######## design 1 ########
### The metal 3 layer, design 1

The bar under the picture is 20 µm long. Cells faint in the background.
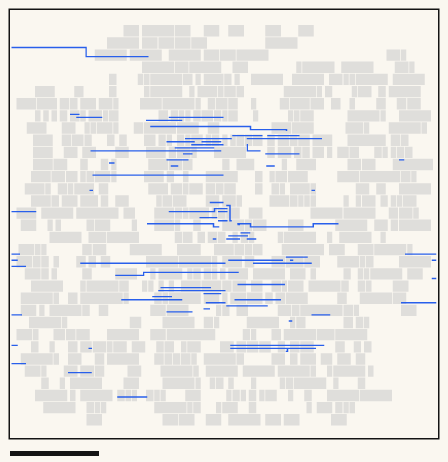

### config.mk
export PLATFORM = sky130hd
export DESIGN_NAME = seg7_scan_driver
export DESIGN_NICKNAME = d
export VERILOG_FILES = /design/src/rtl/seg7_pkg.sv /design/src/rtl/seg7_decoder.sv /design/src/rtl/seg7_scan_driver.sv
export SDC_FILE = /design/constraint.sdc
export NUM_CORES = 1
export LEC_CHECK = 0
export CORE_UTILIZATION = 50
export CTS_CLUSTER_DIAMETER = 60
export DETAILED_ROUTE_END_ITERATION = 12
export PLACE_DENSITY = 0.7
export SKIP_LAST_GASP = 1
export SLEW_MARGIN = 20
export SYNTH_ARGS = -nofsm -noshare
export SYNTH_HDL_FRONTEND = slang
export SYNTH_SLANG_ARGS = --single-unit
### constraint.sdc
create_clock -name clk -period 4.35 [get_ports clk]
set_clock_uncertainty 0.05 [all_clocks]
set_input_delay 0.87 -clock clk [delete_from_list [all_inputs] [get_ports clk]]
set_output_delay 0.87 -clock clk [all_outputs]
set_load 0.01 [all_outputs]
### src/rtl/seg7_pkg.sv
// Shared constants for the 7-segment scan driver: active-high {g..a} patterns
// for every nibble value, the blank pattern and default sizing.
package seg7_pkg;

  localparam int unsigned DEFAULT_DIGITS  = 5;
  localparam int unsigned DEFAULT_CLK_DIV = 50000;

  localparam logic [6:0] SEG_OFF  = 7'h00;
  localparam logic [6:0] SEG_DASH = 7'h40;

  // Entry n is the pattern for nibble n; 10..15 render as a dash.
  localparam logic [15:0][6:0] SEG_TABLE = {
    SEG_DASH, SEG_DASH, SEG_DASH, SEG_DASH, SEG_DASH, SEG_DASH,
    7'h6F, 7'h7F, 7'h07, 7'h7D, 7'h6D,
    7'h66, 7'h4F, 7'h5B, 7'h06, 7'h3F
  };

endpackage

### src/rtl/seg7_decoder.sv
// Nibble to active-high {g..a} segment pattern, flagging non-BCD values.
module seg7_decoder
  import seg7_pkg::*;
(
  input  logic [3:0] nibble,
  output logic [6:0] seg,
  output logic       invalid
);

  always_comb begin
    seg     = SEG_TABLE[nibble];
    invalid = (nibble > 4'd9);
  end

endmodule

### src/rtl/seg7_scan_driver.sv
// Captures packed BCD words on rdy_i and scans them onto a common-anode display,
// swapping words only at frame boundaries. SEG7_LZ_BLANK_EN enables leading-zero blanking.
module seg7_scan_driver
  import seg7_pkg::*;
#(
  parameter int unsigned DIGITS         = DEFAULT_DIGITS,
  parameter int unsigned CLK_DIV        = DEFAULT_CLK_DIV,
  parameter bit          SEG_ACTIVE_LOW = 1'b1,
  parameter bit          AN_ACTIVE_LOW  = 1'b1
) (
  input  logic                clk,
  input  logic                rst,
  input  logic [4*DIGITS-1:0] data_i,
  input  logic                rdy_i,
  output logic [DIGITS-1:0]   an_o,
  output logic [6:0]          seg_o,
  output logic                frame_o,
  output logic                err_o
);

  localparam int unsigned DIV_W = (CLK_DIV > 1) ? $clog2(CLK_DIV) : 1;
  localparam int unsigned IDX_W = (DIGITS > 1) ? $clog2(DIGITS) : 1;
  localparam int unsigned W     = 4 * DIGITS;

  logic [DIV_W-1:0]           div_q, div_d;
  logic [IDX_W-1:0]           idx_q, idx_d;
  logic [W-1:0]               active_q, active_d, pend_q;
  logic                       pend_vld_q;
  logic                       div_wrap, boundary;
  logic [DIGITS-1:0][6:0]     dec_seg;
  logic [DIGITS-1:0]          dec_inv;
  logic [DIGITS-1:0]          blank;
  logic [DIGITS-1:0]          an_sel;
  logic [6:0]                 sel_seg;

  always_comb begin
    div_wrap = (div_q == DIV_W'(CLK_DIV - 1));
    boundary = div_wrap && (idx_q == IDX_W'(DIGITS - 1));
    div_d    = div_wrap ? '0 : div_q + 1'b1;
    idx_d    = idx_q;
    if (div_wrap) begin
      idx_d = (idx_q == IDX_W'(DIGITS - 1)) ? '0 : idx_q + 1'b1;
    end
    active_d = active_q;
    if (boundary) begin
      if (rdy_i) begin
        active_d = data_i;
      end else if (pend_vld_q) begin
        active_d = pend_q;
      end
    end
  end

  // Outputs are decoded from next-cycle state so the new word's digit 0 lines up with frame_o.
  for (genvar k = 0; k < DIGITS; k++) begin : g_dec
    seg7_decoder u_dec (
      .nibble  (active_d[4*k +: 4]),
      .seg     (dec_seg[k]),
      .invalid (dec_inv[k])
    );
  end

`ifdef SEG7_LZ_BLANK_EN
  logic lz_seen;

  always_comb begin
    blank   = '0;
    lz_seen = 1'b0;
    for (int unsigned k = DIGITS - 1; k >= 1; k--) begin
      lz_seen  = lz_seen | (active_d[4*k +: 4] != 4'd0);
      blank[k] = ~lz_seen;
    end
  end
`else
  always_comb begin
    blank = '0;
  end
`endif

  always_comb begin
    an_sel        = '0;
    an_sel[idx_d] = 1'b1;
    sel_seg       = blank[idx_d] ? SEG_OFF : dec_seg[idx_d];
  end

  always_ff @(posedge clk) begin
    if (rst) begin
      div_q      <= '0;
      idx_q      <= '0;
      active_q   <= '0;
      pend_q     <= '0;
      pend_vld_q <= 1'b0;
      an_o       <= AN_ACTIVE_LOW ? '1 : '0;
      seg_o      <= SEG_ACTIVE_LOW ? ~SEG_OFF : SEG_OFF;
      frame_o    <= 1'b0;
      err_o      <= 1'b0;
    end else begin
      div_q    <= div_d;
      idx_q    <= idx_d;
      active_q <= active_d;
      if (boundary) begin
        pend_vld_q <= 1'b0;
      end else if (rdy_i) begin
        pend_q     <= data_i;
        pend_vld_q <= 1'b1;
      end
      an_o    <= AN_ACTIVE_LOW ? ~an_sel : an_sel;
      seg_o   <= SEG_ACTIVE_LOW ? ~sel_seg : sel_seg;
      frame_o <= boundary;
      if (boundary) begin
        err_o <= |dec_inv;
      end
    end
  end

endmodule

######## design 2 ########
[config.mk]
export PLATFORM = sky130hd
export DESIGN_NAME = outport_flat
export DESIGN_NICKNAME = d
export VERILOG_FILES = /design/src/rtl/outport_pkg.sv /design/src/rtl/outport_if.sv /design/src/rtl/outport_sync_fifo.sv /design/src/rtl/outport.sv /design/src/flat_wrapper.sv
export SDC_FILE = /design/constraint.sdc
export NUM_CORES = 1
export LEC_CHECK = 0
export CAP_MARGIN = 15
export CORE_MARGIN = 5
export CORE_UTILIZATION = 25
export DETAILED_ROUTE_END_ITERATION = 10
export GPL_ROUTABILITY_DRIVEN = 0
export SLEW_MARGIN = 20
export SYNTH_ARGS = -nofsm -noshare
export SYNTH_HDL_FRONTEND = slang
export SYNTH_SLANG_ARGS = --single-unit
[constraint.sdc]
create_clock -name clk -period 3.65 [get_ports clk]
set_clock_uncertainty 0.15 [all_clocks]
set_input_delay 0.9125 -clock clk [delete_from_list [all_inputs] [get_ports clk]]
set_output_delay 0.9125 -clock clk [all_outputs]
set_load 0.1 [all_outputs]
[src/rtl/outport_pkg.sv]
// Shared constants and the sample conversion helper for the output port.
package outport_pkg;

   // Width of the saturating event counters.
   localparam int CNT_W = 16;
   localparam logic [CNT_W-1:0] CNT_MAX = 16'hFFFF;

   // Working width of the conversion; wide enough that rounding never overflows.
   localparam int CONV_W = 64;

   typedef struct packed {
      logic [CONV_W-1:0] word;
      logic              clip;
   } conv_t;

   // Round-half-up arithmetic shift followed by clipping to an (out_msb+1)-bit range.
   function automatic conv_t sat_round(input logic signed [CONV_W-1:0] x,
                                       input int shift,
                                       input int out_msb);
      logic signed [CONV_W-1:0] sum;
      logic signed [CONV_W-1:0] shifted;
      logic signed [CONV_W-1:0] hi;
      logic signed [CONV_W-1:0] lo;
      conv_t                    res;
      if (shift > 0) begin
         sum = x + (64'sd1 <<< (shift - 1));
      end else begin
         sum = x;
      end
      shifted = sum >>> shift;
      hi      = (64'sd1 <<< out_msb) - 64'sd1;
      lo      = -(64'sd1 <<< out_msb);
      if (shifted > hi) begin
         res.word = hi;
         res.clip = 1'b1;
      end else if (shifted < lo) begin
         res.word = lo;
         res.clip = 1'b1;
      end else begin
         res.word = shifted;
         res.clip = 1'b0;
      end
      return res;
   endfunction

endpackage

[src/rtl/outport_if.sv]
// Sample input and ready/valid output stream of the output port.
interface outport_if #(
   parameter int MSB     = 31,
   parameter int OUT_MSB = 23
);
   logic [MSB:0]     internal_data;
   logic             internal_data_en;
   logic [OUT_MSB:0] out_data;
   logic             out_valid;
   logic             out_ready;

   // The port itself: takes samples, produces the output stream.
   modport master (
      input  internal_data,
      input  internal_data_en,
      input  out_ready,
      output out_data,
      output out_valid
   );

   // The surroundings: supplies samples, consumes the output stream.
   modport slave (
      output internal_data,
      output internal_data_en,
      output out_ready,
      input  out_data,
      input  out_valid
   );
endinterface

[src/rtl/outport_sync_fifo.sv]
// Show-ahead synchronous FIFO with a registered head word.
// The head register holds its last value once the FIFO runs empty.
module sync_fifo #(
   parameter int   WIDTH = 24,
   parameter int   DEPTH = 4,
   localparam int  AW    = $clog2(DEPTH)
) (
   input  logic             clk,
   input  logic             rst,
   input  logic             push,
   input  logic [WIDTH-1:0] push_data,
   input  logic             pop,
   output logic [WIDTH-1:0] head,
   output logic             full,
   output logic             empty,
   output logic [AW:0]      level
);
   logic [WIDTH-1:0] mem_r [DEPTH];
   logic [AW-1:0]    wr_ptr_r;
   logic [AW-1:0]    rd_ptr_r;
   logic [AW-1:0]    rd_next_s;
   logic [AW:0]      count_r;
   logic [WIDTH-1:0] head_r;
   logic             full_s;
   logic             empty_s;
   logic             pop_en_s;
   logic             wr_en_s;

   assign full_s    = (count_r == (AW+1)'(DEPTH));
   assign empty_s   = (count_r == (AW+1)'(0));
   assign pop_en_s  = pop & ~empty_s;
   // A full FIFO still accepts a word when a pop frees a slot in the same cycle.
   assign wr_en_s   = push & (~full_s | pop_en_s);
   assign rd_next_s = rd_ptr_r + AW'(1);

   // Storage array; no reset needed since only counted entries are ever read.
   always_ff @(posedge clk) begin
      if (wr_en_s) begin
         mem_r[wr_ptr_r] <= push_data;
      end
   end

   // Pointers, occupancy and the show-ahead head register.
   always_ff @(posedge clk or posedge rst) begin
      if (rst) begin
         wr_ptr_r <= '0;
         rd_ptr_r <= '0;
         count_r  <= '0;
         head_r   <= '0;
      end else begin
         if (wr_en_s) begin
            wr_ptr_r <= wr_ptr_r + AW'(1);
         end
         if (pop_en_s) begin
            rd_ptr_r <= rd_next_s;
         end
         case ({wr_en_s, pop_en_s})
            2'b10:   count_r <= count_r + (AW+1)'(1);
            2'b01:   count_r <= count_r - (AW+1)'(1);
            default: count_r <= count_r;
         endcase
         if (pop_en_s) begin
            if (count_r > (AW+1)'(1)) begin
               head_r <= mem_r[rd_next_s];
            end else if (wr_en_s) begin
               head_r <= push_data;
            end else begin
               head_r <= head_r;
            end
         end else if (empty_s && wr_en_s) begin
            head_r <= push_data;
         end else begin
            head_r <= head_r;
         end
      end
   end

   assign head  = head_r;
   assign full  = full_s;
   assign empty = empty_s;
   assign level = count_r;
endmodule

[src/rtl/outport.sv]
// Output port: rounds/clips internal samples to the external width,
// buffers them in a FIFO and keeps drop/saturation statistics.
module outport
   import outport_pkg::*;
#(
   parameter int OUT_MSB = 23,
   parameter int MSB     = 31,
   parameter int SHIFT   = 0,
   parameter int DEPTH   = 4
) (
   input  logic                   clk,
   input  logic                   rst,
   outport_if.master              bus,
   input  logic                   clr_flags,
   output logic [$clog2(DEPTH):0] level,
   output logic                   overflow,
   output logic [CNT_W-1:0]       sat_count,
   output logic [CNT_W-1:0]       drop_count
);
   conv_t            conv_s;
   logic             unused_conv_s;
   logic [OUT_MSB:0] s1_data_r;
   logic             s1_valid_r;
   logic             s1_sat_r;
   logic             full_s;
   logic             empty_s;
   logic             drop_s;
   logic             overflow_r;
   logic [CNT_W-1:0] sat_count_r;
   logic [CNT_W-1:0] drop_count_r;

   assign conv_s = sat_round({{(CONV_W-MSB-1){bus.internal_data[MSB]}}, bus.internal_data},
                             SHIFT, OUT_MSB);
   assign unused_conv_s = ^conv_s.word[CONV_W-1:OUT_MSB+1];

   // Stage 1: capture the converted sample, its valid bit and clip event.
   always_ff @(posedge clk or posedge rst) begin
      if (rst) begin
         s1_data_r  <= '0;
         s1_valid_r <= 1'b0;
         s1_sat_r   <= 1'b0;
      end else begin
         s1_valid_r <= bus.internal_data_en;
         s1_sat_r   <= bus.internal_data_en & conv_s.clip;
         if (bus.internal_data_en) begin
            s1_data_r <= conv_s.word[OUT_MSB:0];
         end else begin
            s1_data_r <= s1_data_r;
         end
      end
   end

   sync_fifo #(
      .WIDTH (OUT_MSB + 1),
      .DEPTH (DEPTH)
   ) u_fifo (
      .clk       (clk),
      .rst       (rst),
      .push      (s1_valid_r),
      .push_data (s1_data_r),
      .pop       (bus.out_ready),
      .head      (bus.out_data),
      .full      (full_s),
      .empty     (empty_s),
      .level     (level)
   );

   assign bus.out_valid = ~empty_s;
   // A full FIFO loses the incoming word only when nothing leaves that cycle.
   assign drop_s = s1_valid_r & full_s & ~bus.out_ready;

   // Sticky overflow and saturating counters; a clear wins over same-cycle events.
   always_ff @(posedge clk or posedge rst) begin
      if (rst) begin
         overflow_r   <= 1'b0;
         sat_count_r  <= '0;
         drop_count_r <= '0;
      end else if (clr_flags) begin
         overflow_r   <= 1'b0;
         sat_count_r  <= '0;
         drop_count_r <= '0;
      end else begin
         overflow_r <= overflow_r | drop_s;
         if (s1_sat_r && (sat_count_r != CNT_MAX)) begin
            sat_count_r <= sat_count_r + CNT_W'(1);
         end else begin
            sat_count_r <= sat_count_r;
         end
         if (drop_s && (drop_count_r != CNT_MAX)) begin
            drop_count_r <= drop_count_r + CNT_W'(1);
         end else begin
            drop_count_r <= drop_count_r;
         end
      end
   end

   assign overflow   = overflow_r;
   assign sat_count  = sat_count_r;
   assign drop_count = drop_count_r;
endmodule

[src/flat_wrapper.sv]
// flat-port wrapper written by rule: the top's interface ports become plain ports
module outport_flat import outport_pkg::*;
#(
   parameter int OUT_MSB = 23,
   parameter int MSB     = 31,
   parameter int SHIFT   = 0,
   parameter int DEPTH   = 4
)
  (clk, rst, clr_flags, level, overflow, sat_count, drop_count, bus_internal_data, bus_internal_data_en, bus_out_ready, bus_out_data, bus_out_valid);
  outport_if #(.MSB(MSB), .OUT_MSB(OUT_MSB)) bus_i ();
  input  logic clk;
  input  logic rst;
  input  logic clr_flags;
  output logic [$clog2(DEPTH):0] level;
  output logic overflow;
  output logic [CNT_W-1:0] sat_count;
  output logic [CNT_W-1:0] drop_count;
  input wire logic [$bits(bus_i.internal_data)-1:0] bus_internal_data;
  input wire logic [$bits(bus_i.internal_data_en)-1:0] bus_internal_data_en;
  input wire logic [$bits(bus_i.out_ready)-1:0] bus_out_ready;
  output wire logic [$bits(bus_i.out_data)-1:0] bus_out_data;
  output wire logic [$bits(bus_i.out_valid)-1:0] bus_out_valid;
  assign bus_i.internal_data = bus_internal_data;
  assign bus_i.internal_data_en = bus_internal_data_en;
  assign bus_i.out_ready = bus_out_ready;
  assign bus_out_data = bus_i.out_data;
  assign bus_out_valid = bus_i.out_valid;
  outport #(.OUT_MSB(OUT_MSB), .MSB(MSB), .SHIFT(SHIFT), .DEPTH(DEPTH)) u_core (.clk(clk), .rst(rst), .bus(bus_i), .clr_flags(clr_flags), .level(level), .overflow(overflow), .sat_count(sat_count), .drop_count(drop_count));
endmodule
### Met1 routing, design 2

The bar under the picture is 50 µm long. Supply wires on this layer in gray.
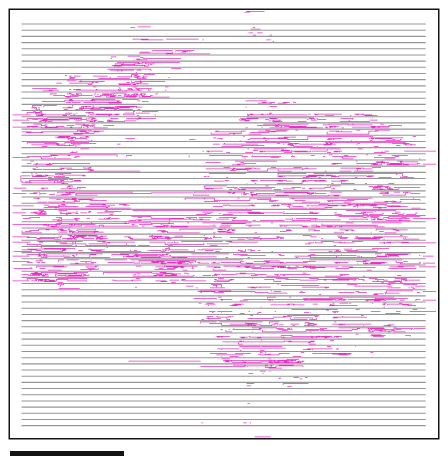
wire length on this layer = 8770 µm
nets with wire on the layer = 637
via count: 4904
Post-Route WL: 18.3 mm

### Close-up of the layout, design 2

The bar under the picture is 10 µm long. Window x 121 to 161, y 27 to 67 µm. Cells in gray, sequential cells in the stronger gray; small squares are vias.
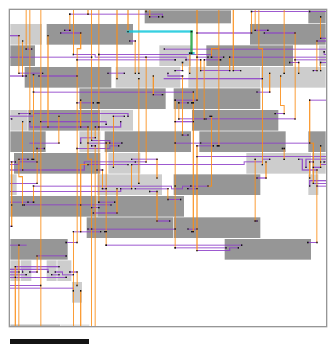
purple -> met1
green -> met4
cyan -> met3
orange -> met2
most frequent = edfxtp_1 (17), mux4_2 (4), mux2_2 (4)
cells with their middle in the window = 36
sequential cells in the window = 19
netlist names of flops here include = u_core.u_fifo.mem_r (17)

==> out/metrics.csv, design 2 <==
stage,metric,value,unit
status,status,completed,
cells_and_area,largest_register_ffs,96,
routing,drc_errors,0,
placement,hpwl,12.0,mm
sta,holdWs,362,ps
synthesis,synth-async-reset-ratio,0.484,
cells_and_area,drive_above_1_share,0.288,
routing,wl_met1,8.77,mm
cells_and_area,final_cell_mix,"edfxtp_1 (96), dfrtp_1 (89), buf_4 (74)",
global_route,grt_pass1_wl,29.4,mm
floorplan,io_pins,98,
clocking,clockBufferDepth,2,
global_route,track_usage,0.105,
synthesis,synth_seq_share,0.645,
cells_and_area,fill_cells,3094,
cells_and_area,logic_area,2690,µm²
placement,placed_area,9340,µm²
setup_path,path_max_fanout,24,
synthesis,ff_type,edfxtp_1,
global_route,grt_start_max_net_pins,50,
setup_path,crit_required,3810,ps
worst_hold_path,holdPathStages,1,
synthesis,topCellsByArea,"edfxtp_1 (36%), dfrtp_1 (28%), mux2_2 (7.2%)",
sta,setup_viol,0,
synthesis,ys_warn_count,0,
pwr,p_total,0.00790,W
placement,io_buffers,97,
routing,postRouteAntennaNets,0,
pwr,powerDensity,791,nW/µm²
cells_and_area,n_antenna_cell,0,
synthesis,synthTopCellsByCount,"edfxtp_1 (96), dfrtp_1 (90), mux2_2 (51), nand2_1 (45), a21oi_1 (44)",
### Met1 routing, design 1

The bar under the picture is 20 µm long. Supply wires on this layer in gray.
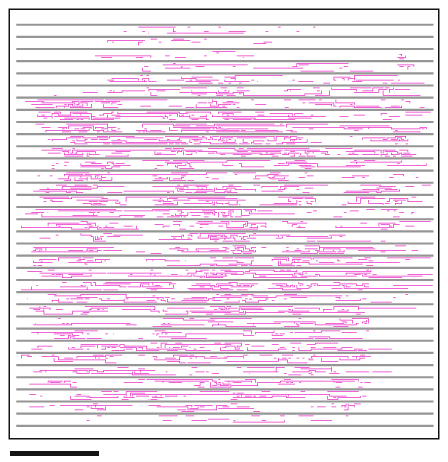
longest straight run = 44.2 µm
wire length on this layer = 4860 µm
nets with wire on the layer = 542
via count: 4000
met1 global-route usage: 0.325
Post-Route WL: 11.2 mm

Notes on 'The metal 3 layer' of design 1 above:
longest straight run = 32.2 µm
share of all routed wire = 5.2%
wire length on this layer = 583 µm
nets with wire on the layer = 59
global-route met3 utilization: 0.0498

==> out/metrics.csv, design 1 <==
stage,metric,value,unit
synthesis,synth.top_cell.area_share,0.337,
pwr,p_sw,0.000337,W
setup_path,timing.rr.end,err_o,
pwr,swShare,0.251,
global_route,met2_usage,0.442,
setup_path,crit_path_start_kind,register,
sta,drv_slew,0,
cells_and_area,area_growth_syn_to_layout,13.1,%
routing,drc_errors,0,
synthesis,synth_nets,580,
status,status,completed,
synthesis,aoi_share,0.252,
sta,period_needed,3660,ps
synthesis,syn_inst,524,
routing,wl_met1,4.86,mm
cells_and_area,lay_top_count,dfxtp_1,
floorplan,tapCellCount,105,
pwr,p_clk_frac,0.408,
floorplan,die_w,95.8,µm
clocking,hold_buffers,0,
sta,setup_ws,695,ps
cells_and_area,inv_count,15,
cells_and_area,instances_no_fill,659,
placement,hpwl,8.06,mm
pwr,max-vdd-ir-drop,0.119,mV
setup_path,endpoint_kind,register,
global_route,grt_start_max_net_pins,51,
global_route,grt_pass1_wl,18.0,mm
synthesis,synth-async-reset-ratio,0,
routing,first_pass_iters,5,
clocking,clk_pin_slew,80,ps
global_route,grt_pass1_vias,3674,
setup_path,crit_start,idx_q[0],
routing,postRouteAntennaNets,0,
cells_and_area,regArea,1480,µm²
cells_and_area,n_antenna_cell,0,
global_route,antenna_found_initial,0,
setup_path,regToRegSetupSlack,690,ps
global_route,busiest_layer,met2,
clocking,cts_tree,done,
pwr,power_leader,sequential cells,
synthesis,yosys-mux-area-fraction,0.00484,

######## design 3 ########
$ cat src/rtl/g06_input_conditioner.sv
// g06_input_conditioner: synchronises and debounces raw DE1-SoC KEY/SW pins for the
// SHA256 system PIOs, and emits one-cycle press/release/change pulses for local logic.
// Latency: SYNC_STAGES+DEBOUNCE_CYCLES edges from raw pin to debounced level, counting
// the sampling edge as the first; pulses are coincident with the level change.
// Backpressure: none; free-running pin conditioner, outputs are levels and pulses.
// Optional feature: define G06_KEY_AUTOREPEAT_EN for per-key hold auto-repeat on key_press.
// Ports:
//   clk_clk, reset_reset_n        clock, async active-low reset
//   key_n_raw[N_KEYS], sw_raw[N_SW]  raw asynchronous pins (keys active-low)
//   pushbuttons_export, switches_export  debounced levels (keys active-high)
//   key_press, key_release, sw_change    one-cycle event pulses

module g06_input_conditioner #(
  parameter int N_KEYS          = 4,
  parameter int N_SW            = 10,
  parameter int SYNC_STAGES     = 2,
  parameter int DEBOUNCE_CYCLES = 1000000,
  parameter int CNT_W           = 20,
  parameter int REPEAT_DELAY    = 25000000,
  parameter int REPEAT_PERIOD   = 5000000
) (
  input  logic              clk_clk,
  input  logic              reset_reset_n,
  input  logic [N_KEYS-1:0] key_n_raw,
  input  logic [N_SW-1:0]   sw_raw,
  output logic [N_KEYS-1:0] pushbuttons_export,
  output logic [N_SW-1:0]   switches_export,
  output logic [N_KEYS-1:0] key_press,
  output logic [N_KEYS-1:0] key_release,
  output logic              sw_change
);

  localparam logic [CNT_W-1:0] DB_LAST = CNT_W'(DEBOUNCE_CYCLES - 1);

  // ---------------------------------------------------------------- synchronisers
  // Stage 0 takes the raw pin; the last stage is the synchronised value.
  logic [SYNC_STAGES-1:0][N_KEYS-1:0] r_key_sync;
  logic [SYNC_STAGES-1:0][N_SW-1:0]   r_sw_sync;
  logic [N_KEYS-1:0]                  w_key_s;
  logic [N_SW-1:0]                    w_sw_s;

  always_ff @(posedge clk_clk or negedge reset_reset_n) begin
    if (!reset_reset_n) begin
      r_key_sync <= '1;   // keys idle high (released)
      r_sw_sync  <= '0;
    end else begin
      r_key_sync <= {r_key_sync[SYNC_STAGES-2:0], key_n_raw};
      r_sw_sync  <= {r_sw_sync[SYNC_STAGES-2:0], sw_raw};
    end
  end

  assign w_key_s = ~r_key_sync[SYNC_STAGES-1];
  assign w_sw_s  = r_sw_sync[SYNC_STAGES-1];

  // ---------------------------------------------------------------- key debounce
  logic [N_KEYS-1:0] r_key_lvl;
  logic [N_KEYS-1:0] r_key_press;
  logic [N_KEYS-1:0] r_key_release;
  logic [CNT_W-1:0]  r_key_cnt [N_KEYS];
  logic [N_KEYS-1:0] w_key_hit;
  logic [N_KEYS-1:0] w_press_evt;
  logic [N_KEYS-1:0] w_rel_evt;
  logic [N_KEYS-1:0] w_rpt_fire;

  // A key flips when it has mismatched for DEBOUNCE_CYCLES consecutive cycles.
  always_comb begin
    w_key_hit = '0;
    for (int i = 0; i < N_KEYS; i++) begin
      w_key_hit[i] = (w_key_s[i] != r_key_lvl[i]) && (r_key_cnt[i] == DB_LAST);
    end
  end

  assign w_press_evt = w_key_hit & w_key_s;
  assign w_rel_evt   = w_key_hit & ~w_key_s;

  always_ff @(posedge clk_clk or negedge reset_reset_n) begin
    if (!reset_reset_n) begin
      r_key_lvl     <= '0;
      r_key_press   <= '0;
      r_key_release <= '0;
      for (int i = 0; i < N_KEYS; i++) r_key_cnt[i] <= '0;
    end else begin
      r_key_lvl     <= r_key_lvl ^ w_key_hit;
      r_key_press   <= w_press_evt | w_rpt_fire;
      r_key_release <= w_rel_evt;
      // Counter clears on match (bounce) or on the flip; never passes DB_LAST.
      for (int i = 0; i < N_KEYS; i++) begin
        if ((w_key_s[i] == r_key_lvl[i]) || w_key_hit[i]) r_key_cnt[i] <= '0;
        else                                              r_key_cnt[i] <= r_key_cnt[i] + 1'b1;
      end
    end
  end

  // ---------------------------------------------------------------- switch debounce
  logic [N_SW-1:0]  r_sw_prev;
  logic [N_SW-1:0]  r_sw_lvl;
  logic [CNT_W-1:0] r_sw_cnt;
  logic             r_sw_chg;
  logic [CNT_W-1:0] w_sw_cnt_eff;
  logic             w_sw_hit;

  // A cycle where the vector moved counts as count 0 of a fresh window, so a single
  // clean change has the same latency as a key.
  assign w_sw_cnt_eff = (w_sw_s != r_sw_prev) ? '0 : r_sw_cnt;
  assign w_sw_hit     = (w_sw_s != r_sw_lvl) && (w_sw_cnt_eff == DB_LAST);

  always_ff @(posedge clk_clk or negedge reset_reset_n) begin
    if (!reset_reset_n) begin
      r_sw_prev <= '0;
      r_sw_lvl  <= '0;
      r_sw_cnt  <= '0;
      r_sw_chg  <= 1'b0;
    end else begin
      r_sw_prev <= w_sw_s;
      r_sw_chg  <= w_sw_hit;
      if (w_sw_hit) r_sw_lvl <= w_sw_s;
      if ((w_sw_s == r_sw_lvl) || w_sw_hit) r_sw_cnt <= '0;
      else                                  r_sw_cnt <= w_sw_cnt_eff + 1'b1;
    end
  end

  // ---------------------------------------------------------------- auto-repeat
`ifdef G06_KEY_AUTOREPEAT_EN
  localparam int RPT_MAX = (REPEAT_DELAY > REPEAT_PERIOD) ? REPEAT_DELAY : REPEAT_PERIOD;
  localparam int RPT_W   = $clog2(RPT_MAX + 1);
  localparam logic [RPT_W-1:0] RPT_DLY_LAST = RPT_W'(REPEAT_DELAY - 1);
  localparam logic [RPT_W-1:0] RPT_PER_LAST = RPT_W'(REPEAT_PERIOD - 1);

  typedef enum logic [1:0] {
    RPT_IDLE,
    RPT_HELD_DELAY,
    RPT_HELD_REPEAT
  } rpt_state_t;

  rpt_state_t       r_rpt_state   [N_KEYS];
  rpt_state_t       w_rpt_state_nxt [N_KEYS];
  logic [RPT_W-1:0] r_rpt_tmr     [N_KEYS];
  logic [RPT_W-1:0] w_rpt_tmr_nxt [N_KEYS];

  always_ff @(posedge clk_clk or negedge reset_reset_n) begin
    if (!reset_reset_n) begin
      for (int i = 0; i < N_KEYS; i++) begin
        r_rpt_state[i] <= RPT_IDLE;
        r_rpt_tmr[i]   <= '0;
      end
    end else begin
      for (int i = 0; i < N_KEYS; i++) begin
        r_rpt_state[i] <= w_rpt_state_nxt[i];
        r_rpt_tmr[i]   <= w_rpt_tmr_nxt[i];
      end
    end
  end

  // Timer starts at 0 on the edge of the press pulse, so the first repeat lands
  // exactly REPEAT_DELAY edges after it. A release event wins over a due repeat.
  always_comb begin
    w_rpt_fire = '0;
    for (int i = 0; i < N_KEYS; i++) begin
      w_rpt_state_nxt[i] = r_rpt_state[i];
      w_rpt_tmr_nxt[i]   = r_rpt_tmr[i];
      case (r_rpt_state[i])
        RPT_IDLE: begin
          if (w_press_evt[i]) begin
            w_rpt_state_nxt[i] = RPT_HELD_DELAY;
            w_rpt_tmr_nxt[i]   = '0;
          end
        end
        RPT_HELD_DELAY, RPT_HELD_REPEAT: begin
          if (w_rel_evt[i] || !r_key_lvl[i]) begin
            w_rpt_state_nxt[i] = RPT_IDLE;
            w_rpt_tmr_nxt[i]   = '0;
          end else if (r_rpt_tmr[i] == ((r_rpt_state[i] == RPT_HELD_DELAY) ? RPT_DLY_LAST
                                                                          : RPT_PER_LAST)) begin
            w_rpt_fire[i]      = 1'b1;
            w_rpt_state_nxt[i] = RPT_HELD_REPEAT;
            w_rpt_tmr_nxt[i]   = '0;
          end else begin
            w_rpt_tmr_nxt[i] = r_rpt_tmr[i] + 1'b1;
          end
        end
        default: begin
          w_rpt_state_nxt[i] = RPT_IDLE;
          w_rpt_tmr_nxt[i]   = '0;
        end
      endcase
    end
  end
`else
  logic w_unused_rpt;
  assign w_rpt_fire   = '0;
  assign w_unused_rpt = ^{REPEAT_DELAY, REPEAT_PERIOD};
`endif

  // ---------------------------------------------------------------- outputs
  assign pushbuttons_export = r_key_lvl;
  assign switches_export    = r_sw_lvl;
  assign key_press          = r_key_press;
  assign key_release        = r_key_release;
  assign sw_change          = r_sw_chg;

endmodule
$ cat config.mk
export PLATFORM = sky130hd
export DESIGN_NAME = g06_input_conditioner
export DESIGN_NICKNAME = d
export VERILOG_FILES = /design/src/rtl/g06_input_conditioner.sv
export SDC_FILE = /design/constraint.sdc
export NUM_CORES = 1
export LEC_CHECK = 0
export CORE_UTILIZATION = 45
export DETAILED_ROUTE_END_ITERATION = 7
export SETUP_SLACK_MARGIN = 0.3
export SLEW_MARGIN = 0
export SYNTH_ARGS = -nofsm -noshare
export SYNTH_HDL_FRONTEND = slang
export SYNTH_SLANG_ARGS = --single-unit
$ cat constraint.sdc
create_clock -name clk_clk -period 4.9 [get_ports clk_clk]
set_input_delay 0.98 -clock clk_clk [delete_from_list [all_inputs] [get_ports clk_clk]]
set_output_delay 0.98 -clock clk_clk [all_outputs]
set_load 0.01 [all_outputs]
######## design 4 ########
<file path="src/rtl/game_sequencer.sv">
// ============================================================================
//  Module   : game_sequencer
//  Purpose  : Game-flow controller (lives, score, state) gating the invaders
//             datapath; timers advance on vsync frame boundaries.
//             Optional macro EXTRA_LIFE_EN enables the one-shot bonus life.
//  Revision : 1.0  initial release
// ============================================================================
`default_nettype none

module game_sequencer #(
    parameter int START_LIVES      = 3,
    parameter int POINTS_PER_ALIEN = 1,
    parameter int RESPAWN_FRAMES   = 90,
    parameter int WAVE_FRAMES      = 60,
    parameter int GAMEOVER_FRAMES  = 180,
    parameter int EXTRA_LIFE_SCORE = 100
) (
    input  logic       clk,
    input  logic       rst_n,
    input  logic       vsync,
    input  logic       btn_start,
    input  logic       alien_hit,
    input  logic       player_hit,
    input  logic [5:0] aliens_left,
    input  logic       aliens_landed,
    output logic [2:0] state,
    output logic       run_en,
    output logic       formation_rst,
    output logic       cannon_rst,
    output logic [1:0] lives,
    output logic [7:0] score
);

    typedef enum logic [2:0] {
        S_IDLE       = 3'd0,
        S_PLAYING    = 3'd1,
        S_DYING      = 3'd2,
        S_WAVE_CLEAR = 3'd3,
        S_GAME_OVER  = 3'd4
    } state_t;

    localparam logic [1:0] c_start_lives = 2'(START_LIVES);
    localparam logic [8:0] c_points      = 9'(POINTS_PER_ALIEN);
    localparam logic [7:0] c_respawn     = 8'(RESPAWN_FRAMES);
    localparam logic [7:0] c_wave        = 8'(WAVE_FRAMES);
    localparam logic [7:0] c_gameover    = 8'(GAMEOVER_FRAMES);

    state_t     r_state;
    logic [2:0] r_vs_sync;
    logic [2:0] r_btn_sync;
    logic       r_frame_tick;
    logic       r_start_press;
    logic [7:0] r_frame_cnt;
    logic [8:0] w_score_sum;
    logic [7:0] w_score_next;

    assign state        = r_state;
    assign w_score_sum  = {1'b0, score} + c_points;
    assign w_score_next = w_score_sum[8] ? 8'hFF : w_score_sum[7:0];

`ifdef EXTRA_LIFE_EN
    localparam logic [8:0] c_extra_score = 9'(EXTRA_LIFE_SCORE);
    logic r_bonus_avail;
    logic w_bonus_cross;
    assign w_bonus_cross = ({1'b0, score} < c_extra_score) &&
                           ({1'b0, w_score_next} >= c_extra_score);
`endif

    // Two-flop synchronizers plus an edge-detect stage, registered pulses
    always_ff @(posedge clk or negedge rst_n) begin
        if (!rst_n) begin
            r_vs_sync     <= '0;
            r_btn_sync    <= '0;
            r_frame_tick  <= 1'b0;
            r_start_press <= 1'b0;
        end else begin
            r_vs_sync     <= {r_vs_sync[1:0], vsync};
            r_btn_sync    <= {r_btn_sync[1:0], btn_start};
            r_frame_tick  <= r_vs_sync[1] & ~r_vs_sync[2];
            r_start_press <= r_btn_sync[1] & ~r_btn_sync[2];
        end
    end

    always_ff @(posedge clk or negedge rst_n) begin
        if (!rst_n) begin
            r_state       <= S_IDLE;
            run_en        <= 1'b0;
            formation_rst <= 1'b0;
            cannon_rst    <= 1'b0;
            lives         <= 2'd0;
            score         <= 8'd0;
            r_frame_cnt   <= 8'd0;
`ifdef EXTRA_LIFE_EN
            r_bonus_avail <= 1'b0;
`endif
        end else begin
            formation_rst <= 1'b0;
            cannon_rst    <= 1'b0;
            if (r_frame_tick && r_frame_cnt != 8'hFF)
                r_frame_cnt <= r_frame_cnt + 8'd1;

            // Every transition below also clears the frame counter
            case (r_state)
                S_IDLE: begin
                    if (r_start_press) begin
                        r_state       <= S_PLAYING;
                        run_en        <= 1'b1;
                        lives         <= c_start_lives;
                        score         <= 8'd0;
                        formation_rst <= 1'b1;
                        cannon_rst    <= 1'b1;
                        r_frame_cnt   <= 8'd0;
`ifdef EXTRA_LIFE_EN
                        r_bonus_avail <= 1'b1;
`endif
                    end
                end
                S_PLAYING: begin
                    if (alien_hit) begin
                        score <= w_score_next;
`ifdef EXTRA_LIFE_EN
                        if (r_bonus_avail && w_bonus_cross) begin
                            r_bonus_avail <= 1'b0;
                            if (lives != 2'd3)
                                lives <= lives + 2'd1;
                        end
`endif
                    end
                    if (aliens_landed) begin
                        r_state     <= S_GAME_OVER;
                        run_en      <= 1'b0;
                        lives       <= 2'd0;
                        r_frame_cnt <= 8'd0;
                    end else if (player_hit) begin
                        r_state     <= S_DYING;
                        run_en      <= 1'b0;
                        r_frame_cnt <= 8'd0;
                    end else if (aliens_left == 6'd0) begin
                        r_state     <= S_WAVE_CLEAR;
                        run_en      <= 1'b0;
                        r_frame_cnt <= 8'd0;
                    end
                end
                S_DYING: begin
                    if (r_frame_cnt >= c_respawn) begin
                        r_frame_cnt <= 8'd0;
                        if (lives <= 2'd1) begin
                            lives   <= 2'd0;
                            r_state <= S_GAME_OVER;
                        end else begin
                            lives      <= lives - 2'd1;
                            r_state    <= S_PLAYING;
                            run_en     <= 1'b1;
                            cannon_rst <= 1'b1;
                        end
                    end
                end
                S_WAVE_CLEAR: begin
                    if (r_frame_cnt >= c_wave) begin
                        r_frame_cnt   <= 8'd0;
                        r_state       <= S_PLAYING;
                        run_en        <= 1'b1;
                        formation_rst <= 1'b1;
                        cannon_rst    <= 1'b1;
                    end
                end
                S_GAME_OVER: begin
                    if (r_frame_cnt >= c_gameover) begin
                        r_frame_cnt <= 8'd0;
                        r_state     <= S_IDLE;
                    end
                end
                default: begin
                    r_state     <= S_IDLE;
                    run_en      <= 1'b0;
                    r_frame_cnt <= 8'd0;
                end
            endcase
        end
    end

endmodule

`default_nettype wire

</file>
<file path="config.mk">
export PLATFORM = sky130hd
export DESIGN_NAME = game_sequencer
export DESIGN_NICKNAME = d
export VERILOG_FILES = /design/src/rtl/game_sequencer.sv
export SDC_FILE = /design/constraint.sdc
export NUM_CORES = 1
export LEC_CHECK = 0
export CORE_UTILIZATION = 30
export DETAILED_ROUTE_END_ITERATION = 8
export PLACE_DENSITY_LB_ADDON = 0.3
export SYNTH_ARGS = -nofsm -noshare
export SYNTH_HDL_FRONTEND = slang
export SYNTH_SLANG_ARGS = --single-unit
</file>
<file path="constraint.sdc">
create_clock -name clk -period 5.4 [get_ports clk]
set_input_delay 1.08 -clock clk [delete_from_list [all_inputs] [get_ports clk]]
set_output_delay 1.08 -clock clk [all_outputs]
set_load 0.05 [all_outputs]
</file>
### Met1 routing, design 4

The bar under the picture is 20 µm long. Supply wires on this layer in gray.
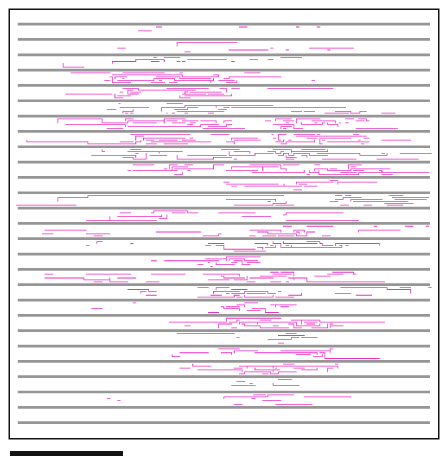
nets with wire on the layer = 187
longest straight run = 34.7 µm
share of all routed wire = 49%
wire length on this layer = 1730 µm
main direction = horizontal
via count: 1348
met1 global-route usage: 0.176
Post-Route WL: 3.54 mm

==> out/metrics.csv, design 4 <==
stage,metric,value,unit
synthesis,yosys.area_share.adder,0.0305,
clocking,clockBufferDepth,2,
cells_and_area,sh_comb_area,0.379,
placement,gp_congestion,0.812,
routing,wl_met2,1.61,mm
synthesis,yosys_area,1640,µm²
synthesis,synth_seq_share,0.488,
cells_and_area,final_area,2070,µm²
floorplan,die_h,75.9,µm
routing,first_pass_iters,4,
cells_and_area,area_dominant_class,registers,
routing,route.met3.wl,150,µm
setup_path,cp_top_family,buffers and inverters,
cells_and_area,post-route-util,0.401,
setup_path,regToRegSetupSlack,3170,ps
sta,drv_slew,0,
routing,avgRoutedWirePerCell,13.1,µm
placement,io_buffers,28,
cells_and_area,inv_count,9,
global_route,met2_usage,0.220,
pwr,seq-power,0.000336,W
global_route,busiest_layer,met2,
sta,holdWs,352,ps
synthesis,ys_warn_count,0,
floorplan,rows,26,
status,status,completed,
### Met1 routing, design 3

The bar under the picture is 50 µm long. Supply wires on this layer in gray.
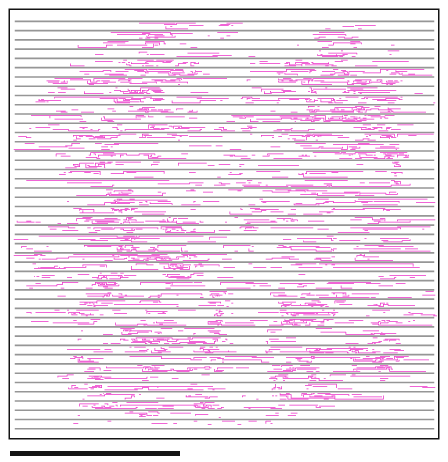
wire length on this layer = 5990 µm
nets with wire on the layer = 635
longest straight run = 41.9 µm
share of all routed wire = 49%
met1 global-route usage: 0.235
via count: 4520
Post-Route WL: 12.3 mm

### The metal 3 layer, design 3

The bar under the picture is 50 µm long. Cells faint in the background.
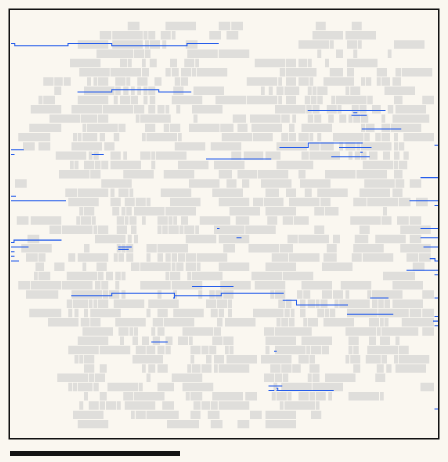
wire length on this layer = 444 µm
longest straight run = 22.5 µm
share of all routed wire = 3.6%
main direction = horizontal
nets with wire on the layer = 40
global-route met3 utilization: 0.0484

==> out/metrics.csv, design 3 <==
stage,metric,value,unit
status,status,completed,
cells_and_area,comb_cells,433,
setup_path,crit_path_start_kind,register,
placement,dp_cells,830,
clocking,post_cts_buffers,0,
cells_and_area,clock_cell_area_share,0.0807,
sta,drv_slew,0,
floorplan,die_w,126,µm
worst_hold_path,holdPathStages,0,
cells_and_area,final_cell_mix,"dfrtp_1 (153), nor2_1 (109), xor2_1 (74)",
floorplan,rows,44,
global_route,overflow,0,
synthesis,ff_type,dfrtp_1,
cells_and_area,nNonClkBuffers,40,
placement,dp_slack,1630,ps
synthesis,yosys_cells,623,
setup_path,crit_path_top_delay_cell,or4_1,
setup_path,crit_required,5220,ps
global_route,grt_pass1_vias,4668,
clocking,clk_pin_slew,60,ps
pwr,max-vdd-ir-drop,0.246,mV
sta,grt_setup_unrepaired,false,
routing,postRouteAntennaNets,0,
synthesis,synth.cellmix.xorXnorShare,0.140,

==> screenshots <==
Routing congestion.
panel A
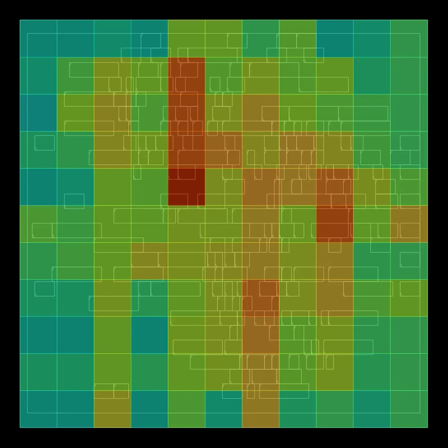
panel B
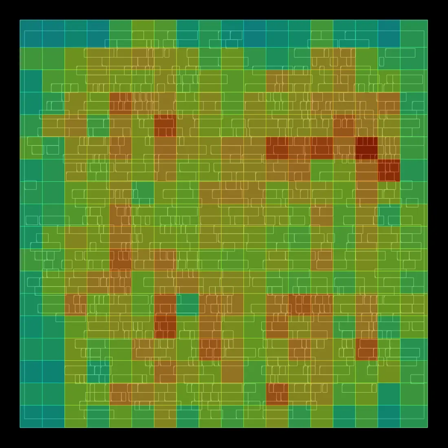
Panel B is design 3.
Panel A is design 4.
- highest track usage: panel B
- highest utilization: panel B


######## design 5 ########
### Selected gate families, design 5

The bar under the picture is 20 µm long.
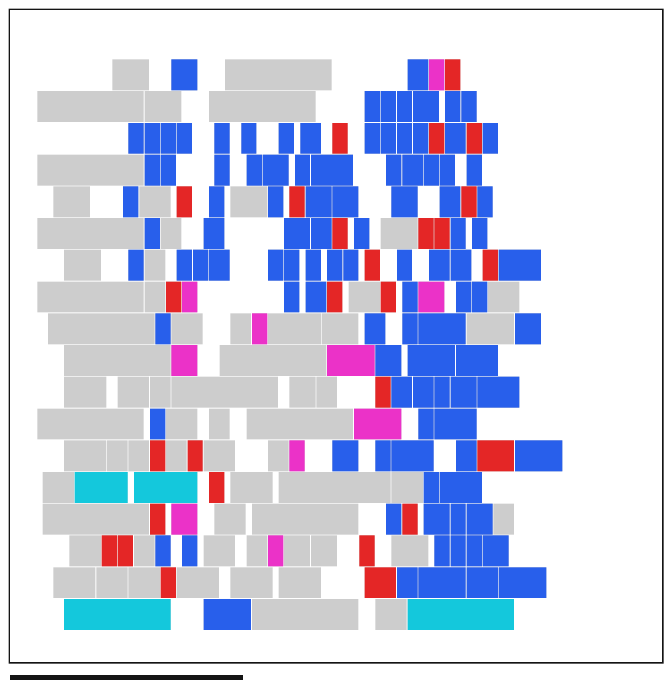

[config.mk]
export PLATFORM = sky130hd
export DESIGN_NAME = gf_inv_iter
export DESIGN_NICKNAME = d
export VERILOG_FILES = /design/src/rtl/gf_inv_iter.sv
export SDC_FILE = /design/constraint.sdc
export NUM_CORES = 1
export LEC_CHECK = 0
export ABC_AREA = 1
export ABC_CLOCK_PERIOD_IN_PS = 1900
export CORE_MARGIN = 2
export CORE_UTILIZATION = 45
export CTS_BUF_LIST = sky130_fd_sc_hd__clkbuf_2 sky130_fd_sc_hd__clkbuf_4 sky130_fd_sc_hd__clkbuf_8
export CTS_CLUSTER_SIZE = 14
export DETAILED_ROUTE_END_ITERATION = 8
export PLACE_DENSITY = 0.76
export SETUP_SLACK_MARGIN = 0.3
export SYNTH_ARGS = -nofsm -noshare
export SYNTH_HDL_FRONTEND = slang
export SYNTH_SLANG_ARGS = --single-unit
[constraint.sdc]
create_clock -name clk -period 1.9 [get_ports clk]
set_input_delay 0.19 -clock clk [delete_from_list [all_inputs] [get_ports clk]]
set_output_delay 0.19 -clock clk [all_outputs]
set_load 0.05 [all_outputs]
[src/rtl/gf_inv_iter.sv]
`default_nettype none
// ============================================================================
// Module   : gf_inv_iter
// Purpose  : Sequential GF(2^WIDTH) inverter, inv(a) = a^(2^WIDTH-2), via one
//            square and one multiply per cycle with valid/ready handshakes.
// Revision : 1.0
// ============================================================================
module gf_inv_iter #(
    parameter int                 WIDTH = 4,
    parameter logic [WIDTH:0]     POLY  = 5'b10011
) (
    input  logic             clk,
    input  logic             rst_n,
    input  logic             in_valid,
    output logic             in_ready,
    input  logic [WIDTH-1:0] in_data,
    output logic             out_valid,
    input  logic             out_ready,
    output logic [WIDTH-1:0] out_data,
    output logic             busy
);

    localparam int CW = (WIDTH <= 2) ? 1 : $clog2(WIDTH);

    if (WIDTH < 2 || WIDTH > 16 || POLY[WIDTH] != 1'b1 || POLY[0] != 1'b1) begin : g_bad_param
        $fatal(1, "gf_inv_iter: illegal WIDTH or POLY");
    end

    typedef enum logic [1:0] {
        IDLE = 2'd0,
        CALC = 2'd1,
        DONE = 2'd2
    } state_t;

    state_t           state, state_n;
    logic [WIDTH-1:0] sq, acc;
    logic [CW-1:0]    cnt;
    logic [WIDTH-1:0] sq_n, prod;
    logic             last;

    // Shift-and-reduce product: t walks through a*x^i mod POLY.
    function automatic logic [WIDTH-1:0] gf_mul(input logic [WIDTH-1:0] a,
                                                input logic [WIDTH-1:0] b);
        logic [WIDTH-1:0] p;
        logic [WIDTH-1:0] t;
        p = '0;
        t = a;
        for (int i = 0; i < WIDTH; i++) begin
            if (b[i]) p = p ^ t;
            if (t[WIDTH-1]) t = {t[WIDTH-2:0], 1'b0} ^ POLY[WIDTH-1:0];
            else            t = {t[WIDTH-2:0], 1'b0};
        end
        return p;
    endfunction

    assign sq_n = gf_mul(sq, sq);
    assign prod = gf_mul(acc, sq_n);
    assign last = (cnt == CW'(WIDTH - 2));

    always_comb begin
        state_n   = state;
        in_ready  = 1'b0;
        out_valid = 1'b0;
        busy      = 1'b0;
        case (state)
            IDLE: begin
                in_ready = 1'b1;
                if (in_valid) state_n = CALC;
            end
            CALC: begin
                busy = 1'b1;
                if (last) state_n = DONE;
            end
            DONE: begin
                busy      = 1'b1;
                out_valid = 1'b1;
                if (out_ready) state_n = IDLE;
            end
            default: state_n = IDLE;
        endcase
    end

    // acc collects a^2 * a^4 * ... * a^(2^(WIDTH-1)) over WIDTH-1 CALC cycles.
    always_ff @(posedge clk or negedge rst_n) begin
        if (!rst_n) begin
            state    <= IDLE;
            sq       <= '0;
            acc      <= '0;
            cnt      <= '0;
            out_data <= '0;
        end else begin
            state <= state_n;
            case (state)
                IDLE: begin
                    if (in_valid) begin
                        sq  <= in_data;
                        acc <= {{(WIDTH-1){1'b0}}, 1'b1};
                        cnt <= '0;
                    end
                end
                CALC: begin
                    sq  <= sq_n;
                    acc <= prod;
                    if (last) begin
                        cnt      <= '0;
                        out_data <= prod;
                    end else begin
                        cnt <= cnt + CW'(1);
                    end
                end
                default: ;
            endcase
        end
    end

endmodule
`default_nettype wire

######## design 6 ########
--- src/rtl/lbus_pkg.sv ---
// Shared LBUS definitions: segment geometry and the packed segment/word types.
package lbus_pkg;

  localparam int LBUS_SEG_BYTES = 16;
  localparam int LBUS_SEG_CNT   = 4;

  typedef struct packed {
    logic [LBUS_SEG_BYTES*8-1:0] data;
    logic                        ena;
    logic                        sop;
    logic                        eop;
    logic                        err;
    logic [3:0]                  mty;
  } lbus_seg_t;

  typedef lbus_seg_t [LBUS_SEG_CNT-1:0] lbus_word_t;

endpackage

--- src/rtl/lbus_tx_skid_fifo.sv ---
// Skid FIFO for framed LBUS words; an entry becomes readable one cycle after it is written.
module lbus_tx_skid_fifo
  import lbus_pkg::*;
#(
  parameter int  DEPTH  = 4,
  parameter type word_t = lbus_word_t
) (
  input  logic  clk_i,
  input  logic  rst_ni,
  input  logic  push_i,
  input  word_t din_i,
  input  logic  pop_i,
  output word_t dout_o,
  output logic  full_o,
  output logic  empty_o
);

  localparam int AW = $clog2(DEPTH);

  word_t         mem_q [DEPTH];
  logic [AW-1:0] wptr_q, rptr_q;
  logic [AW:0]   cnt_q, cnt_d;
  logic          push_q;
  logic          do_push, do_pop;

  assign full_o  = (cnt_q == (AW+1)'(DEPTH));
  // A lone entry written on the previous edge is not yet visible to the reader.
  assign empty_o = (cnt_q == '0) || ((cnt_q == (AW+1)'(1)) && push_q);
  assign do_pop  = pop_i && !empty_o;
  assign do_push = push_i && (!full_o || do_pop);
  assign dout_o  = mem_q[rptr_q];

  always_comb begin
    cnt_d = cnt_q + {{AW{1'b0}}, do_push} - {{AW{1'b0}}, do_pop};
  end

  always_ff @(posedge clk_i) begin
    if (!rst_ni) begin
      wptr_q <= '0;
      rptr_q <= '0;
      cnt_q  <= '0;
      push_q <= 1'b0;
    end else begin
      if (do_push) wptr_q <= wptr_q + AW'(1);
      if (do_pop)  rptr_q <= rptr_q + AW'(1);
      cnt_q  <= cnt_d;
      push_q <= do_push;
    end
  end

  always_ff @(posedge clk_i) begin
    if (do_push) mem_q[wptr_q] <= din_i;
  end

endmodule

--- src/rtl/axi_to_lbus.sv ---
// Frames 512-bit AXI4-Stream beats onto a 4-segment LBUS word through a skid FIFO.
// Define AXI_TO_LBUS_ERR_EN to add s_axis_tuser and err marking of malformed packets.
module axi_to_lbus
  import lbus_pkg::*;
#(
  parameter int SKID_DEPTH = 4
) (
  input  logic         tx_clk,
  input  logic         tx_resetn,
  input  logic         s_axis_tvalid,
  output logic         s_axis_tready,
  input  logic [511:0] s_axis_tdata,
  input  logic [63:0]  s_axis_tkeep,
  input  logic         s_axis_tlast,
`ifdef AXI_TO_LBUS_ERR_EN
  input  logic         s_axis_tuser,
`endif
  input  logic         tx_rdyout,
  input  logic         tx_ovfout,
  input  logic         tx_unfout,
  output logic [127:0] tx_datain0,
  output logic         tx_enain0,
  output logic         tx_sopin0,
  output logic         tx_eopin0,
  output logic         tx_errin0,
  output logic [3:0]   tx_mtyin0,
  output logic [127:0] tx_datain1,
  output logic         tx_enain1,
  output logic         tx_sopin1,
  output logic         tx_eopin1,
  output logic         tx_errin1,
  output logic [3:0]   tx_mtyin1,
  output logic [127:0] tx_datain2,
  output logic         tx_enain2,
  output logic         tx_sopin2,
  output logic         tx_eopin2,
  output logic         tx_errin2,
  output logic [3:0]   tx_mtyin2,
  output logic [127:0] tx_datain3,
  output logic         tx_enain3,
  output logic         tx_sopin3,
  output logic         tx_eopin3,
  output logic         tx_errin3,
  output logic [3:0]   tx_mtyin3,
  output logic         ovf_sticky,
  output logic         unf_sticky
);

  logic       accept, pop;
  logic       in_pkt_q, in_pkt_d;
  logic       active_q;
  logic       ovf_q, unf_q;
  logic [6:0] nbytes;
  logic [1:0] eseg;
  logic [3:0] emty;
  logic       err_eop, keep_zero;
  logic       fifo_full, fifo_empty;
  lbus_word_t word_d, fifo_dout, lbus_q, lbus_d;

  assign s_axis_tready = active_q && !fifo_full;
  assign accept        = s_axis_tvalid && s_axis_tready;
  assign pop           = tx_rdyout && !fifo_empty;

`ifdef AXI_TO_LBUS_ERR_EN
  logic err_acc_q, err_acc_d, keep_bad;

  always_comb begin
    keep_zero = (s_axis_tkeep == '0);
    if (s_axis_tlast) keep_bad = ((s_axis_tkeep & (s_axis_tkeep + 64'd1)) != '0);
    else              keep_bad = (s_axis_tkeep != '1);
    err_eop   = err_acc_q | s_axis_tuser | keep_bad | keep_zero;
    err_acc_d = err_acc_q;
    if (accept) err_acc_d = s_axis_tlast ? 1'b0 : (err_acc_q | s_axis_tuser | keep_bad);
  end

  always_ff @(posedge tx_clk) begin
    if (!tx_resetn) err_acc_q <= 1'b0;
    else            err_acc_q <= err_acc_d;
  end
`else
  assign keep_zero = 1'b0;
  assign err_eop   = 1'b0;
`endif

  // Framing: B valid bytes end in segment (B-1)/16 with (-B mod 16) empty bytes.
  always_comb begin
    nbytes = 7'($countones(s_axis_tkeep));
    eseg   = 2'((nbytes - 7'd1) >> 4);
    emty   = 4'(7'd0 - nbytes);
    if (keep_zero) begin
      eseg = 2'd0;
      emty = 4'd15;
    end
    word_d = '0;
    for (int n = 0; n < LBUS_SEG_CNT; n++) begin
      if (!s_axis_tlast || n <= int'(eseg)) begin
        word_d[n].ena = 1'b1;
        for (int k = 0; k < LBUS_SEG_BYTES; k++)
          word_d[n].data[127-8*k -: 8] = s_axis_tdata[8*(LBUS_SEG_BYTES*n+k) +: 8];
        if (s_axis_tlast && n == int'(eseg)) begin
          word_d[n].eop = 1'b1;
          word_d[n].mty = emty;
          word_d[n].err = err_eop;
        end
      end
    end
    word_d[0].sop = !in_pkt_q;
  end

  always_comb begin
    in_pkt_d = accept ? !s_axis_tlast : in_pkt_q;
    lbus_d   = pop ? fifo_dout : '0;
  end

  lbus_tx_skid_fifo #(
    .DEPTH  (SKID_DEPTH),
    .word_t (lbus_word_t)
  ) u_skid (
    .clk_i   (tx_clk),
    .rst_ni  (tx_resetn),
    .push_i  (accept),
    .din_i   (word_d),
    .pop_i   (pop),
    .dout_o  (fifo_dout),
    .full_o  (fifo_full),
    .empty_o (fifo_empty)
  );

  always_ff @(posedge tx_clk) begin
    if (!tx_resetn) begin
      lbus_q   <= '0;
      in_pkt_q <= 1'b0;
      active_q <= 1'b0;
      ovf_q    <= 1'b0;
      unf_q    <= 1'b0;
    end else begin
      lbus_q   <= lbus_d;
      in_pkt_q <= in_pkt_d;
      active_q <= 1'b1;
      ovf_q    <= ovf_q | tx_ovfout;
      unf_q    <= unf_q | tx_unfout;
    end
  end

  assign ovf_sticky = ovf_q;
  assign unf_sticky = unf_q;

  assign tx_datain0 = lbus_q[0].data;
  assign tx_enain0  = lbus_q[0].ena;
  assign tx_sopin0  = lbus_q[0].sop;
  assign tx_eopin0  = lbus_q[0].eop;
  assign tx_errin0  = lbus_q[0].err;
  assign tx_mtyin0  = lbus_q[0].mty;
  assign tx_datain1 = lbus_q[1].data;
  assign tx_enain1  = lbus_q[1].ena;
  assign tx_sopin1  = lbus_q[1].sop;
  assign tx_eopin1  = lbus_q[1].eop;
  assign tx_errin1  = lbus_q[1].err;
  assign tx_mtyin1  = lbus_q[1].mty;
  assign tx_datain2 = lbus_q[2].data;
  assign tx_enain2  = lbus_q[2].ena;
  assign tx_sopin2  = lbus_q[2].sop;
  assign tx_eopin2  = lbus_q[2].eop;
  assign tx_errin2  = lbus_q[2].err;
  assign tx_mtyin2  = lbus_q[2].mty;
  assign tx_datain3 = lbus_q[3].data;
  assign tx_enain3  = lbus_q[3].ena;
  assign tx_sopin3  = lbus_q[3].sop;
  assign tx_eopin3  = lbus_q[3].eop;
  assign tx_errin3  = lbus_q[3].err;
  assign tx_mtyin3  = lbus_q[3].mty;

endmodule

--- config.mk ---
export PLATFORM = sky130hd
export DESIGN_NAME = axi_to_lbus
export DESIGN_NICKNAME = d
export VERILOG_FILES = /design/src/rtl/lbus_pkg.sv /design/src/rtl/lbus_tx_skid_fifo.sv /design/src/rtl/axi_to_lbus.sv
export SDC_FILE = /design/constraint.sdc
export NUM_CORES = 2
export LEC_CHECK = 0
export CAP_MARGIN = 10
export CELL_PAD_IN_SITES_DETAIL_PLACEMENT = 1
export CELL_PAD_IN_SITES_GLOBAL_PLACEMENT = 1
export CORE_UTILIZATION = 48
export DETAILED_ROUTE_END_ITERATION = 12
export PLACE_DENSITY_LB_ADDON = 0.12
export REMOVE_ABC_BUFFERS = 1
export SLEW_MARGIN = 20
export SYNTH_ARGS = -nofsm -noshare
export SYNTH_HDL_FRONTEND = slang
export SYNTH_SLANG_ARGS = --single-unit
--- constraint.sdc ---
create_clock -name tx_clk -period 22.1 [get_ports tx_clk]
set_input_delay 4.42 -clock tx_clk [delete_from_list [all_inputs] [get_ports tx_clk]]
set_output_delay 4.42 -clock tx_clk [all_outputs]
set_load 0.005 [all_outputs]

==> gallery <==
The metal 3 layer.
Plate I
The bar under the picture is 20 µm long. Cells faint in the background.
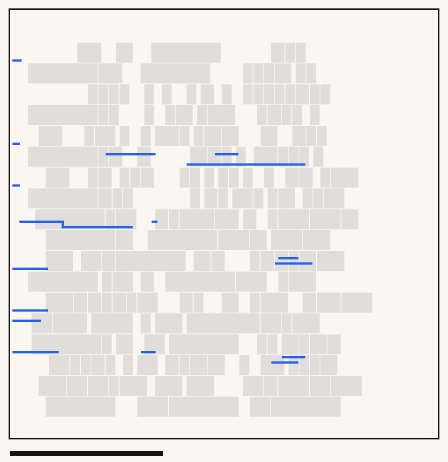
Plate II
The bar under the picture is 100 µm long. Cells faint in the background.
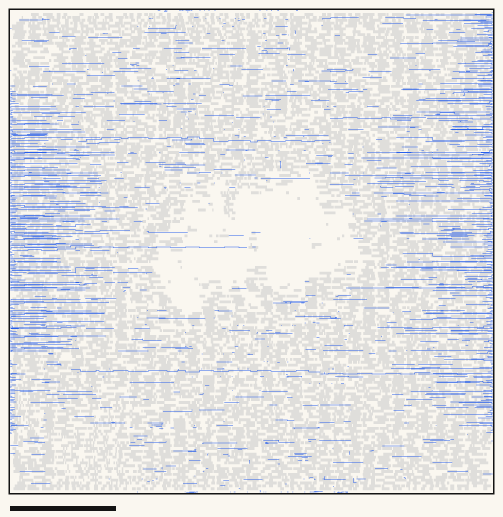
design 6 -> Plate II
design 5 -> Plate I

Key to Plate II:
wire length on this layer = 20.7 mm
longest straight run = 139 µm
main direction = horizontal
share of all routed wire = 7.5%

### Close-up of the layout, design 6

The bar under the picture is 10 µm long. Window x 323 to 363, y 94 to 134 µm. Cells in gray, sequential cells in the stronger gray; small squares are vias.
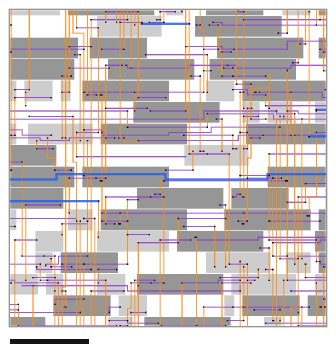
purple -> met1
orange -> met2
blue -> met3
sequential cells in the window = 26
netlist names of flops here include = u_skid.mem_q (21), tx_datain2 (5)
most frequent = edfxtp_1 (21)
cells with their middle in the window = 45

==> out/metrics.csv, design 6 <==
stage,metric,value,unit
status,status,completed,
routing,first_pass_iters,5,
synthesis,yosys-mux-area-fraction,0.121,
sta,fin_tns_setup,0,ps
clocking,cts_buffers,294,
setup_path,critical_path_class,in2reg,
cells_and_area,comb_cells,1631,
synthesis,syn_area,99500,µm²
worst_hold_path,hold_end,ovf_sticky,
sta,holdWs,476,ps
setup_path,crit_path_top_delay_cell,buf_4,
floorplan,fp_util,0.485,
sta,fmax,77.4,MHz
setup_path,path_common_cell,fa_1,
placement,placed_area,113000,µm²
routing,avgRoutedWirePerCell,30.5,µm
synthesis,ys_warn_count,0,
setup_path,cp_top_family,adder cells,
job,cap_violations,0,
cells_and_area,lay_top_count,edfxtp_1,
cells_and_area,seq_share,0.614,
setup_path,timing.rr.end,tx_datain0[9],
cells_and_area,final_cell_mix,"edfxtp_1 (2144), clkdlybuf4s50_1 (1120), dfxtp_1 (547)",
routing,top_layer,met5,
routing,wl_met1,105,mm
synthesis,ys_ff,2693,
cells_and_area,clock_cell_area_share,0.0767,
global_route,grt_pass1_vias,55700,
cells_and_area,final_area,123000,µm²
setup_path,endpoint_kind,register,
cells_and_area,n_antenna_cell,48,
synthesis,topCombFamilyByArea,multiplexers,
placement,gp_congestion,0.784,
clocking,clk_pin_slew,60,ps
synthesis,synth_seq_share,0.758,
synthesis,yosys.area_share.adder,0.0136,
routing,first_iter_violations,4201,
synthesis,ys_types,45,
sta,grt_setup_unrepaired,false,
### Routing congestion, design 5

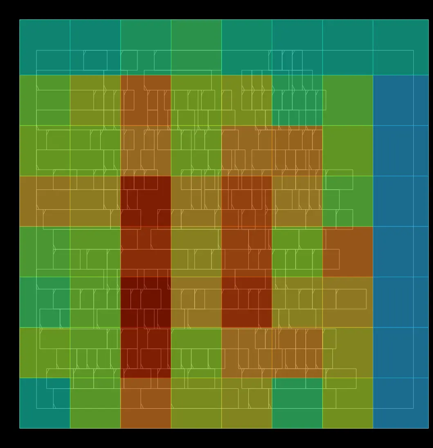
met1 global-route usage: 0.240
drt wl/cell: 12.5 µm

About 'Selected gate families' of design 5:
magenta -> NOR gates  # cells 10
cyan -> adder and majority cells  # cells 4
blue -> NAND gates  # cells 105
red -> inverters  # cells 27
fin cells: 241
logic share of the area: 0.521
Commonest Layout Cell: nand2_1

==> out/metrics.csv, design 5 <==
stage,metric,value,unit
floorplan,core_area,2520,µm²
routing,first_iter_violations,27,
global_route,overflow,0,
clocking,ctsResizeCount,24,
setup_path,crit_required,2080,ps
routing,wl_met1,1.33,mm
synthesis,ys_types,22,
cells_and_area,final_area,1590,µm²
synthesis,topCombFamilyByArea,simple AND/OR/NAND/NOR gates,
cells_and_area,n_antenna_cell,0,
routing,wl_met2,1.56,mm
sta,tightest_slew,490,ps
cells_and_area,area_dominant_class,logic gates,
synthesis,yosys.area_share.adder,0.0413,
synthesis,aoi_share,0.0950,
sta,maxSlewHeadroom,0.675,
global_route,use_met3,0.0209,
clocking,cts_tree,done,
sta,period_used_share,0.956,
routing,postRouteAntennaNets,0,
status,status,completed,
clocking,h-tree-depth,1,
floorplan,die_w,55.9,µm
synthesis,synth_nets,203,
synthesis,synth.cellmix.xorXnorShare,0.0217,
synthesis,ys_warn_count,0,
setup_path,endpoint_kind,register,
setup_path,path_max_fanout,5,
clocking,clock-sinks,16,
floorplan,rows,18,

######## design 7 ########
### The metal 3 layer, design 7

The bar under the picture is 50 µm long. Cells faint in the background.
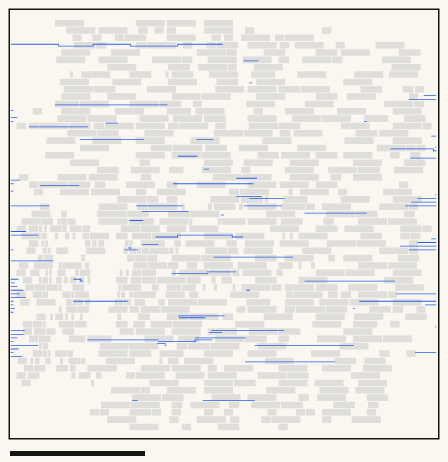

## src/rtl/fifo_sc_vr_reg_based.sv

```systemverilog
// fifo_sc_vr_reg_based
//   Single-clock FIFO built from a register array, valid/ready on both sides,
//   first-word-fall-through head. Depth may be any integer >= 2. Provides runtime
//   almost-full/almost-empty flags, a synchronous flush and a high-water mark.
//
// Optional feature macro: FIFO_SC_VR_BYPASS_EN
//   When defined, an empty FIFO passes write data straight to the read side in the
//   same cycle (cut-through); a simultaneous push and pop stores nothing.
//
// Parameters
//   SIZE     number of entries (>= 2)
//   DATA_WD  entry width in bits
//   SIZE_WD  pointer width; counters are SIZE_WD+1 wide
//
// Ports
//   clk        clock, all state on posedge
//   rst        synchronous reset, active-high
//   clr_i      synchronous flush, active-high
//   wr_val_i   write valid          wr_rdy_o   write ready
//   wr_dat_i   write data
//   rd_val_o   read valid           rd_rdy_i   read ready
//   rd_dat_o   head entry data
//   afu_thr_i  almost-full threshold   afu_o  wd_usd_o >= afu_thr_i
//   aep_thr_i  almost-empty threshold  aep_o  wd_usd_o <= aep_thr_i
//   wd_usd_o   entries stored
//   wd_max_o   high-water mark of wd_usd_o since reset/flush
module fifo_sc_vr_reg_based #(
    parameter int unsigned  SIZE    = 8,
    parameter int unsigned  DATA_WD = 32,
    localparam int unsigned SIZE_WD = $clog2(SIZE)
) (
    input  logic               clk,
    input  logic               rst,
    input  logic               clr_i,
    input  logic               wr_val_i,
    output logic               wr_rdy_o,
    input  logic [DATA_WD-1:0] wr_dat_i,
    output logic               rd_val_o,
    input  logic               rd_rdy_i,
    output logic [DATA_WD-1:0] rd_dat_o,
    input  logic [SIZE_WD:0]   afu_thr_i,
    input  logic [SIZE_WD:0]   aep_thr_i,
    output logic               afu_o,
    output logic               aep_o,
    output logic [SIZE_WD:0]   wd_usd_o,
    output logic [SIZE_WD:0]   wd_max_o
);

    localparam logic [SIZE_WD-1:0] PTR_LAST = SIZE_WD'(SIZE - 1);
    localparam logic [SIZE_WD:0]   CNT_FULL = (SIZE_WD + 1)'(SIZE);

    logic [DATA_WD-1:0] mem_q [SIZE];
    logic [SIZE_WD-1:0] wr_adr_q, wr_adr_d;
    logic [SIZE_WD-1:0] rd_adr_q, rd_adr_d;
    logic [SIZE_WD:0]   usd_q, usd_d;
    logic [SIZE_WD:0]   max_q, max_d;

    logic full, empty, push, pop, store, take, byp;

    assign full  = (usd_q == CNT_FULL);
    assign empty = (usd_q == '0);

    // Ready never looks at rd_rdy_i: a full FIFO stalls even while being popped.
    assign wr_rdy_o = !full && !clr_i && !rst;
    assign push     = wr_val_i && wr_rdy_o;
    assign pop      = rd_val_o && rd_rdy_i;

`ifdef FIFO_SC_VR_BYPASS_EN
    assign rd_val_o = (empty ? wr_val_i : 1'b1) && !clr_i && !rst;
    assign rd_dat_o = empty ? wr_dat_i : mem_q[rd_adr_q];
    // Cut-through beat: data goes straight out and never touches the array.
    assign byp      = empty && push && pop;
`else
    assign rd_val_o = !empty && !clr_i && !rst;
    assign rd_dat_o = mem_q[rd_adr_q];
    assign byp      = 1'b0;
`endif

    assign store = push && !byp;
    assign take  = pop && !byp;

    always_comb begin
        wr_adr_d = wr_adr_q;
        rd_adr_d = rd_adr_q;
        usd_d    = usd_q;
        max_d    = max_q;
        if (clr_i) begin
            wr_adr_d = '0;
            rd_adr_d = '0;
            usd_d    = '0;
            max_d    = '0;
        end else begin
            if (store) begin
                wr_adr_d = (wr_adr_q == PTR_LAST) ? '0 : wr_adr_q + 1'b1;
            end
            if (take) begin
                rd_adr_d = (rd_adr_q == PTR_LAST) ? '0 : rd_adr_q + 1'b1;
            end
            if (store && !take) begin
                usd_d = usd_q + 1'b1;
            end else if (take && !store) begin
                usd_d = usd_q - 1'b1;
            end
            // Compare against the next count so the mark follows in the same cycle.
            if (usd_d > max_q) begin
                max_d = usd_d;
            end
        end
    end

    always_ff @(posedge clk) begin
        if (rst) begin
            wr_adr_q <= '0;
            rd_adr_q <= '0;
            usd_q    <= '0;
            max_q    <= '0;
        end else begin
            wr_adr_q <= wr_adr_d;
            rd_adr_q <= rd_adr_d;
            usd_q    <= usd_d;
            max_q    <= max_d;
        end
    end

    // Storage is deliberately left unreset.
    always_ff @(posedge clk) begin
        if (store) begin
            mem_q[wr_adr_q] <= wr_dat_i;
        end
    end

    assign afu_o    = (usd_q >= afu_thr_i);
    assign aep_o    = (usd_q <= aep_thr_i);
    assign wd_usd_o = usd_q;
    assign wd_max_o = max_q;

endmodule

```

## config.mk

```make
export PLATFORM = sky130hd
export DESIGN_NAME = fifo_sc_vr_reg_based
export DESIGN_NICKNAME = d
export VERILOG_FILES = /design/src/rtl/fifo_sc_vr_reg_based.sv
export SDC_FILE = /design/constraint.sdc
export NUM_CORES = 1
export LEC_CHECK = 0
export CORE_MARGIN = 2
export CORE_UTILIZATION = 45
export CTS_CLUSTER_DIAMETER = 200
export CTS_CLUSTER_SIZE = 30
export DETAILED_ROUTE_END_ITERATION = 8
export GPL_TIMING_DRIVEN = 0
export HOLD_SLACK_MARGIN = 0.1
export PLACE_DENSITY_LB_ADDON = 0.12
export SETUP_SLACK_MARGIN = 0.5
export SLEW_MARGIN = 0
export SYNTH_ARGS = -nofsm -noshare
export SYNTH_HDL_FRONTEND = slang
export SYNTH_SLANG_ARGS = --single-unit
export TNS_END_PERCENT = 5
```

## constraint.sdc

```tcl
create_clock -name clk -period 5.6 [get_ports clk]
set_input_delay 0.84 -clock clk [delete_from_list [all_inputs] [get_ports clk]]
set_output_delay 0.84 -clock clk [all_outputs]
set_load 0.02 [all_outputs]
```

######## design 8 ########
**src/rtl/sad_operand_loader_pkg.sv**
```systemverilog
// -----------------------------------------------------------------------------
// sad_operand_loader_pkg
// Shared definitions for the SAD operand loader slice: default SRAM geometry,
// read/write encoding of the operand SRAM RW pins, loader FSM state encoding and
// the checksum accumulate helper.
// No ports (package).
// -----------------------------------------------------------------------------
package sad_operand_loader_pkg;

    // Default operand SRAM geometry.
    localparam int unsigned A_WIDTH_DEF = 15;
    localparam int unsigned D_WIDTH_DEF = 8;

    // Operand SRAM RW pin encoding.
    localparam logic RW_WRITE = 1'b1;
    localparam logic RW_READ  = 1'b0;

    // Checksum geometry: 16-bit sum sent as two trailer bytes, high byte first.
    localparam int unsigned CSUM_WIDTH = 16;
    localparam int unsigned CSUM_BYTE  = 8;

    typedef enum logic [2:0] {
        StIdle   = 3'd0,
        StLoadA  = 3'd1,
        StLoadB  = 3'd2,
        StCsumHi = 3'd3,
        StCsumLo = 3'd4,
        StGo     = 3'd5
    } load_state_e;

    // Modulo-2^16 accumulate of a zero-extended stream word.
    function automatic logic [CSUM_WIDTH-1:0] csum_add(input logic [CSUM_WIDTH-1:0] acc,
                                                       input logic [CSUM_WIDTH-1:0] val);
        return acc + val;
    endfunction

endpackage

```
**src/rtl/sad_operand_loader_if.sv**
```systemverilog
// -----------------------------------------------------------------------------
// sad_operand_loader_if
// Bundles the loader's control, byte-stream and SRAM write-port signals.
//   Start                 request to begin a load
//   In_Data/In_Valid      byte stream from the source
//   In_Ready              loader accepts a beat this cycle
//   Mem_Addr/Mem_Di       shared write address/data for memories A and B
//   A_RW/A_En, B_RW/B_En  per-memory write strobes (RW=1 write, En=1 access)
//   Busy, Go, Err         port ownership, SAD start pulse, checksum error
// Modports: master = loader side, slave = environment (source, SRAMs, SAD).
// -----------------------------------------------------------------------------
interface sad_operand_loader_if
    import sad_operand_loader_pkg::*;
#(
    parameter int unsigned A_WIDTH = A_WIDTH_DEF,
    parameter int unsigned D_WIDTH = D_WIDTH_DEF
) ();

    logic               Start;
    logic [D_WIDTH-1:0] In_Data;
    logic               In_Valid;
    logic               In_Ready;
    logic [A_WIDTH-1:0] Mem_Addr;
    logic [D_WIDTH-1:0] Mem_Di;
    logic               A_RW;
    logic               A_En;
    logic               B_RW;
    logic               B_En;
    logic               Busy;
    logic               Go;
    logic               Err;

    modport master (
        input  Start, In_Data, In_Valid,
        output In_Ready, Mem_Addr, Mem_Di, A_RW, A_En, B_RW, B_En, Busy, Go, Err
    );

    modport slave (
        output Start, In_Data, In_Valid,
        input  In_Ready, Mem_Addr, Mem_Di, A_RW, A_En, B_RW, B_En, Busy, Go, Err
    );

endinterface

```
**src/rtl/sad_operand_loader_counter.sv**
```systemverilog
// -----------------------------------------------------------------------------
// sad_load_counter
// Write-address counter for the operand loader. Counts 0..NUM_WORDS-1 and wraps
// to 0 on an increment at terminal count.
//   Clk       clock
//   Rst_n     asynchronous active-low reset (count -> 0)
//   clr_i     synchronous clear (priority over inc_i)
//   inc_i     advance by one
//   count_o   current address
//   tc_o      count_o == NUM_WORDS-1
// -----------------------------------------------------------------------------
module sad_load_counter
    import sad_operand_loader_pkg::*;
#(
    parameter int unsigned A_WIDTH   = A_WIDTH_DEF,
    parameter int unsigned NUM_WORDS = 2 ** A_WIDTH
) (
    input  logic               Clk,
    input  logic               Rst_n,
    input  logic               clr_i,
    input  logic               inc_i,
    output logic [A_WIDTH-1:0] count_o,
    output logic               tc_o
);

    localparam logic [A_WIDTH-1:0] LastAddr = A_WIDTH'(NUM_WORDS - 1);

    logic [A_WIDTH-1:0] count_q, count_d;

    assign tc_o    = (count_q == LastAddr);
    assign count_o = count_q;

    always_comb begin
        count_d = count_q;
        if (clr_i) begin
            count_d = '0;
        end else if (inc_i) begin
            count_d = tc_o ? '0 : count_q + A_WIDTH'(1);
        end
    end

    always_ff @(posedge Clk or negedge Rst_n) begin
        if (!Rst_n) begin
            count_q <= '0;
        end else begin
            count_q <= count_d;
        end
    end

endmodule

```
**src/rtl/sad_operand_loader.sv**
```systemverilog
// -----------------------------------------------------------------------------
// sad_operand_loader
// Writer side of the SAD operand SRAM port. Takes a valid/ready byte stream,
// fills operand memory A then operand memory B (NUM_WORDS words each, shared
// address), then pulses Go for one cycle. Busy marks ownership of the SRAM port.
//   Clk      clock, all state on rising edge
//   Rst_n    asynchronous active-low reset
//   bus      sad_operand_loader_if.master: Start, stream in, SRAM write port,
//            Busy/Go/Err status
// Build option: define LOADER_CHECKSUM_EN to accept a two-byte 16-bit checksum
// trailer (high byte first) after memory B; a mismatch sets Err (sticky until
// the next Start) and suppresses Go. Undefined: no trailer, Err tied low.
// -----------------------------------------------------------------------------
module sad_operand_loader
    import sad_operand_loader_pkg::*;
#(
    parameter int unsigned A_WIDTH   = A_WIDTH_DEF,
    parameter int unsigned D_WIDTH   = D_WIDTH_DEF,
    parameter int unsigned NUM_WORDS = 2 ** A_WIDTH
) (
    input  logic                 Clk,
    input  logic                 Rst_n,
    sad_operand_loader_if.master bus
);

    load_state_e        state_q, state_d;
    logic [A_WIDTH-1:0] count;
    logic               tc;
    logic               in_ready;
    logic               busy;
    logic               go;
    logic               wr_a;
    logic               wr_b;
    logic               beat;
    logic               cnt_clr;
    logic               cnt_inc;
    logic [D_WIDTH-1:0] mem_di;

`ifdef LOADER_CHECKSUM_EN
    logic [CSUM_WIDTH-1:0] acc_q, acc_d;
    logic [CSUM_BYTE-1:0]  csum_hi_q, csum_hi_d;
    logic                  err_q, err_d;
    logic                  csum_ok;
`endif

    assign beat    = bus.In_Valid & in_ready;
    assign cnt_clr = (state_q == StIdle) & bus.Start;
    assign cnt_inc = wr_a | wr_b;

    sad_load_counter #(
        .A_WIDTH   (A_WIDTH),
        .NUM_WORDS (NUM_WORDS)
    ) u_counter (
        .Clk     (Clk),
        .Rst_n   (Rst_n),
        .clr_i   (cnt_clr),
        .inc_i   (cnt_inc),
        .count_o (count),
        .tc_o    (tc)
    );

    // ---------------------------------------------------------------- state register
    always_ff @(posedge Clk or negedge Rst_n) begin
        if (!Rst_n) begin
            state_q <= StIdle;
        end else begin
            state_q <= state_d;
        end
    end

    // ---------------------------------------------------------------- next state
    always_comb begin
        state_d = state_q;
        unique case (state_q)
            StIdle: begin
                if (bus.Start) state_d = StLoadA;
            end
            StLoadA: begin
                if (beat && tc) state_d = StLoadB;
            end
            StLoadB: begin
`ifdef LOADER_CHECKSUM_EN
                if (beat && tc) state_d = StCsumHi;
`else
                if (beat && tc) state_d = StGo;
`endif
            end
`ifdef LOADER_CHECKSUM_EN
            StCsumHi: begin
                if (beat) state_d = StCsumLo;
            end
            StCsumLo: begin
                // A bad trailer drops straight back to idle so no Go is issued.
                if (beat) state_d = csum_ok ? StGo : StIdle;
            end
`endif
            StGo: begin
                state_d = StIdle;
            end
            default: begin
                state_d = StIdle;
            end
        endcase
    end

    // ---------------------------------------------------------------- outputs
    // Write strobes use In_Valid directly: In_Ready is already implied by the
    // load states, and this keeps the decode free of a loop through beat.
    always_comb begin
        in_ready = 1'b0;
        busy     = 1'b0;
        go       = 1'b0;
        wr_a     = 1'b0;
        wr_b     = 1'b0;
        unique case (state_q)
            StIdle: begin
            end
            StLoadA: begin
                in_ready = 1'b1;
                busy     = 1'b1;
                wr_a     = bus.In_Valid;
            end
            StLoadB: begin
                in_ready = 1'b1;
                busy     = 1'b1;
                wr_b     = bus.In_Valid;
            end
            StCsumHi, StCsumLo: begin
                in_ready = 1'b1;
                busy     = 1'b1;
            end
            StGo: begin
                busy = 1'b1;
                go   = 1'b1;
            end
            default: begin
            end
        endcase
    end

    // Data is zeroed off-beat so the port idles at all-zero.
    assign mem_di       = (wr_a | wr_b) ? bus.In_Data : '0;
    assign bus.Mem_Di   = mem_di;
    assign bus.Mem_Addr = count;
    assign bus.A_En     = wr_a;
    assign bus.A_RW     = wr_a ? RW_WRITE : RW_READ;
    assign bus.B_En     = wr_b;
    assign bus.B_RW     = wr_b ? RW_WRITE : RW_READ;
    assign bus.In_Ready = in_ready;
    assign bus.Busy     = busy;
    assign bus.Go       = go;

`ifdef LOADER_CHECKSUM_EN
    // ---------------------------------------------------------------- checksum
    assign csum_ok = ({csum_hi_q, bus.In_Data[CSUM_BYTE-1:0]} == acc_q);

    always_comb begin
        acc_d     = acc_q;
        csum_hi_d = csum_hi_q;
        err_d     = err_q;
        if (cnt_clr) begin
            acc_d = '0;
            err_d = 1'b0;
        end else if (wr_a || wr_b) begin
            acc_d = csum_add(acc_q, CSUM_WIDTH'(bus.In_Data));
        end
        if ((state_q == StCsumHi) && beat) begin
            csum_hi_d = bus.In_Data[CSUM_BYTE-1:0];
        end
        if ((state_q == StCsumLo) && beat && !csum_ok) begin
            err_d = 1'b1;
        end
    end

    always_ff @(posedge Clk or negedge Rst_n) begin
        if (!Rst_n) begin
            acc_q     <= '0;
            csum_hi_q <= '0;
            err_q     <= 1'b0;
        end else begin
            acc_q     <= acc_d;
            csum_hi_q <= csum_hi_d;
            err_q     <= err_d;
        end
    end

    assign bus.Err = err_q;
`else
    assign bus.Err = 1'b0;
`endif

endmodule

```
**src/flat_wrapper.sv**
```systemverilog
// flat-port wrapper written by rule: the top's interface ports become plain ports
module sad_operand_loader_flat import sad_operand_loader_pkg::*;
#(
    parameter int unsigned A_WIDTH   = A_WIDTH_DEF,
    parameter int unsigned D_WIDTH   = D_WIDTH_DEF,
    parameter int unsigned NUM_WORDS = 2 ** A_WIDTH
)
  (Clk, Rst_n, bus_Start, bus_In_Data, bus_In_Valid, bus_In_Ready, bus_Mem_Addr, bus_Mem_Di, bus_A_RW, bus_A_En, bus_B_RW, bus_B_En, bus_Busy, bus_Go, bus_Err);
  sad_operand_loader_if #(.A_WIDTH(A_WIDTH), .D_WIDTH(D_WIDTH)) bus_i ();
  input  logic Clk;
  input  logic Rst_n;
  input wire logic [$bits(bus_i.Start)-1:0] bus_Start;
  input wire logic [$bits(bus_i.In_Data)-1:0] bus_In_Data;
  input wire logic [$bits(bus_i.In_Valid)-1:0] bus_In_Valid;
  output wire logic [$bits(bus_i.In_Ready)-1:0] bus_In_Ready;
  output wire logic [$bits(bus_i.Mem_Addr)-1:0] bus_Mem_Addr;
  output wire logic [$bits(bus_i.Mem_Di)-1:0] bus_Mem_Di;
  output wire logic [$bits(bus_i.A_RW)-1:0] bus_A_RW;
  output wire logic [$bits(bus_i.A_En)-1:0] bus_A_En;
  output wire logic [$bits(bus_i.B_RW)-1:0] bus_B_RW;
  output wire logic [$bits(bus_i.B_En)-1:0] bus_B_En;
  output wire logic [$bits(bus_i.Busy)-1:0] bus_Busy;
  output wire logic [$bits(bus_i.Go)-1:0] bus_Go;
  output wire logic [$bits(bus_i.Err)-1:0] bus_Err;
  assign bus_i.Start = bus_Start;
  assign bus_i.In_Data = bus_In_Data;
  assign bus_i.In_Valid = bus_In_Valid;
  assign bus_In_Ready = bus_i.In_Ready;
  assign bus_Mem_Addr = bus_i.Mem_Addr;
  assign bus_Mem_Di = bus_i.Mem_Di;
  assign bus_A_RW = bus_i.A_RW;
  assign bus_A_En = bus_i.A_En;
  assign bus_B_RW = bus_i.B_RW;
  assign bus_B_En = bus_i.B_En;
  assign bus_Busy = bus_i.Busy;
  assign bus_Go = bus_i.Go;
  assign bus_Err = bus_i.Err;
  sad_operand_loader #(.A_WIDTH(A_WIDTH), .D_WIDTH(D_WIDTH), .NUM_WORDS(NUM_WORDS)) u_core (.Clk(Clk), .Rst_n(Rst_n), .bus(bus_i));
endmodule
```
**config.mk**
```make
export PLATFORM = sky130hd
export DESIGN_NAME = sad_operand_loader_flat
export DESIGN_NICKNAME = d
export VERILOG_FILES = /design/src/rtl/sad_operand_loader_pkg.sv /design/src/rtl/sad_operand_loader_if.sv /design/src/rtl/sad_operand_loader_counter.sv /design/src/rtl/sad_operand_loader.sv /design/src/flat_wrapper.sv
export SDC_FILE = /design/constraint.sdc
export NUM_CORES = 1
export LEC_CHECK = 0
export ABC_AREA = 1
export CAP_MARGIN = 5
export CORE_MARGIN = 5
export CORE_UTILIZATION = 46
export DETAILED_ROUTE_END_ITERATION = 10
export GPL_TIMING_DRIVEN = 0
export PLACE_DENSITY = 0.79
export RECOVER_POWER = 50
export SLEW_MARGIN = 20
export SYNTH_ARGS = -nofsm -noshare
export SYNTH_HDL_FRONTEND = slang
export SYNTH_SLANG_ARGS = --single-unit
```
**constraint.sdc**
```tcl
create_clock -name Clk -period 2 [get_ports Clk]
set_input_delay 0.3 -clock Clk [delete_from_list [all_inputs] [get_ports Clk]]
set_output_delay 0.3 -clock Clk [all_outputs]
set_load 0.1 [all_outputs]
```
######## design 9 ########
`src/rtl/sdram_p2_line_bridge.sv`:
```
// Host-side client for SDRAM controller port 2: 16-bit word reads/writes served
// from a single 4-word write-back line buffer, refilled/evicted as whole 64-bit lines.
module sdram_p2_line_bridge (
    input  logic        clk,
    input  logic        rst,
    input  logic [21:0] host_addr,
    input  logic [15:0] host_wdata,
    input  logic        host_rd,
    input  logic        host_wr,
    input  logic        host_flush,
    output logic [15:0] host_rdata,
    output logic        host_done,
    output logic        host_busy,
    output logic [12:0] p2_address,
    output logic [6:0]  p2_page,
    output logic [63:0] p2_to_mem,
    input  logic [63:0] p2_from_mem,
    output logic        p2_req,
    output logic        p2_wren,
    input  logic        p2_ready
);

    typedef enum logic [2:0] {
        S_IDLE,
        S_FLUSH_REQ,
        S_FLUSH_WAIT,
        S_FILL_REQ,
        S_FILL_WAIT
    } state_e;

    state_e      state_q, state_d;
    logic [63:0] line_q, line_d;
    logic [19:0] tag_q, tag_d;
    logic        valid_q, valid_d;
    logic        dirty_q, dirty_d;
    logic        pend_wr_q, pend_wr_d;
    logic        pend_flush_q, pend_flush_d;
    logic [21:0] pend_addr_q, pend_addr_d;
    logic [15:0] pend_wdata_q, pend_wdata_d;
    logic [15:0] rdata_q, rdata_d;
    logic        done_q, done_d;
    logic [19:0] p2_line_q, p2_line_d;
    logic [63:0] p2_data_q, p2_data_d;
    logic        p2_wren_q, p2_wren_d;

    logic cmd_flush, cmd_wr, cmd_rd, hit, need_wb;

    function automatic logic [15:0] word_get(input logic [63:0] l, input logic [1:0] idx);
        return l[{idx, 4'b0000} +: 16];
    endfunction

    function automatic logic [63:0] word_put(input logic [63:0] l, input logic [1:0] idx,
                                             input logic [15:0] w);
        logic [63:0] r;
        r = l;
        r[{idx, 4'b0000} +: 16] = w;
        return r;
    endfunction

    // Flush beats write beats read; lower-priority commands in the same cycle are dropped.
    assign cmd_flush = host_flush;
    assign cmd_wr    = host_wr & ~host_flush;
    assign cmd_rd    = host_rd & ~host_wr & ~host_flush;
    assign hit       = valid_q && (host_addr[21:2] == tag_q);
    assign need_wb   = valid_q & dirty_q;

    always_ff @(posedge clk) begin
        if (rst) begin
            state_q      <= S_IDLE;
            valid_q      <= 1'b0;
            dirty_q      <= 1'b0;
            pend_wr_q    <= 1'b0;
            pend_flush_q <= 1'b0;
            rdata_q      <= '0;
            done_q       <= 1'b0;
            p2_line_q    <= '0;
            p2_data_q    <= '0;
            p2_wren_q    <= 1'b0;
        end else begin
            state_q      <= state_d;
            valid_q      <= valid_d;
            dirty_q      <= dirty_d;
            pend_wr_q    <= pend_wr_d;
            pend_flush_q <= pend_flush_d;
            rdata_q      <= rdata_d;
            done_q       <= done_d;
            p2_line_q    <= p2_line_d;
            p2_data_q    <= p2_data_d;
            p2_wren_q    <= p2_wren_d;
        end
    end

    // Line contents and the latched miss command are meaningless while valid/state say so.
    always_ff @(posedge clk) begin
        line_q       <= line_d;
        tag_q        <= tag_d;
        pend_addr_q  <= pend_addr_d;
        pend_wdata_q <= pend_wdata_d;
    end

    always_comb begin
        state_d = state_q;
        case (state_q)
            S_IDLE: begin
                if (cmd_flush) begin
                    if (need_wb) state_d = S_FLUSH_REQ;
                end else if ((cmd_wr || cmd_rd) && !hit) begin
                    state_d = need_wb ? S_FLUSH_REQ : S_FILL_REQ;
                end
            end
            S_FLUSH_REQ:  state_d = S_FLUSH_WAIT;
            S_FLUSH_WAIT: if (p2_ready) state_d = pend_flush_q ? S_IDLE : S_FILL_REQ;
            S_FILL_REQ:   state_d = S_FILL_WAIT;
            S_FILL_WAIT:  if (p2_ready) state_d = S_IDLE;
            default:      state_d = S_IDLE;
        endcase
    end

    always_comb begin
        host_busy  = (state_q != S_IDLE);
        p2_req     = (state_q == S_FLUSH_REQ) || (state_q == S_FILL_REQ);
        host_done  = done_q;
        host_rdata = rdata_q;
        p2_wren    = p2_wren_q;
        p2_address = p2_line_q[12:0];
        p2_page    = p2_line_q[19:13];
        p2_to_mem  = p2_data_q;
    end

    // Port-2 address/data/wren only change on entry to a REQ state, so they stay
    // stable for a controller that latches the request late.
    always_comb begin
        line_d       = line_q;
        tag_d        = tag_q;
        valid_d      = valid_q;
        dirty_d      = dirty_q;
        pend_wr_d    = pend_wr_q;
        pend_flush_d = pend_flush_q;
        pend_addr_d  = pend_addr_q;
        pend_wdata_d = pend_wdata_q;
        rdata_d      = rdata_q;
        done_d       = 1'b0;
        p2_line_d    = p2_line_q;
        p2_data_d    = p2_data_q;
        p2_wren_d    = p2_wren_q;
        case (state_q)
            S_IDLE: begin
                if (cmd_flush) begin
                    if (need_wb) begin
                        pend_flush_d = 1'b1;
                        p2_line_d    = tag_q;
                        p2_data_d    = line_q;
                        p2_wren_d    = 1'b1;
                    end else begin
                        done_d = 1'b1;
                    end
                end else if (cmd_wr || cmd_rd) begin
                    if (hit) begin
                        done_d = 1'b1;
                        if (cmd_wr) begin
                            line_d  = word_put(line_q, host_addr[1:0], host_wdata);
                            dirty_d = 1'b1;
                        end else begin
                            rdata_d = word_get(line_q, host_addr[1:0]);
                        end
                    end else begin
                        pend_flush_d = 1'b0;
                        pend_wr_d    = cmd_wr;
                        pend_addr_d  = host_addr;
                        pend_wdata_d = host_wdata;
                        p2_wren_d    = need_wb;
                        p2_line_d    = need_wb ? tag_q : host_addr[21:2];
                        if (need_wb) p2_data_d = line_q;
                    end
                end
            end
            S_FLUSH_WAIT: begin
                if (p2_ready) begin
                    dirty_d = 1'b0;
                    if (pend_flush_q) begin
                        done_d = 1'b1;
                    end else begin
                        p2_wren_d = 1'b0;
                        p2_line_d = pend_addr_q[21:2];
                    end
                end
            end
            S_FILL_WAIT: begin
                if (p2_ready) begin
                    tag_d   = pend_addr_q[21:2];
                    valid_d = 1'b1;
                    done_d  = 1'b1;
                    if (pend_wr_q) begin
                        line_d  = word_put(p2_from_mem, pend_addr_q[1:0], pend_wdata_q);
                        dirty_d = 1'b1;
                    end else begin
                        line_d  = p2_from_mem;
                        rdata_d = word_get(p2_from_mem, pend_addr_q[1:0]);
                        dirty_d = 1'b0;
                    end
                end
            end
            default: ;
        endcase
    end

endmodule

```
`config.mk`:
```
export PLATFORM = sky130hd
export DESIGN_NAME = sdram_p2_line_bridge
export DESIGN_NICKNAME = d
export VERILOG_FILES = /design/src/rtl/sdram_p2_line_bridge.sv
export SDC_FILE = /design/constraint.sdc
export NUM_CORES = 1
export LEC_CHECK = 0
export CAP_MARGIN = 10
export CORE_MARGIN = 4
export CORE_UTILIZATION = 35
export CTS_BUF_LIST = sky130_fd_sc_hd__clkbuf_4 sky130_fd_sc_hd__clkbuf_8 sky130_fd_sc_hd__clkbuf_16
export DETAILED_ROUTE_END_ITERATION = 7
export GPL_TIMING_DRIVEN = 0
export PLACE_DENSITY_LB_ADDON = 0.2
export SLEW_MARGIN = 20
export SYNTH_ARGS = -nofsm -noshare
export SYNTH_HDL_FRONTEND = slang
export SYNTH_SLANG_ARGS = --single-unit
export TNS_END_PERCENT = 10
```
`constraint.sdc`:
```
create_clock -name clk -period 9.1 [get_ports clk]
set_input_delay 1.82 -clock clk [delete_from_list [all_inputs] [get_ports clk]]
set_output_delay 1.82 -clock clk [all_outputs]
set_load 0.1 [all_outputs]
```
### Routing congestion, design 7

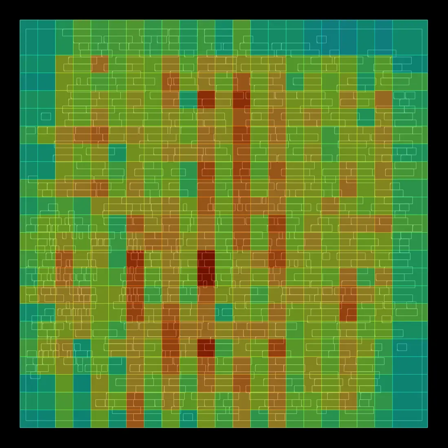
global-route met3 utilization: 0.0242
total global-route track usage: 0.174
global route hottest layer: met2
drt wl/cell: 22.0 µm
met1 global-route usage: 0.228

Notes on 'The metal 3 layer' of design 7 above:
wire length on this layer = 973 µm
longest straight run = 41.4 µm
main direction = horizontal
via count: 5149
Post-Route WL: 21.2 mm

==> out/metrics.csv, design 7 <==
stage,metric,value,unit
synthesis,top_cell,edfxtp_1,
routing,wl_met1,8.86,mm
floorplan,tapCellCount,319,
sta,fin_skew,40.2,ps
pwr,p_clk_frac,0.304,
setup_path,worstSetupPathDepth,5,
sta,holdWs,509,ps
status,status,completed,
routing,first_iter_violations,401,
cells_and_area,regMostFlops,mem_q,
setup_path,critPathBufInv,3,
synthesis,synth.cellmix.xorXnorShare,0.00163,
synthesis,synthTopCellsByCount,"edfxtp_1 (256), mux4_2 (64), mux2_2 (32), ha_1 (18), dfxtp_1 (17)",
pwr,pwr-share-comb,0.041,
synthesis,syn_area,10700,µm²
cells_and_area,regArea,8030,µm²
global_route,overflow,0,
floorplan,die_h,159,µm
pwr,cellLeakagePower,4.02,nW
cells_and_area,inv_count,14,
cells_and_area,nonClkBufAreaFrac,0.104,
setup_path,endpoint,rd_dat_o[12],
sta,fmax,253,MHz
pwr,p_total,0.00342,W
pwr,p_sw,0.000671,W
sta,setup_ws,1640,ps
global_route,grt_pass1_wl,32.0,mm
clocking,ctsResizeCount,0,
cells_and_area,clock_cell_area_share,0.0286,
synthesis,yosys_cells,508,
clocking,clk_pin_slew,110,ps
sta,hold_viol_final,0,
worst_hold_path,holdPathStages,2,
worst_hold_path,worstHoldPathType,reg2reg,
pwr,p_int,0.00275,W
setup_path,crit_path_start_kind,register,
synthesis,synth_area_leader_cell,edfxtp_1,
pwr,powerDensity,267,nW/µm²
pwr,pg_clk,0.00104,W
global_route,grt_start_max_net_pins,32,
setup_path,max_stage_delay,660,ps
sta,grt_setup_unrepaired,false,
pwr,max-vdd-ir-drop,0.214,mV
cells_and_area,n_antenna_cell,0,
sta,period_needed,3960,ps
setup_path,endpoint_kind,output pin,
synthesis,topCellsByArea,"edfxtp_1 (72%), mux4_2 (13%), mux2_2 (3.4%)",
floorplan,rows,56,
pwr,swShare,0.196,
setup_path,regToRegSetupSlack,2250,ps
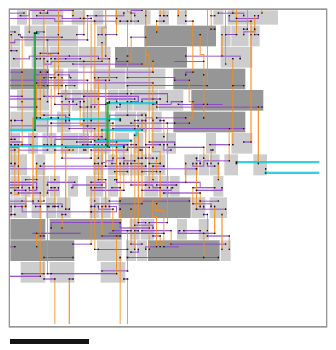
*Close-up of the layout, design 8*
The bar under the picture is 10 µm long. Window x 24 to 64, y 0 to 40 µm. Cells in gray, sequential cells in the stronger gray; small squares are vias.
cyan -> met3
orange -> met2
green -> met4
purple -> met1
cells with their middle in the window = 104
netlist names of flops here include = u_core.u_counter.count_o (7), u_core.state_q (3)
most frequent = nand2_1 (24), inv_1 (15), dfrtp_1 (10)
sequential cells in the window = 10

==> out/metrics.csv, design 8 <==
stage,metric,value,unit
status,status,completed,
synthesis,topCellsByArea,"dfrtp_1 (34%), nand2_1 (14%), inv_1 (9.3%)",
floorplan,fp_util,0.480,
synthesis,ys_types,25,
routing,via_per_inst,4.87,
sta,fmax,513,MHz
placement,hpwl,2.56,mm
worst_hold_path,hold_end,u_core.u_counter.count_o[0],
synthesis,yosys-mux-area-fraction,0,
sta,hold_viol_final,0,
floorplan,rows,19,
cells_and_area,n_antenna_cell,0,
synthesis,ff_type,dfrtp_1,
worst_hold_path,worstHoldPathType,reg2reg,
synthesis,synth.top_cell.area_share,0.340,
cells_and_area,comb_cells,136,
placement,gp_congestion,0.833,
cells_and_area,nets,257,
clocking,clk_latency,300,ps
synthesis,top_cell,nand2_1,
sta,holdWs,514,ps
setup_path,critPathBufInv,2,
clocking,cts_tree,done,
routing,num_vias,1335,
clocking,post_cts_buffers,0,
setup_path,cp_top_family,simple AND/OR/NAND/NOR gates,
synthesis,synthTopCellsByCount,"nand2_1 (50), inv_1 (33), nor2_1 (26), nand3_1 (19), dfrtp_1 (18)",
routing,wl,3.27,mm
routing,wl_met2,1.59,mm
cells_and_area,post-route-util,0.662,
synthesis,yosys.area_share.adder,0.00944,
clocking,clock-sinks,18,
setup_path,critical_path_class,reg2out,
sta,period_used_share,0.974,
cells_and_area,final_cell_mix,"nand2_1 (51), inv_1 (32), nand3_1 (19)",
clocking,h-tree-depth,1,
synthesis,edf_count,0,
routing,postRouteAntennaNets,0,
clocking,ctsResizeCount,91,
pwr,p_clk_frac,0.088,
routing,avgRoutedWirePerCell,11.9,µm
setup_path,regToRegSetupSlack,140,ps
setup_path,endpoint,bus_Mem_Di[5],
sta,fin_tns_setup,0,ps
cells_and_area,seq_cells,18,
synthesis,ys_warn_count,0,
setup_path,crit_path_top_delay_cell,dfrtp_1,
pwr,max-vdd-ir-drop,1.86,mV
### Routing congestion, design 9

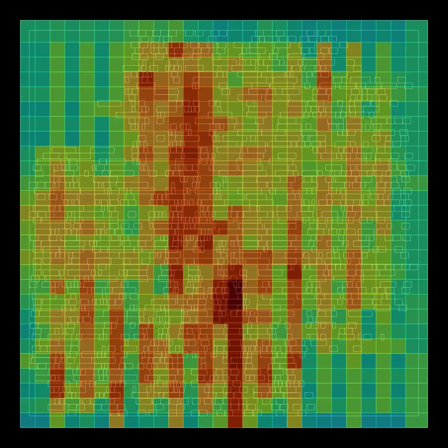
drt wl/cell: 22.8 µm
routing usage on met2: 0.349

==> out/metrics.csv, design 9 <==
stage,metric,value,unit
routing,wl,40.0,mm
pwr,seq_power_share,0.405,
global_route,busiest_layer,met2,
setup_path,endpoint_kind,register,
pwr,pwr-share-comb,0.238,
floorplan,core_area,32500,µm²
placement,hpwl,31.2,mm
synthesis,synth.top_cell.area_share,0.317,
global_route,grt_start_max_net_pins,23,
synthesis,ff_type,edfxtp_1,
status,status,completed,
setup_path,crit_required,9420,ps
cells_and_area,comb_cells,724,
cells_and_area,inv_count,7,
global_route,use_met1,0.283,
synthesis,synthTopCellsByCount,"nand2b_1 (130), edfxtp_1 (122), dfxtp_1 (109), mux2i_1 (100), nand2_1 (75)",


==> gallery <==
Met1 routing.
shot_01.png
The bar under the picture is 20 µm long. Supply wires on this layer in gray.
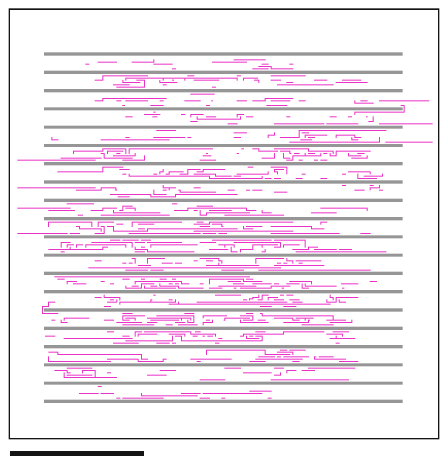
shot_02.png
The bar under the picture is 50 µm long. Supply wires on this layer in gray.
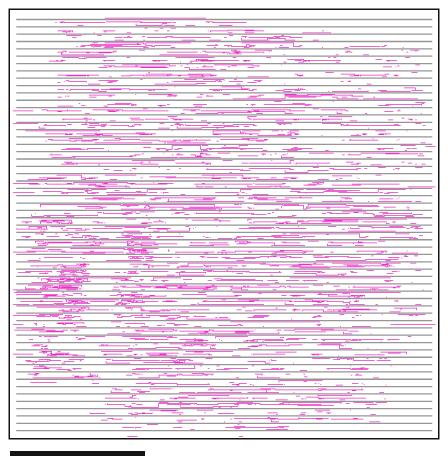
shot_03.png
The bar under the picture is 100 µm long. Supply wires on this layer in gray.
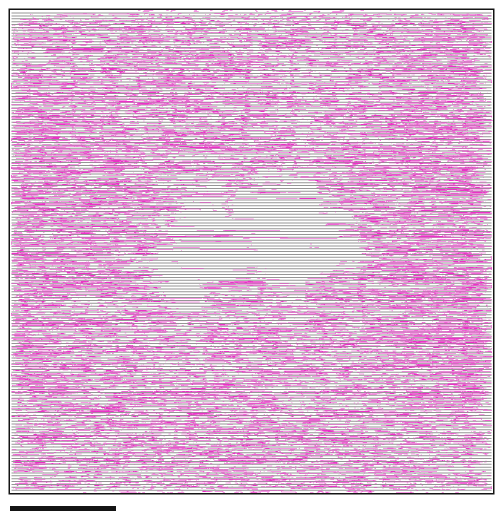
shot_04.png
The bar under the picture is 50 µm long. Supply wires on this layer in gray.
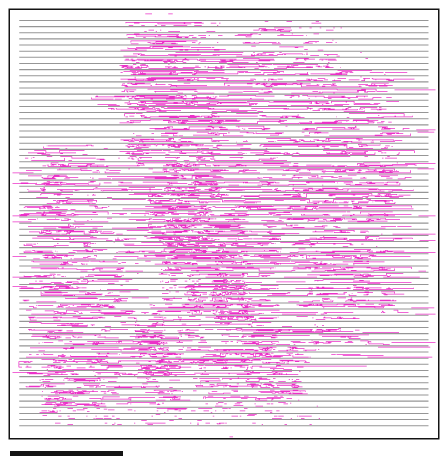
shot_05.png
The bar under the picture is 20 µm long. Supply wires on this layer in gray.
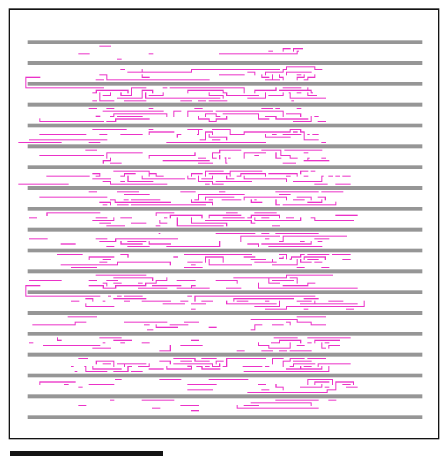
shot_01.png is design 8.
shot_02.png is design 7.
shot_05.png is design 5.
shot_03.png is design 6.
shot_04.png is design 9.

Key to shot_03.png:
longest straight run = 90.8 µm
share of all routed wire = 38%
main direction = horizontal


==> screenshots <==
Selected gate families.
(a)
The bar under the picture is 20 µm long.
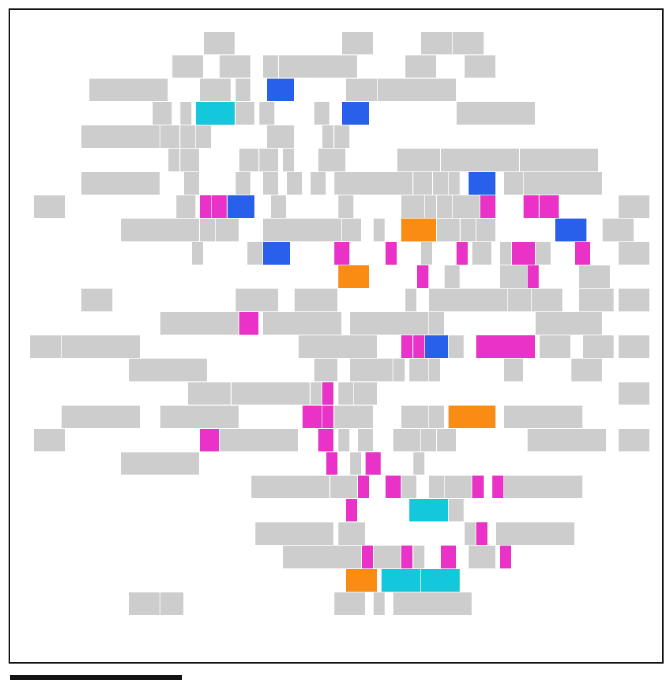
(b)
The bar under the picture is 100 µm long.
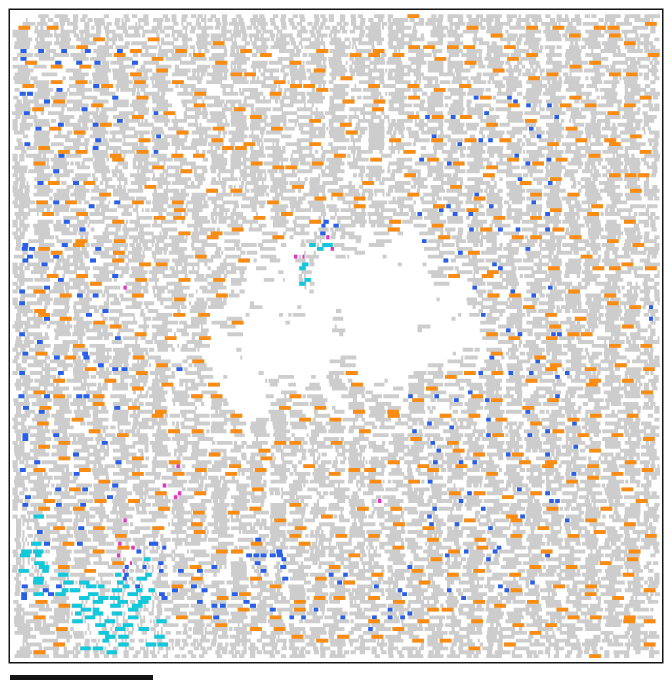
(c)
The bar under the picture is 50 µm long.
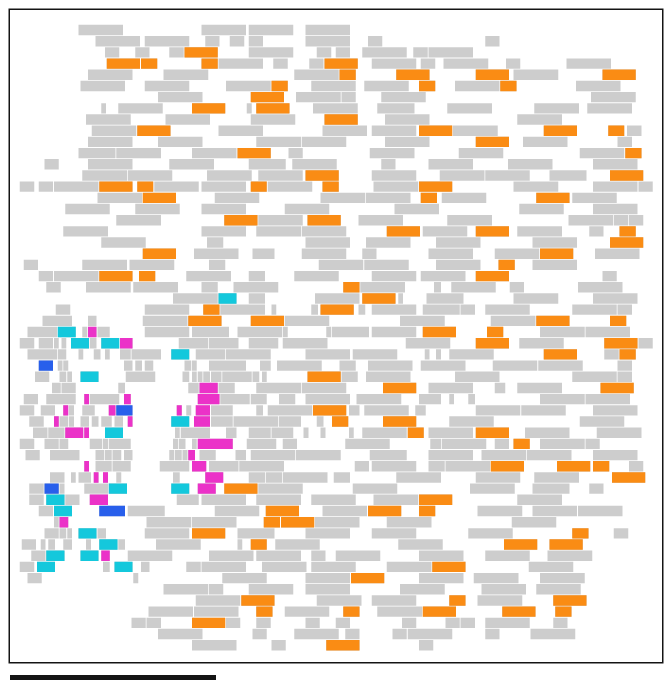
(d)
The bar under the picture is 50 µm long.
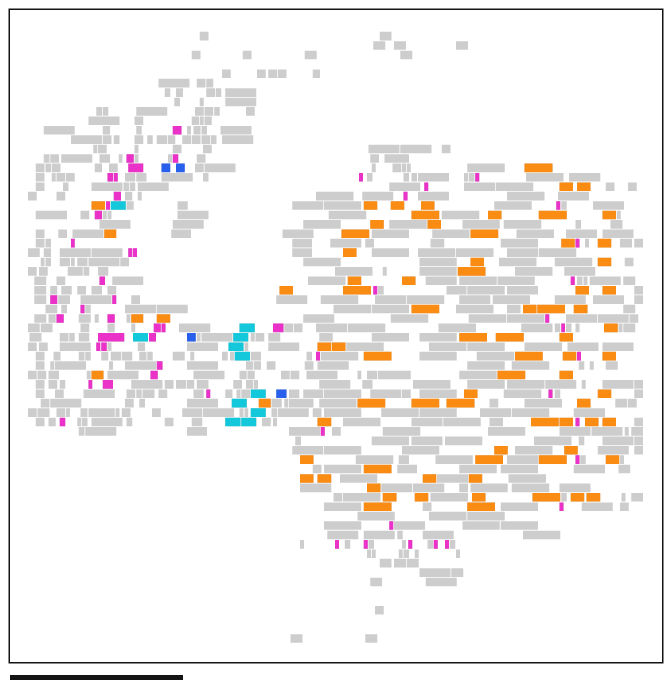
(e)
The bar under the picture is 20 µm long.
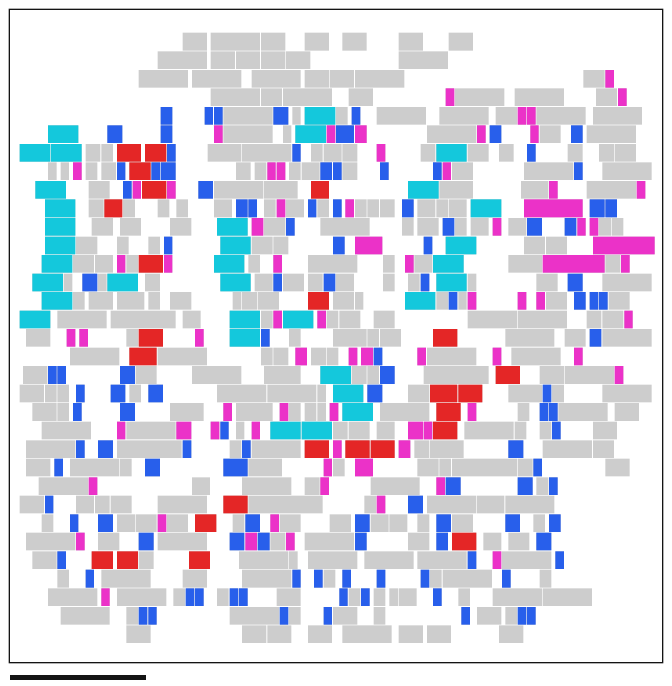
(f)
The bar under the picture is 20 µm long.
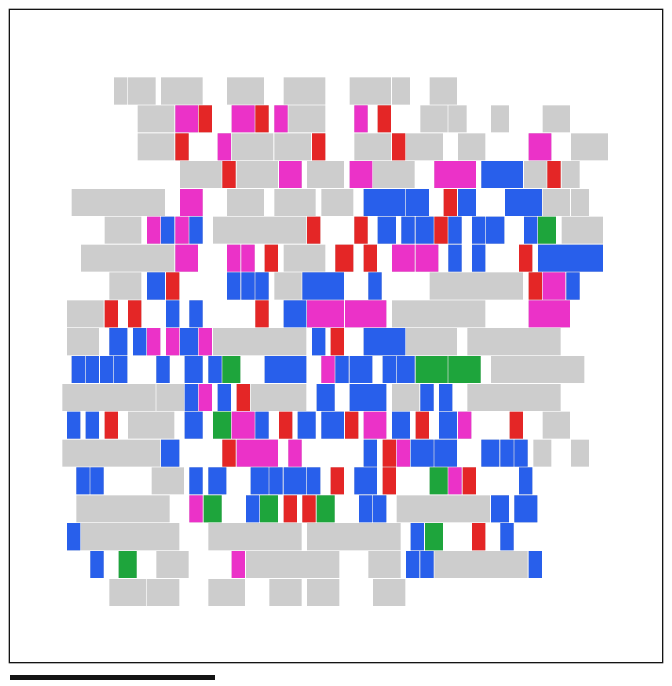
design 1 -> (e)
design 4 -> (a)
design 8 -> (f)
design 2 -> (d)
design 7 -> (c)
design 6 -> (b)
Of these, smallest die: (f)
Of these, most cells: (b)

Key to (d):
orange -> multiplexers  # cells 79
cyan -> adder and majority cells  # cells 11
magenta -> NOR gates  # cells 54
blue -> AND-OR and OR-AND gates  # cells 4

Power and IR drop assume default switching activity.
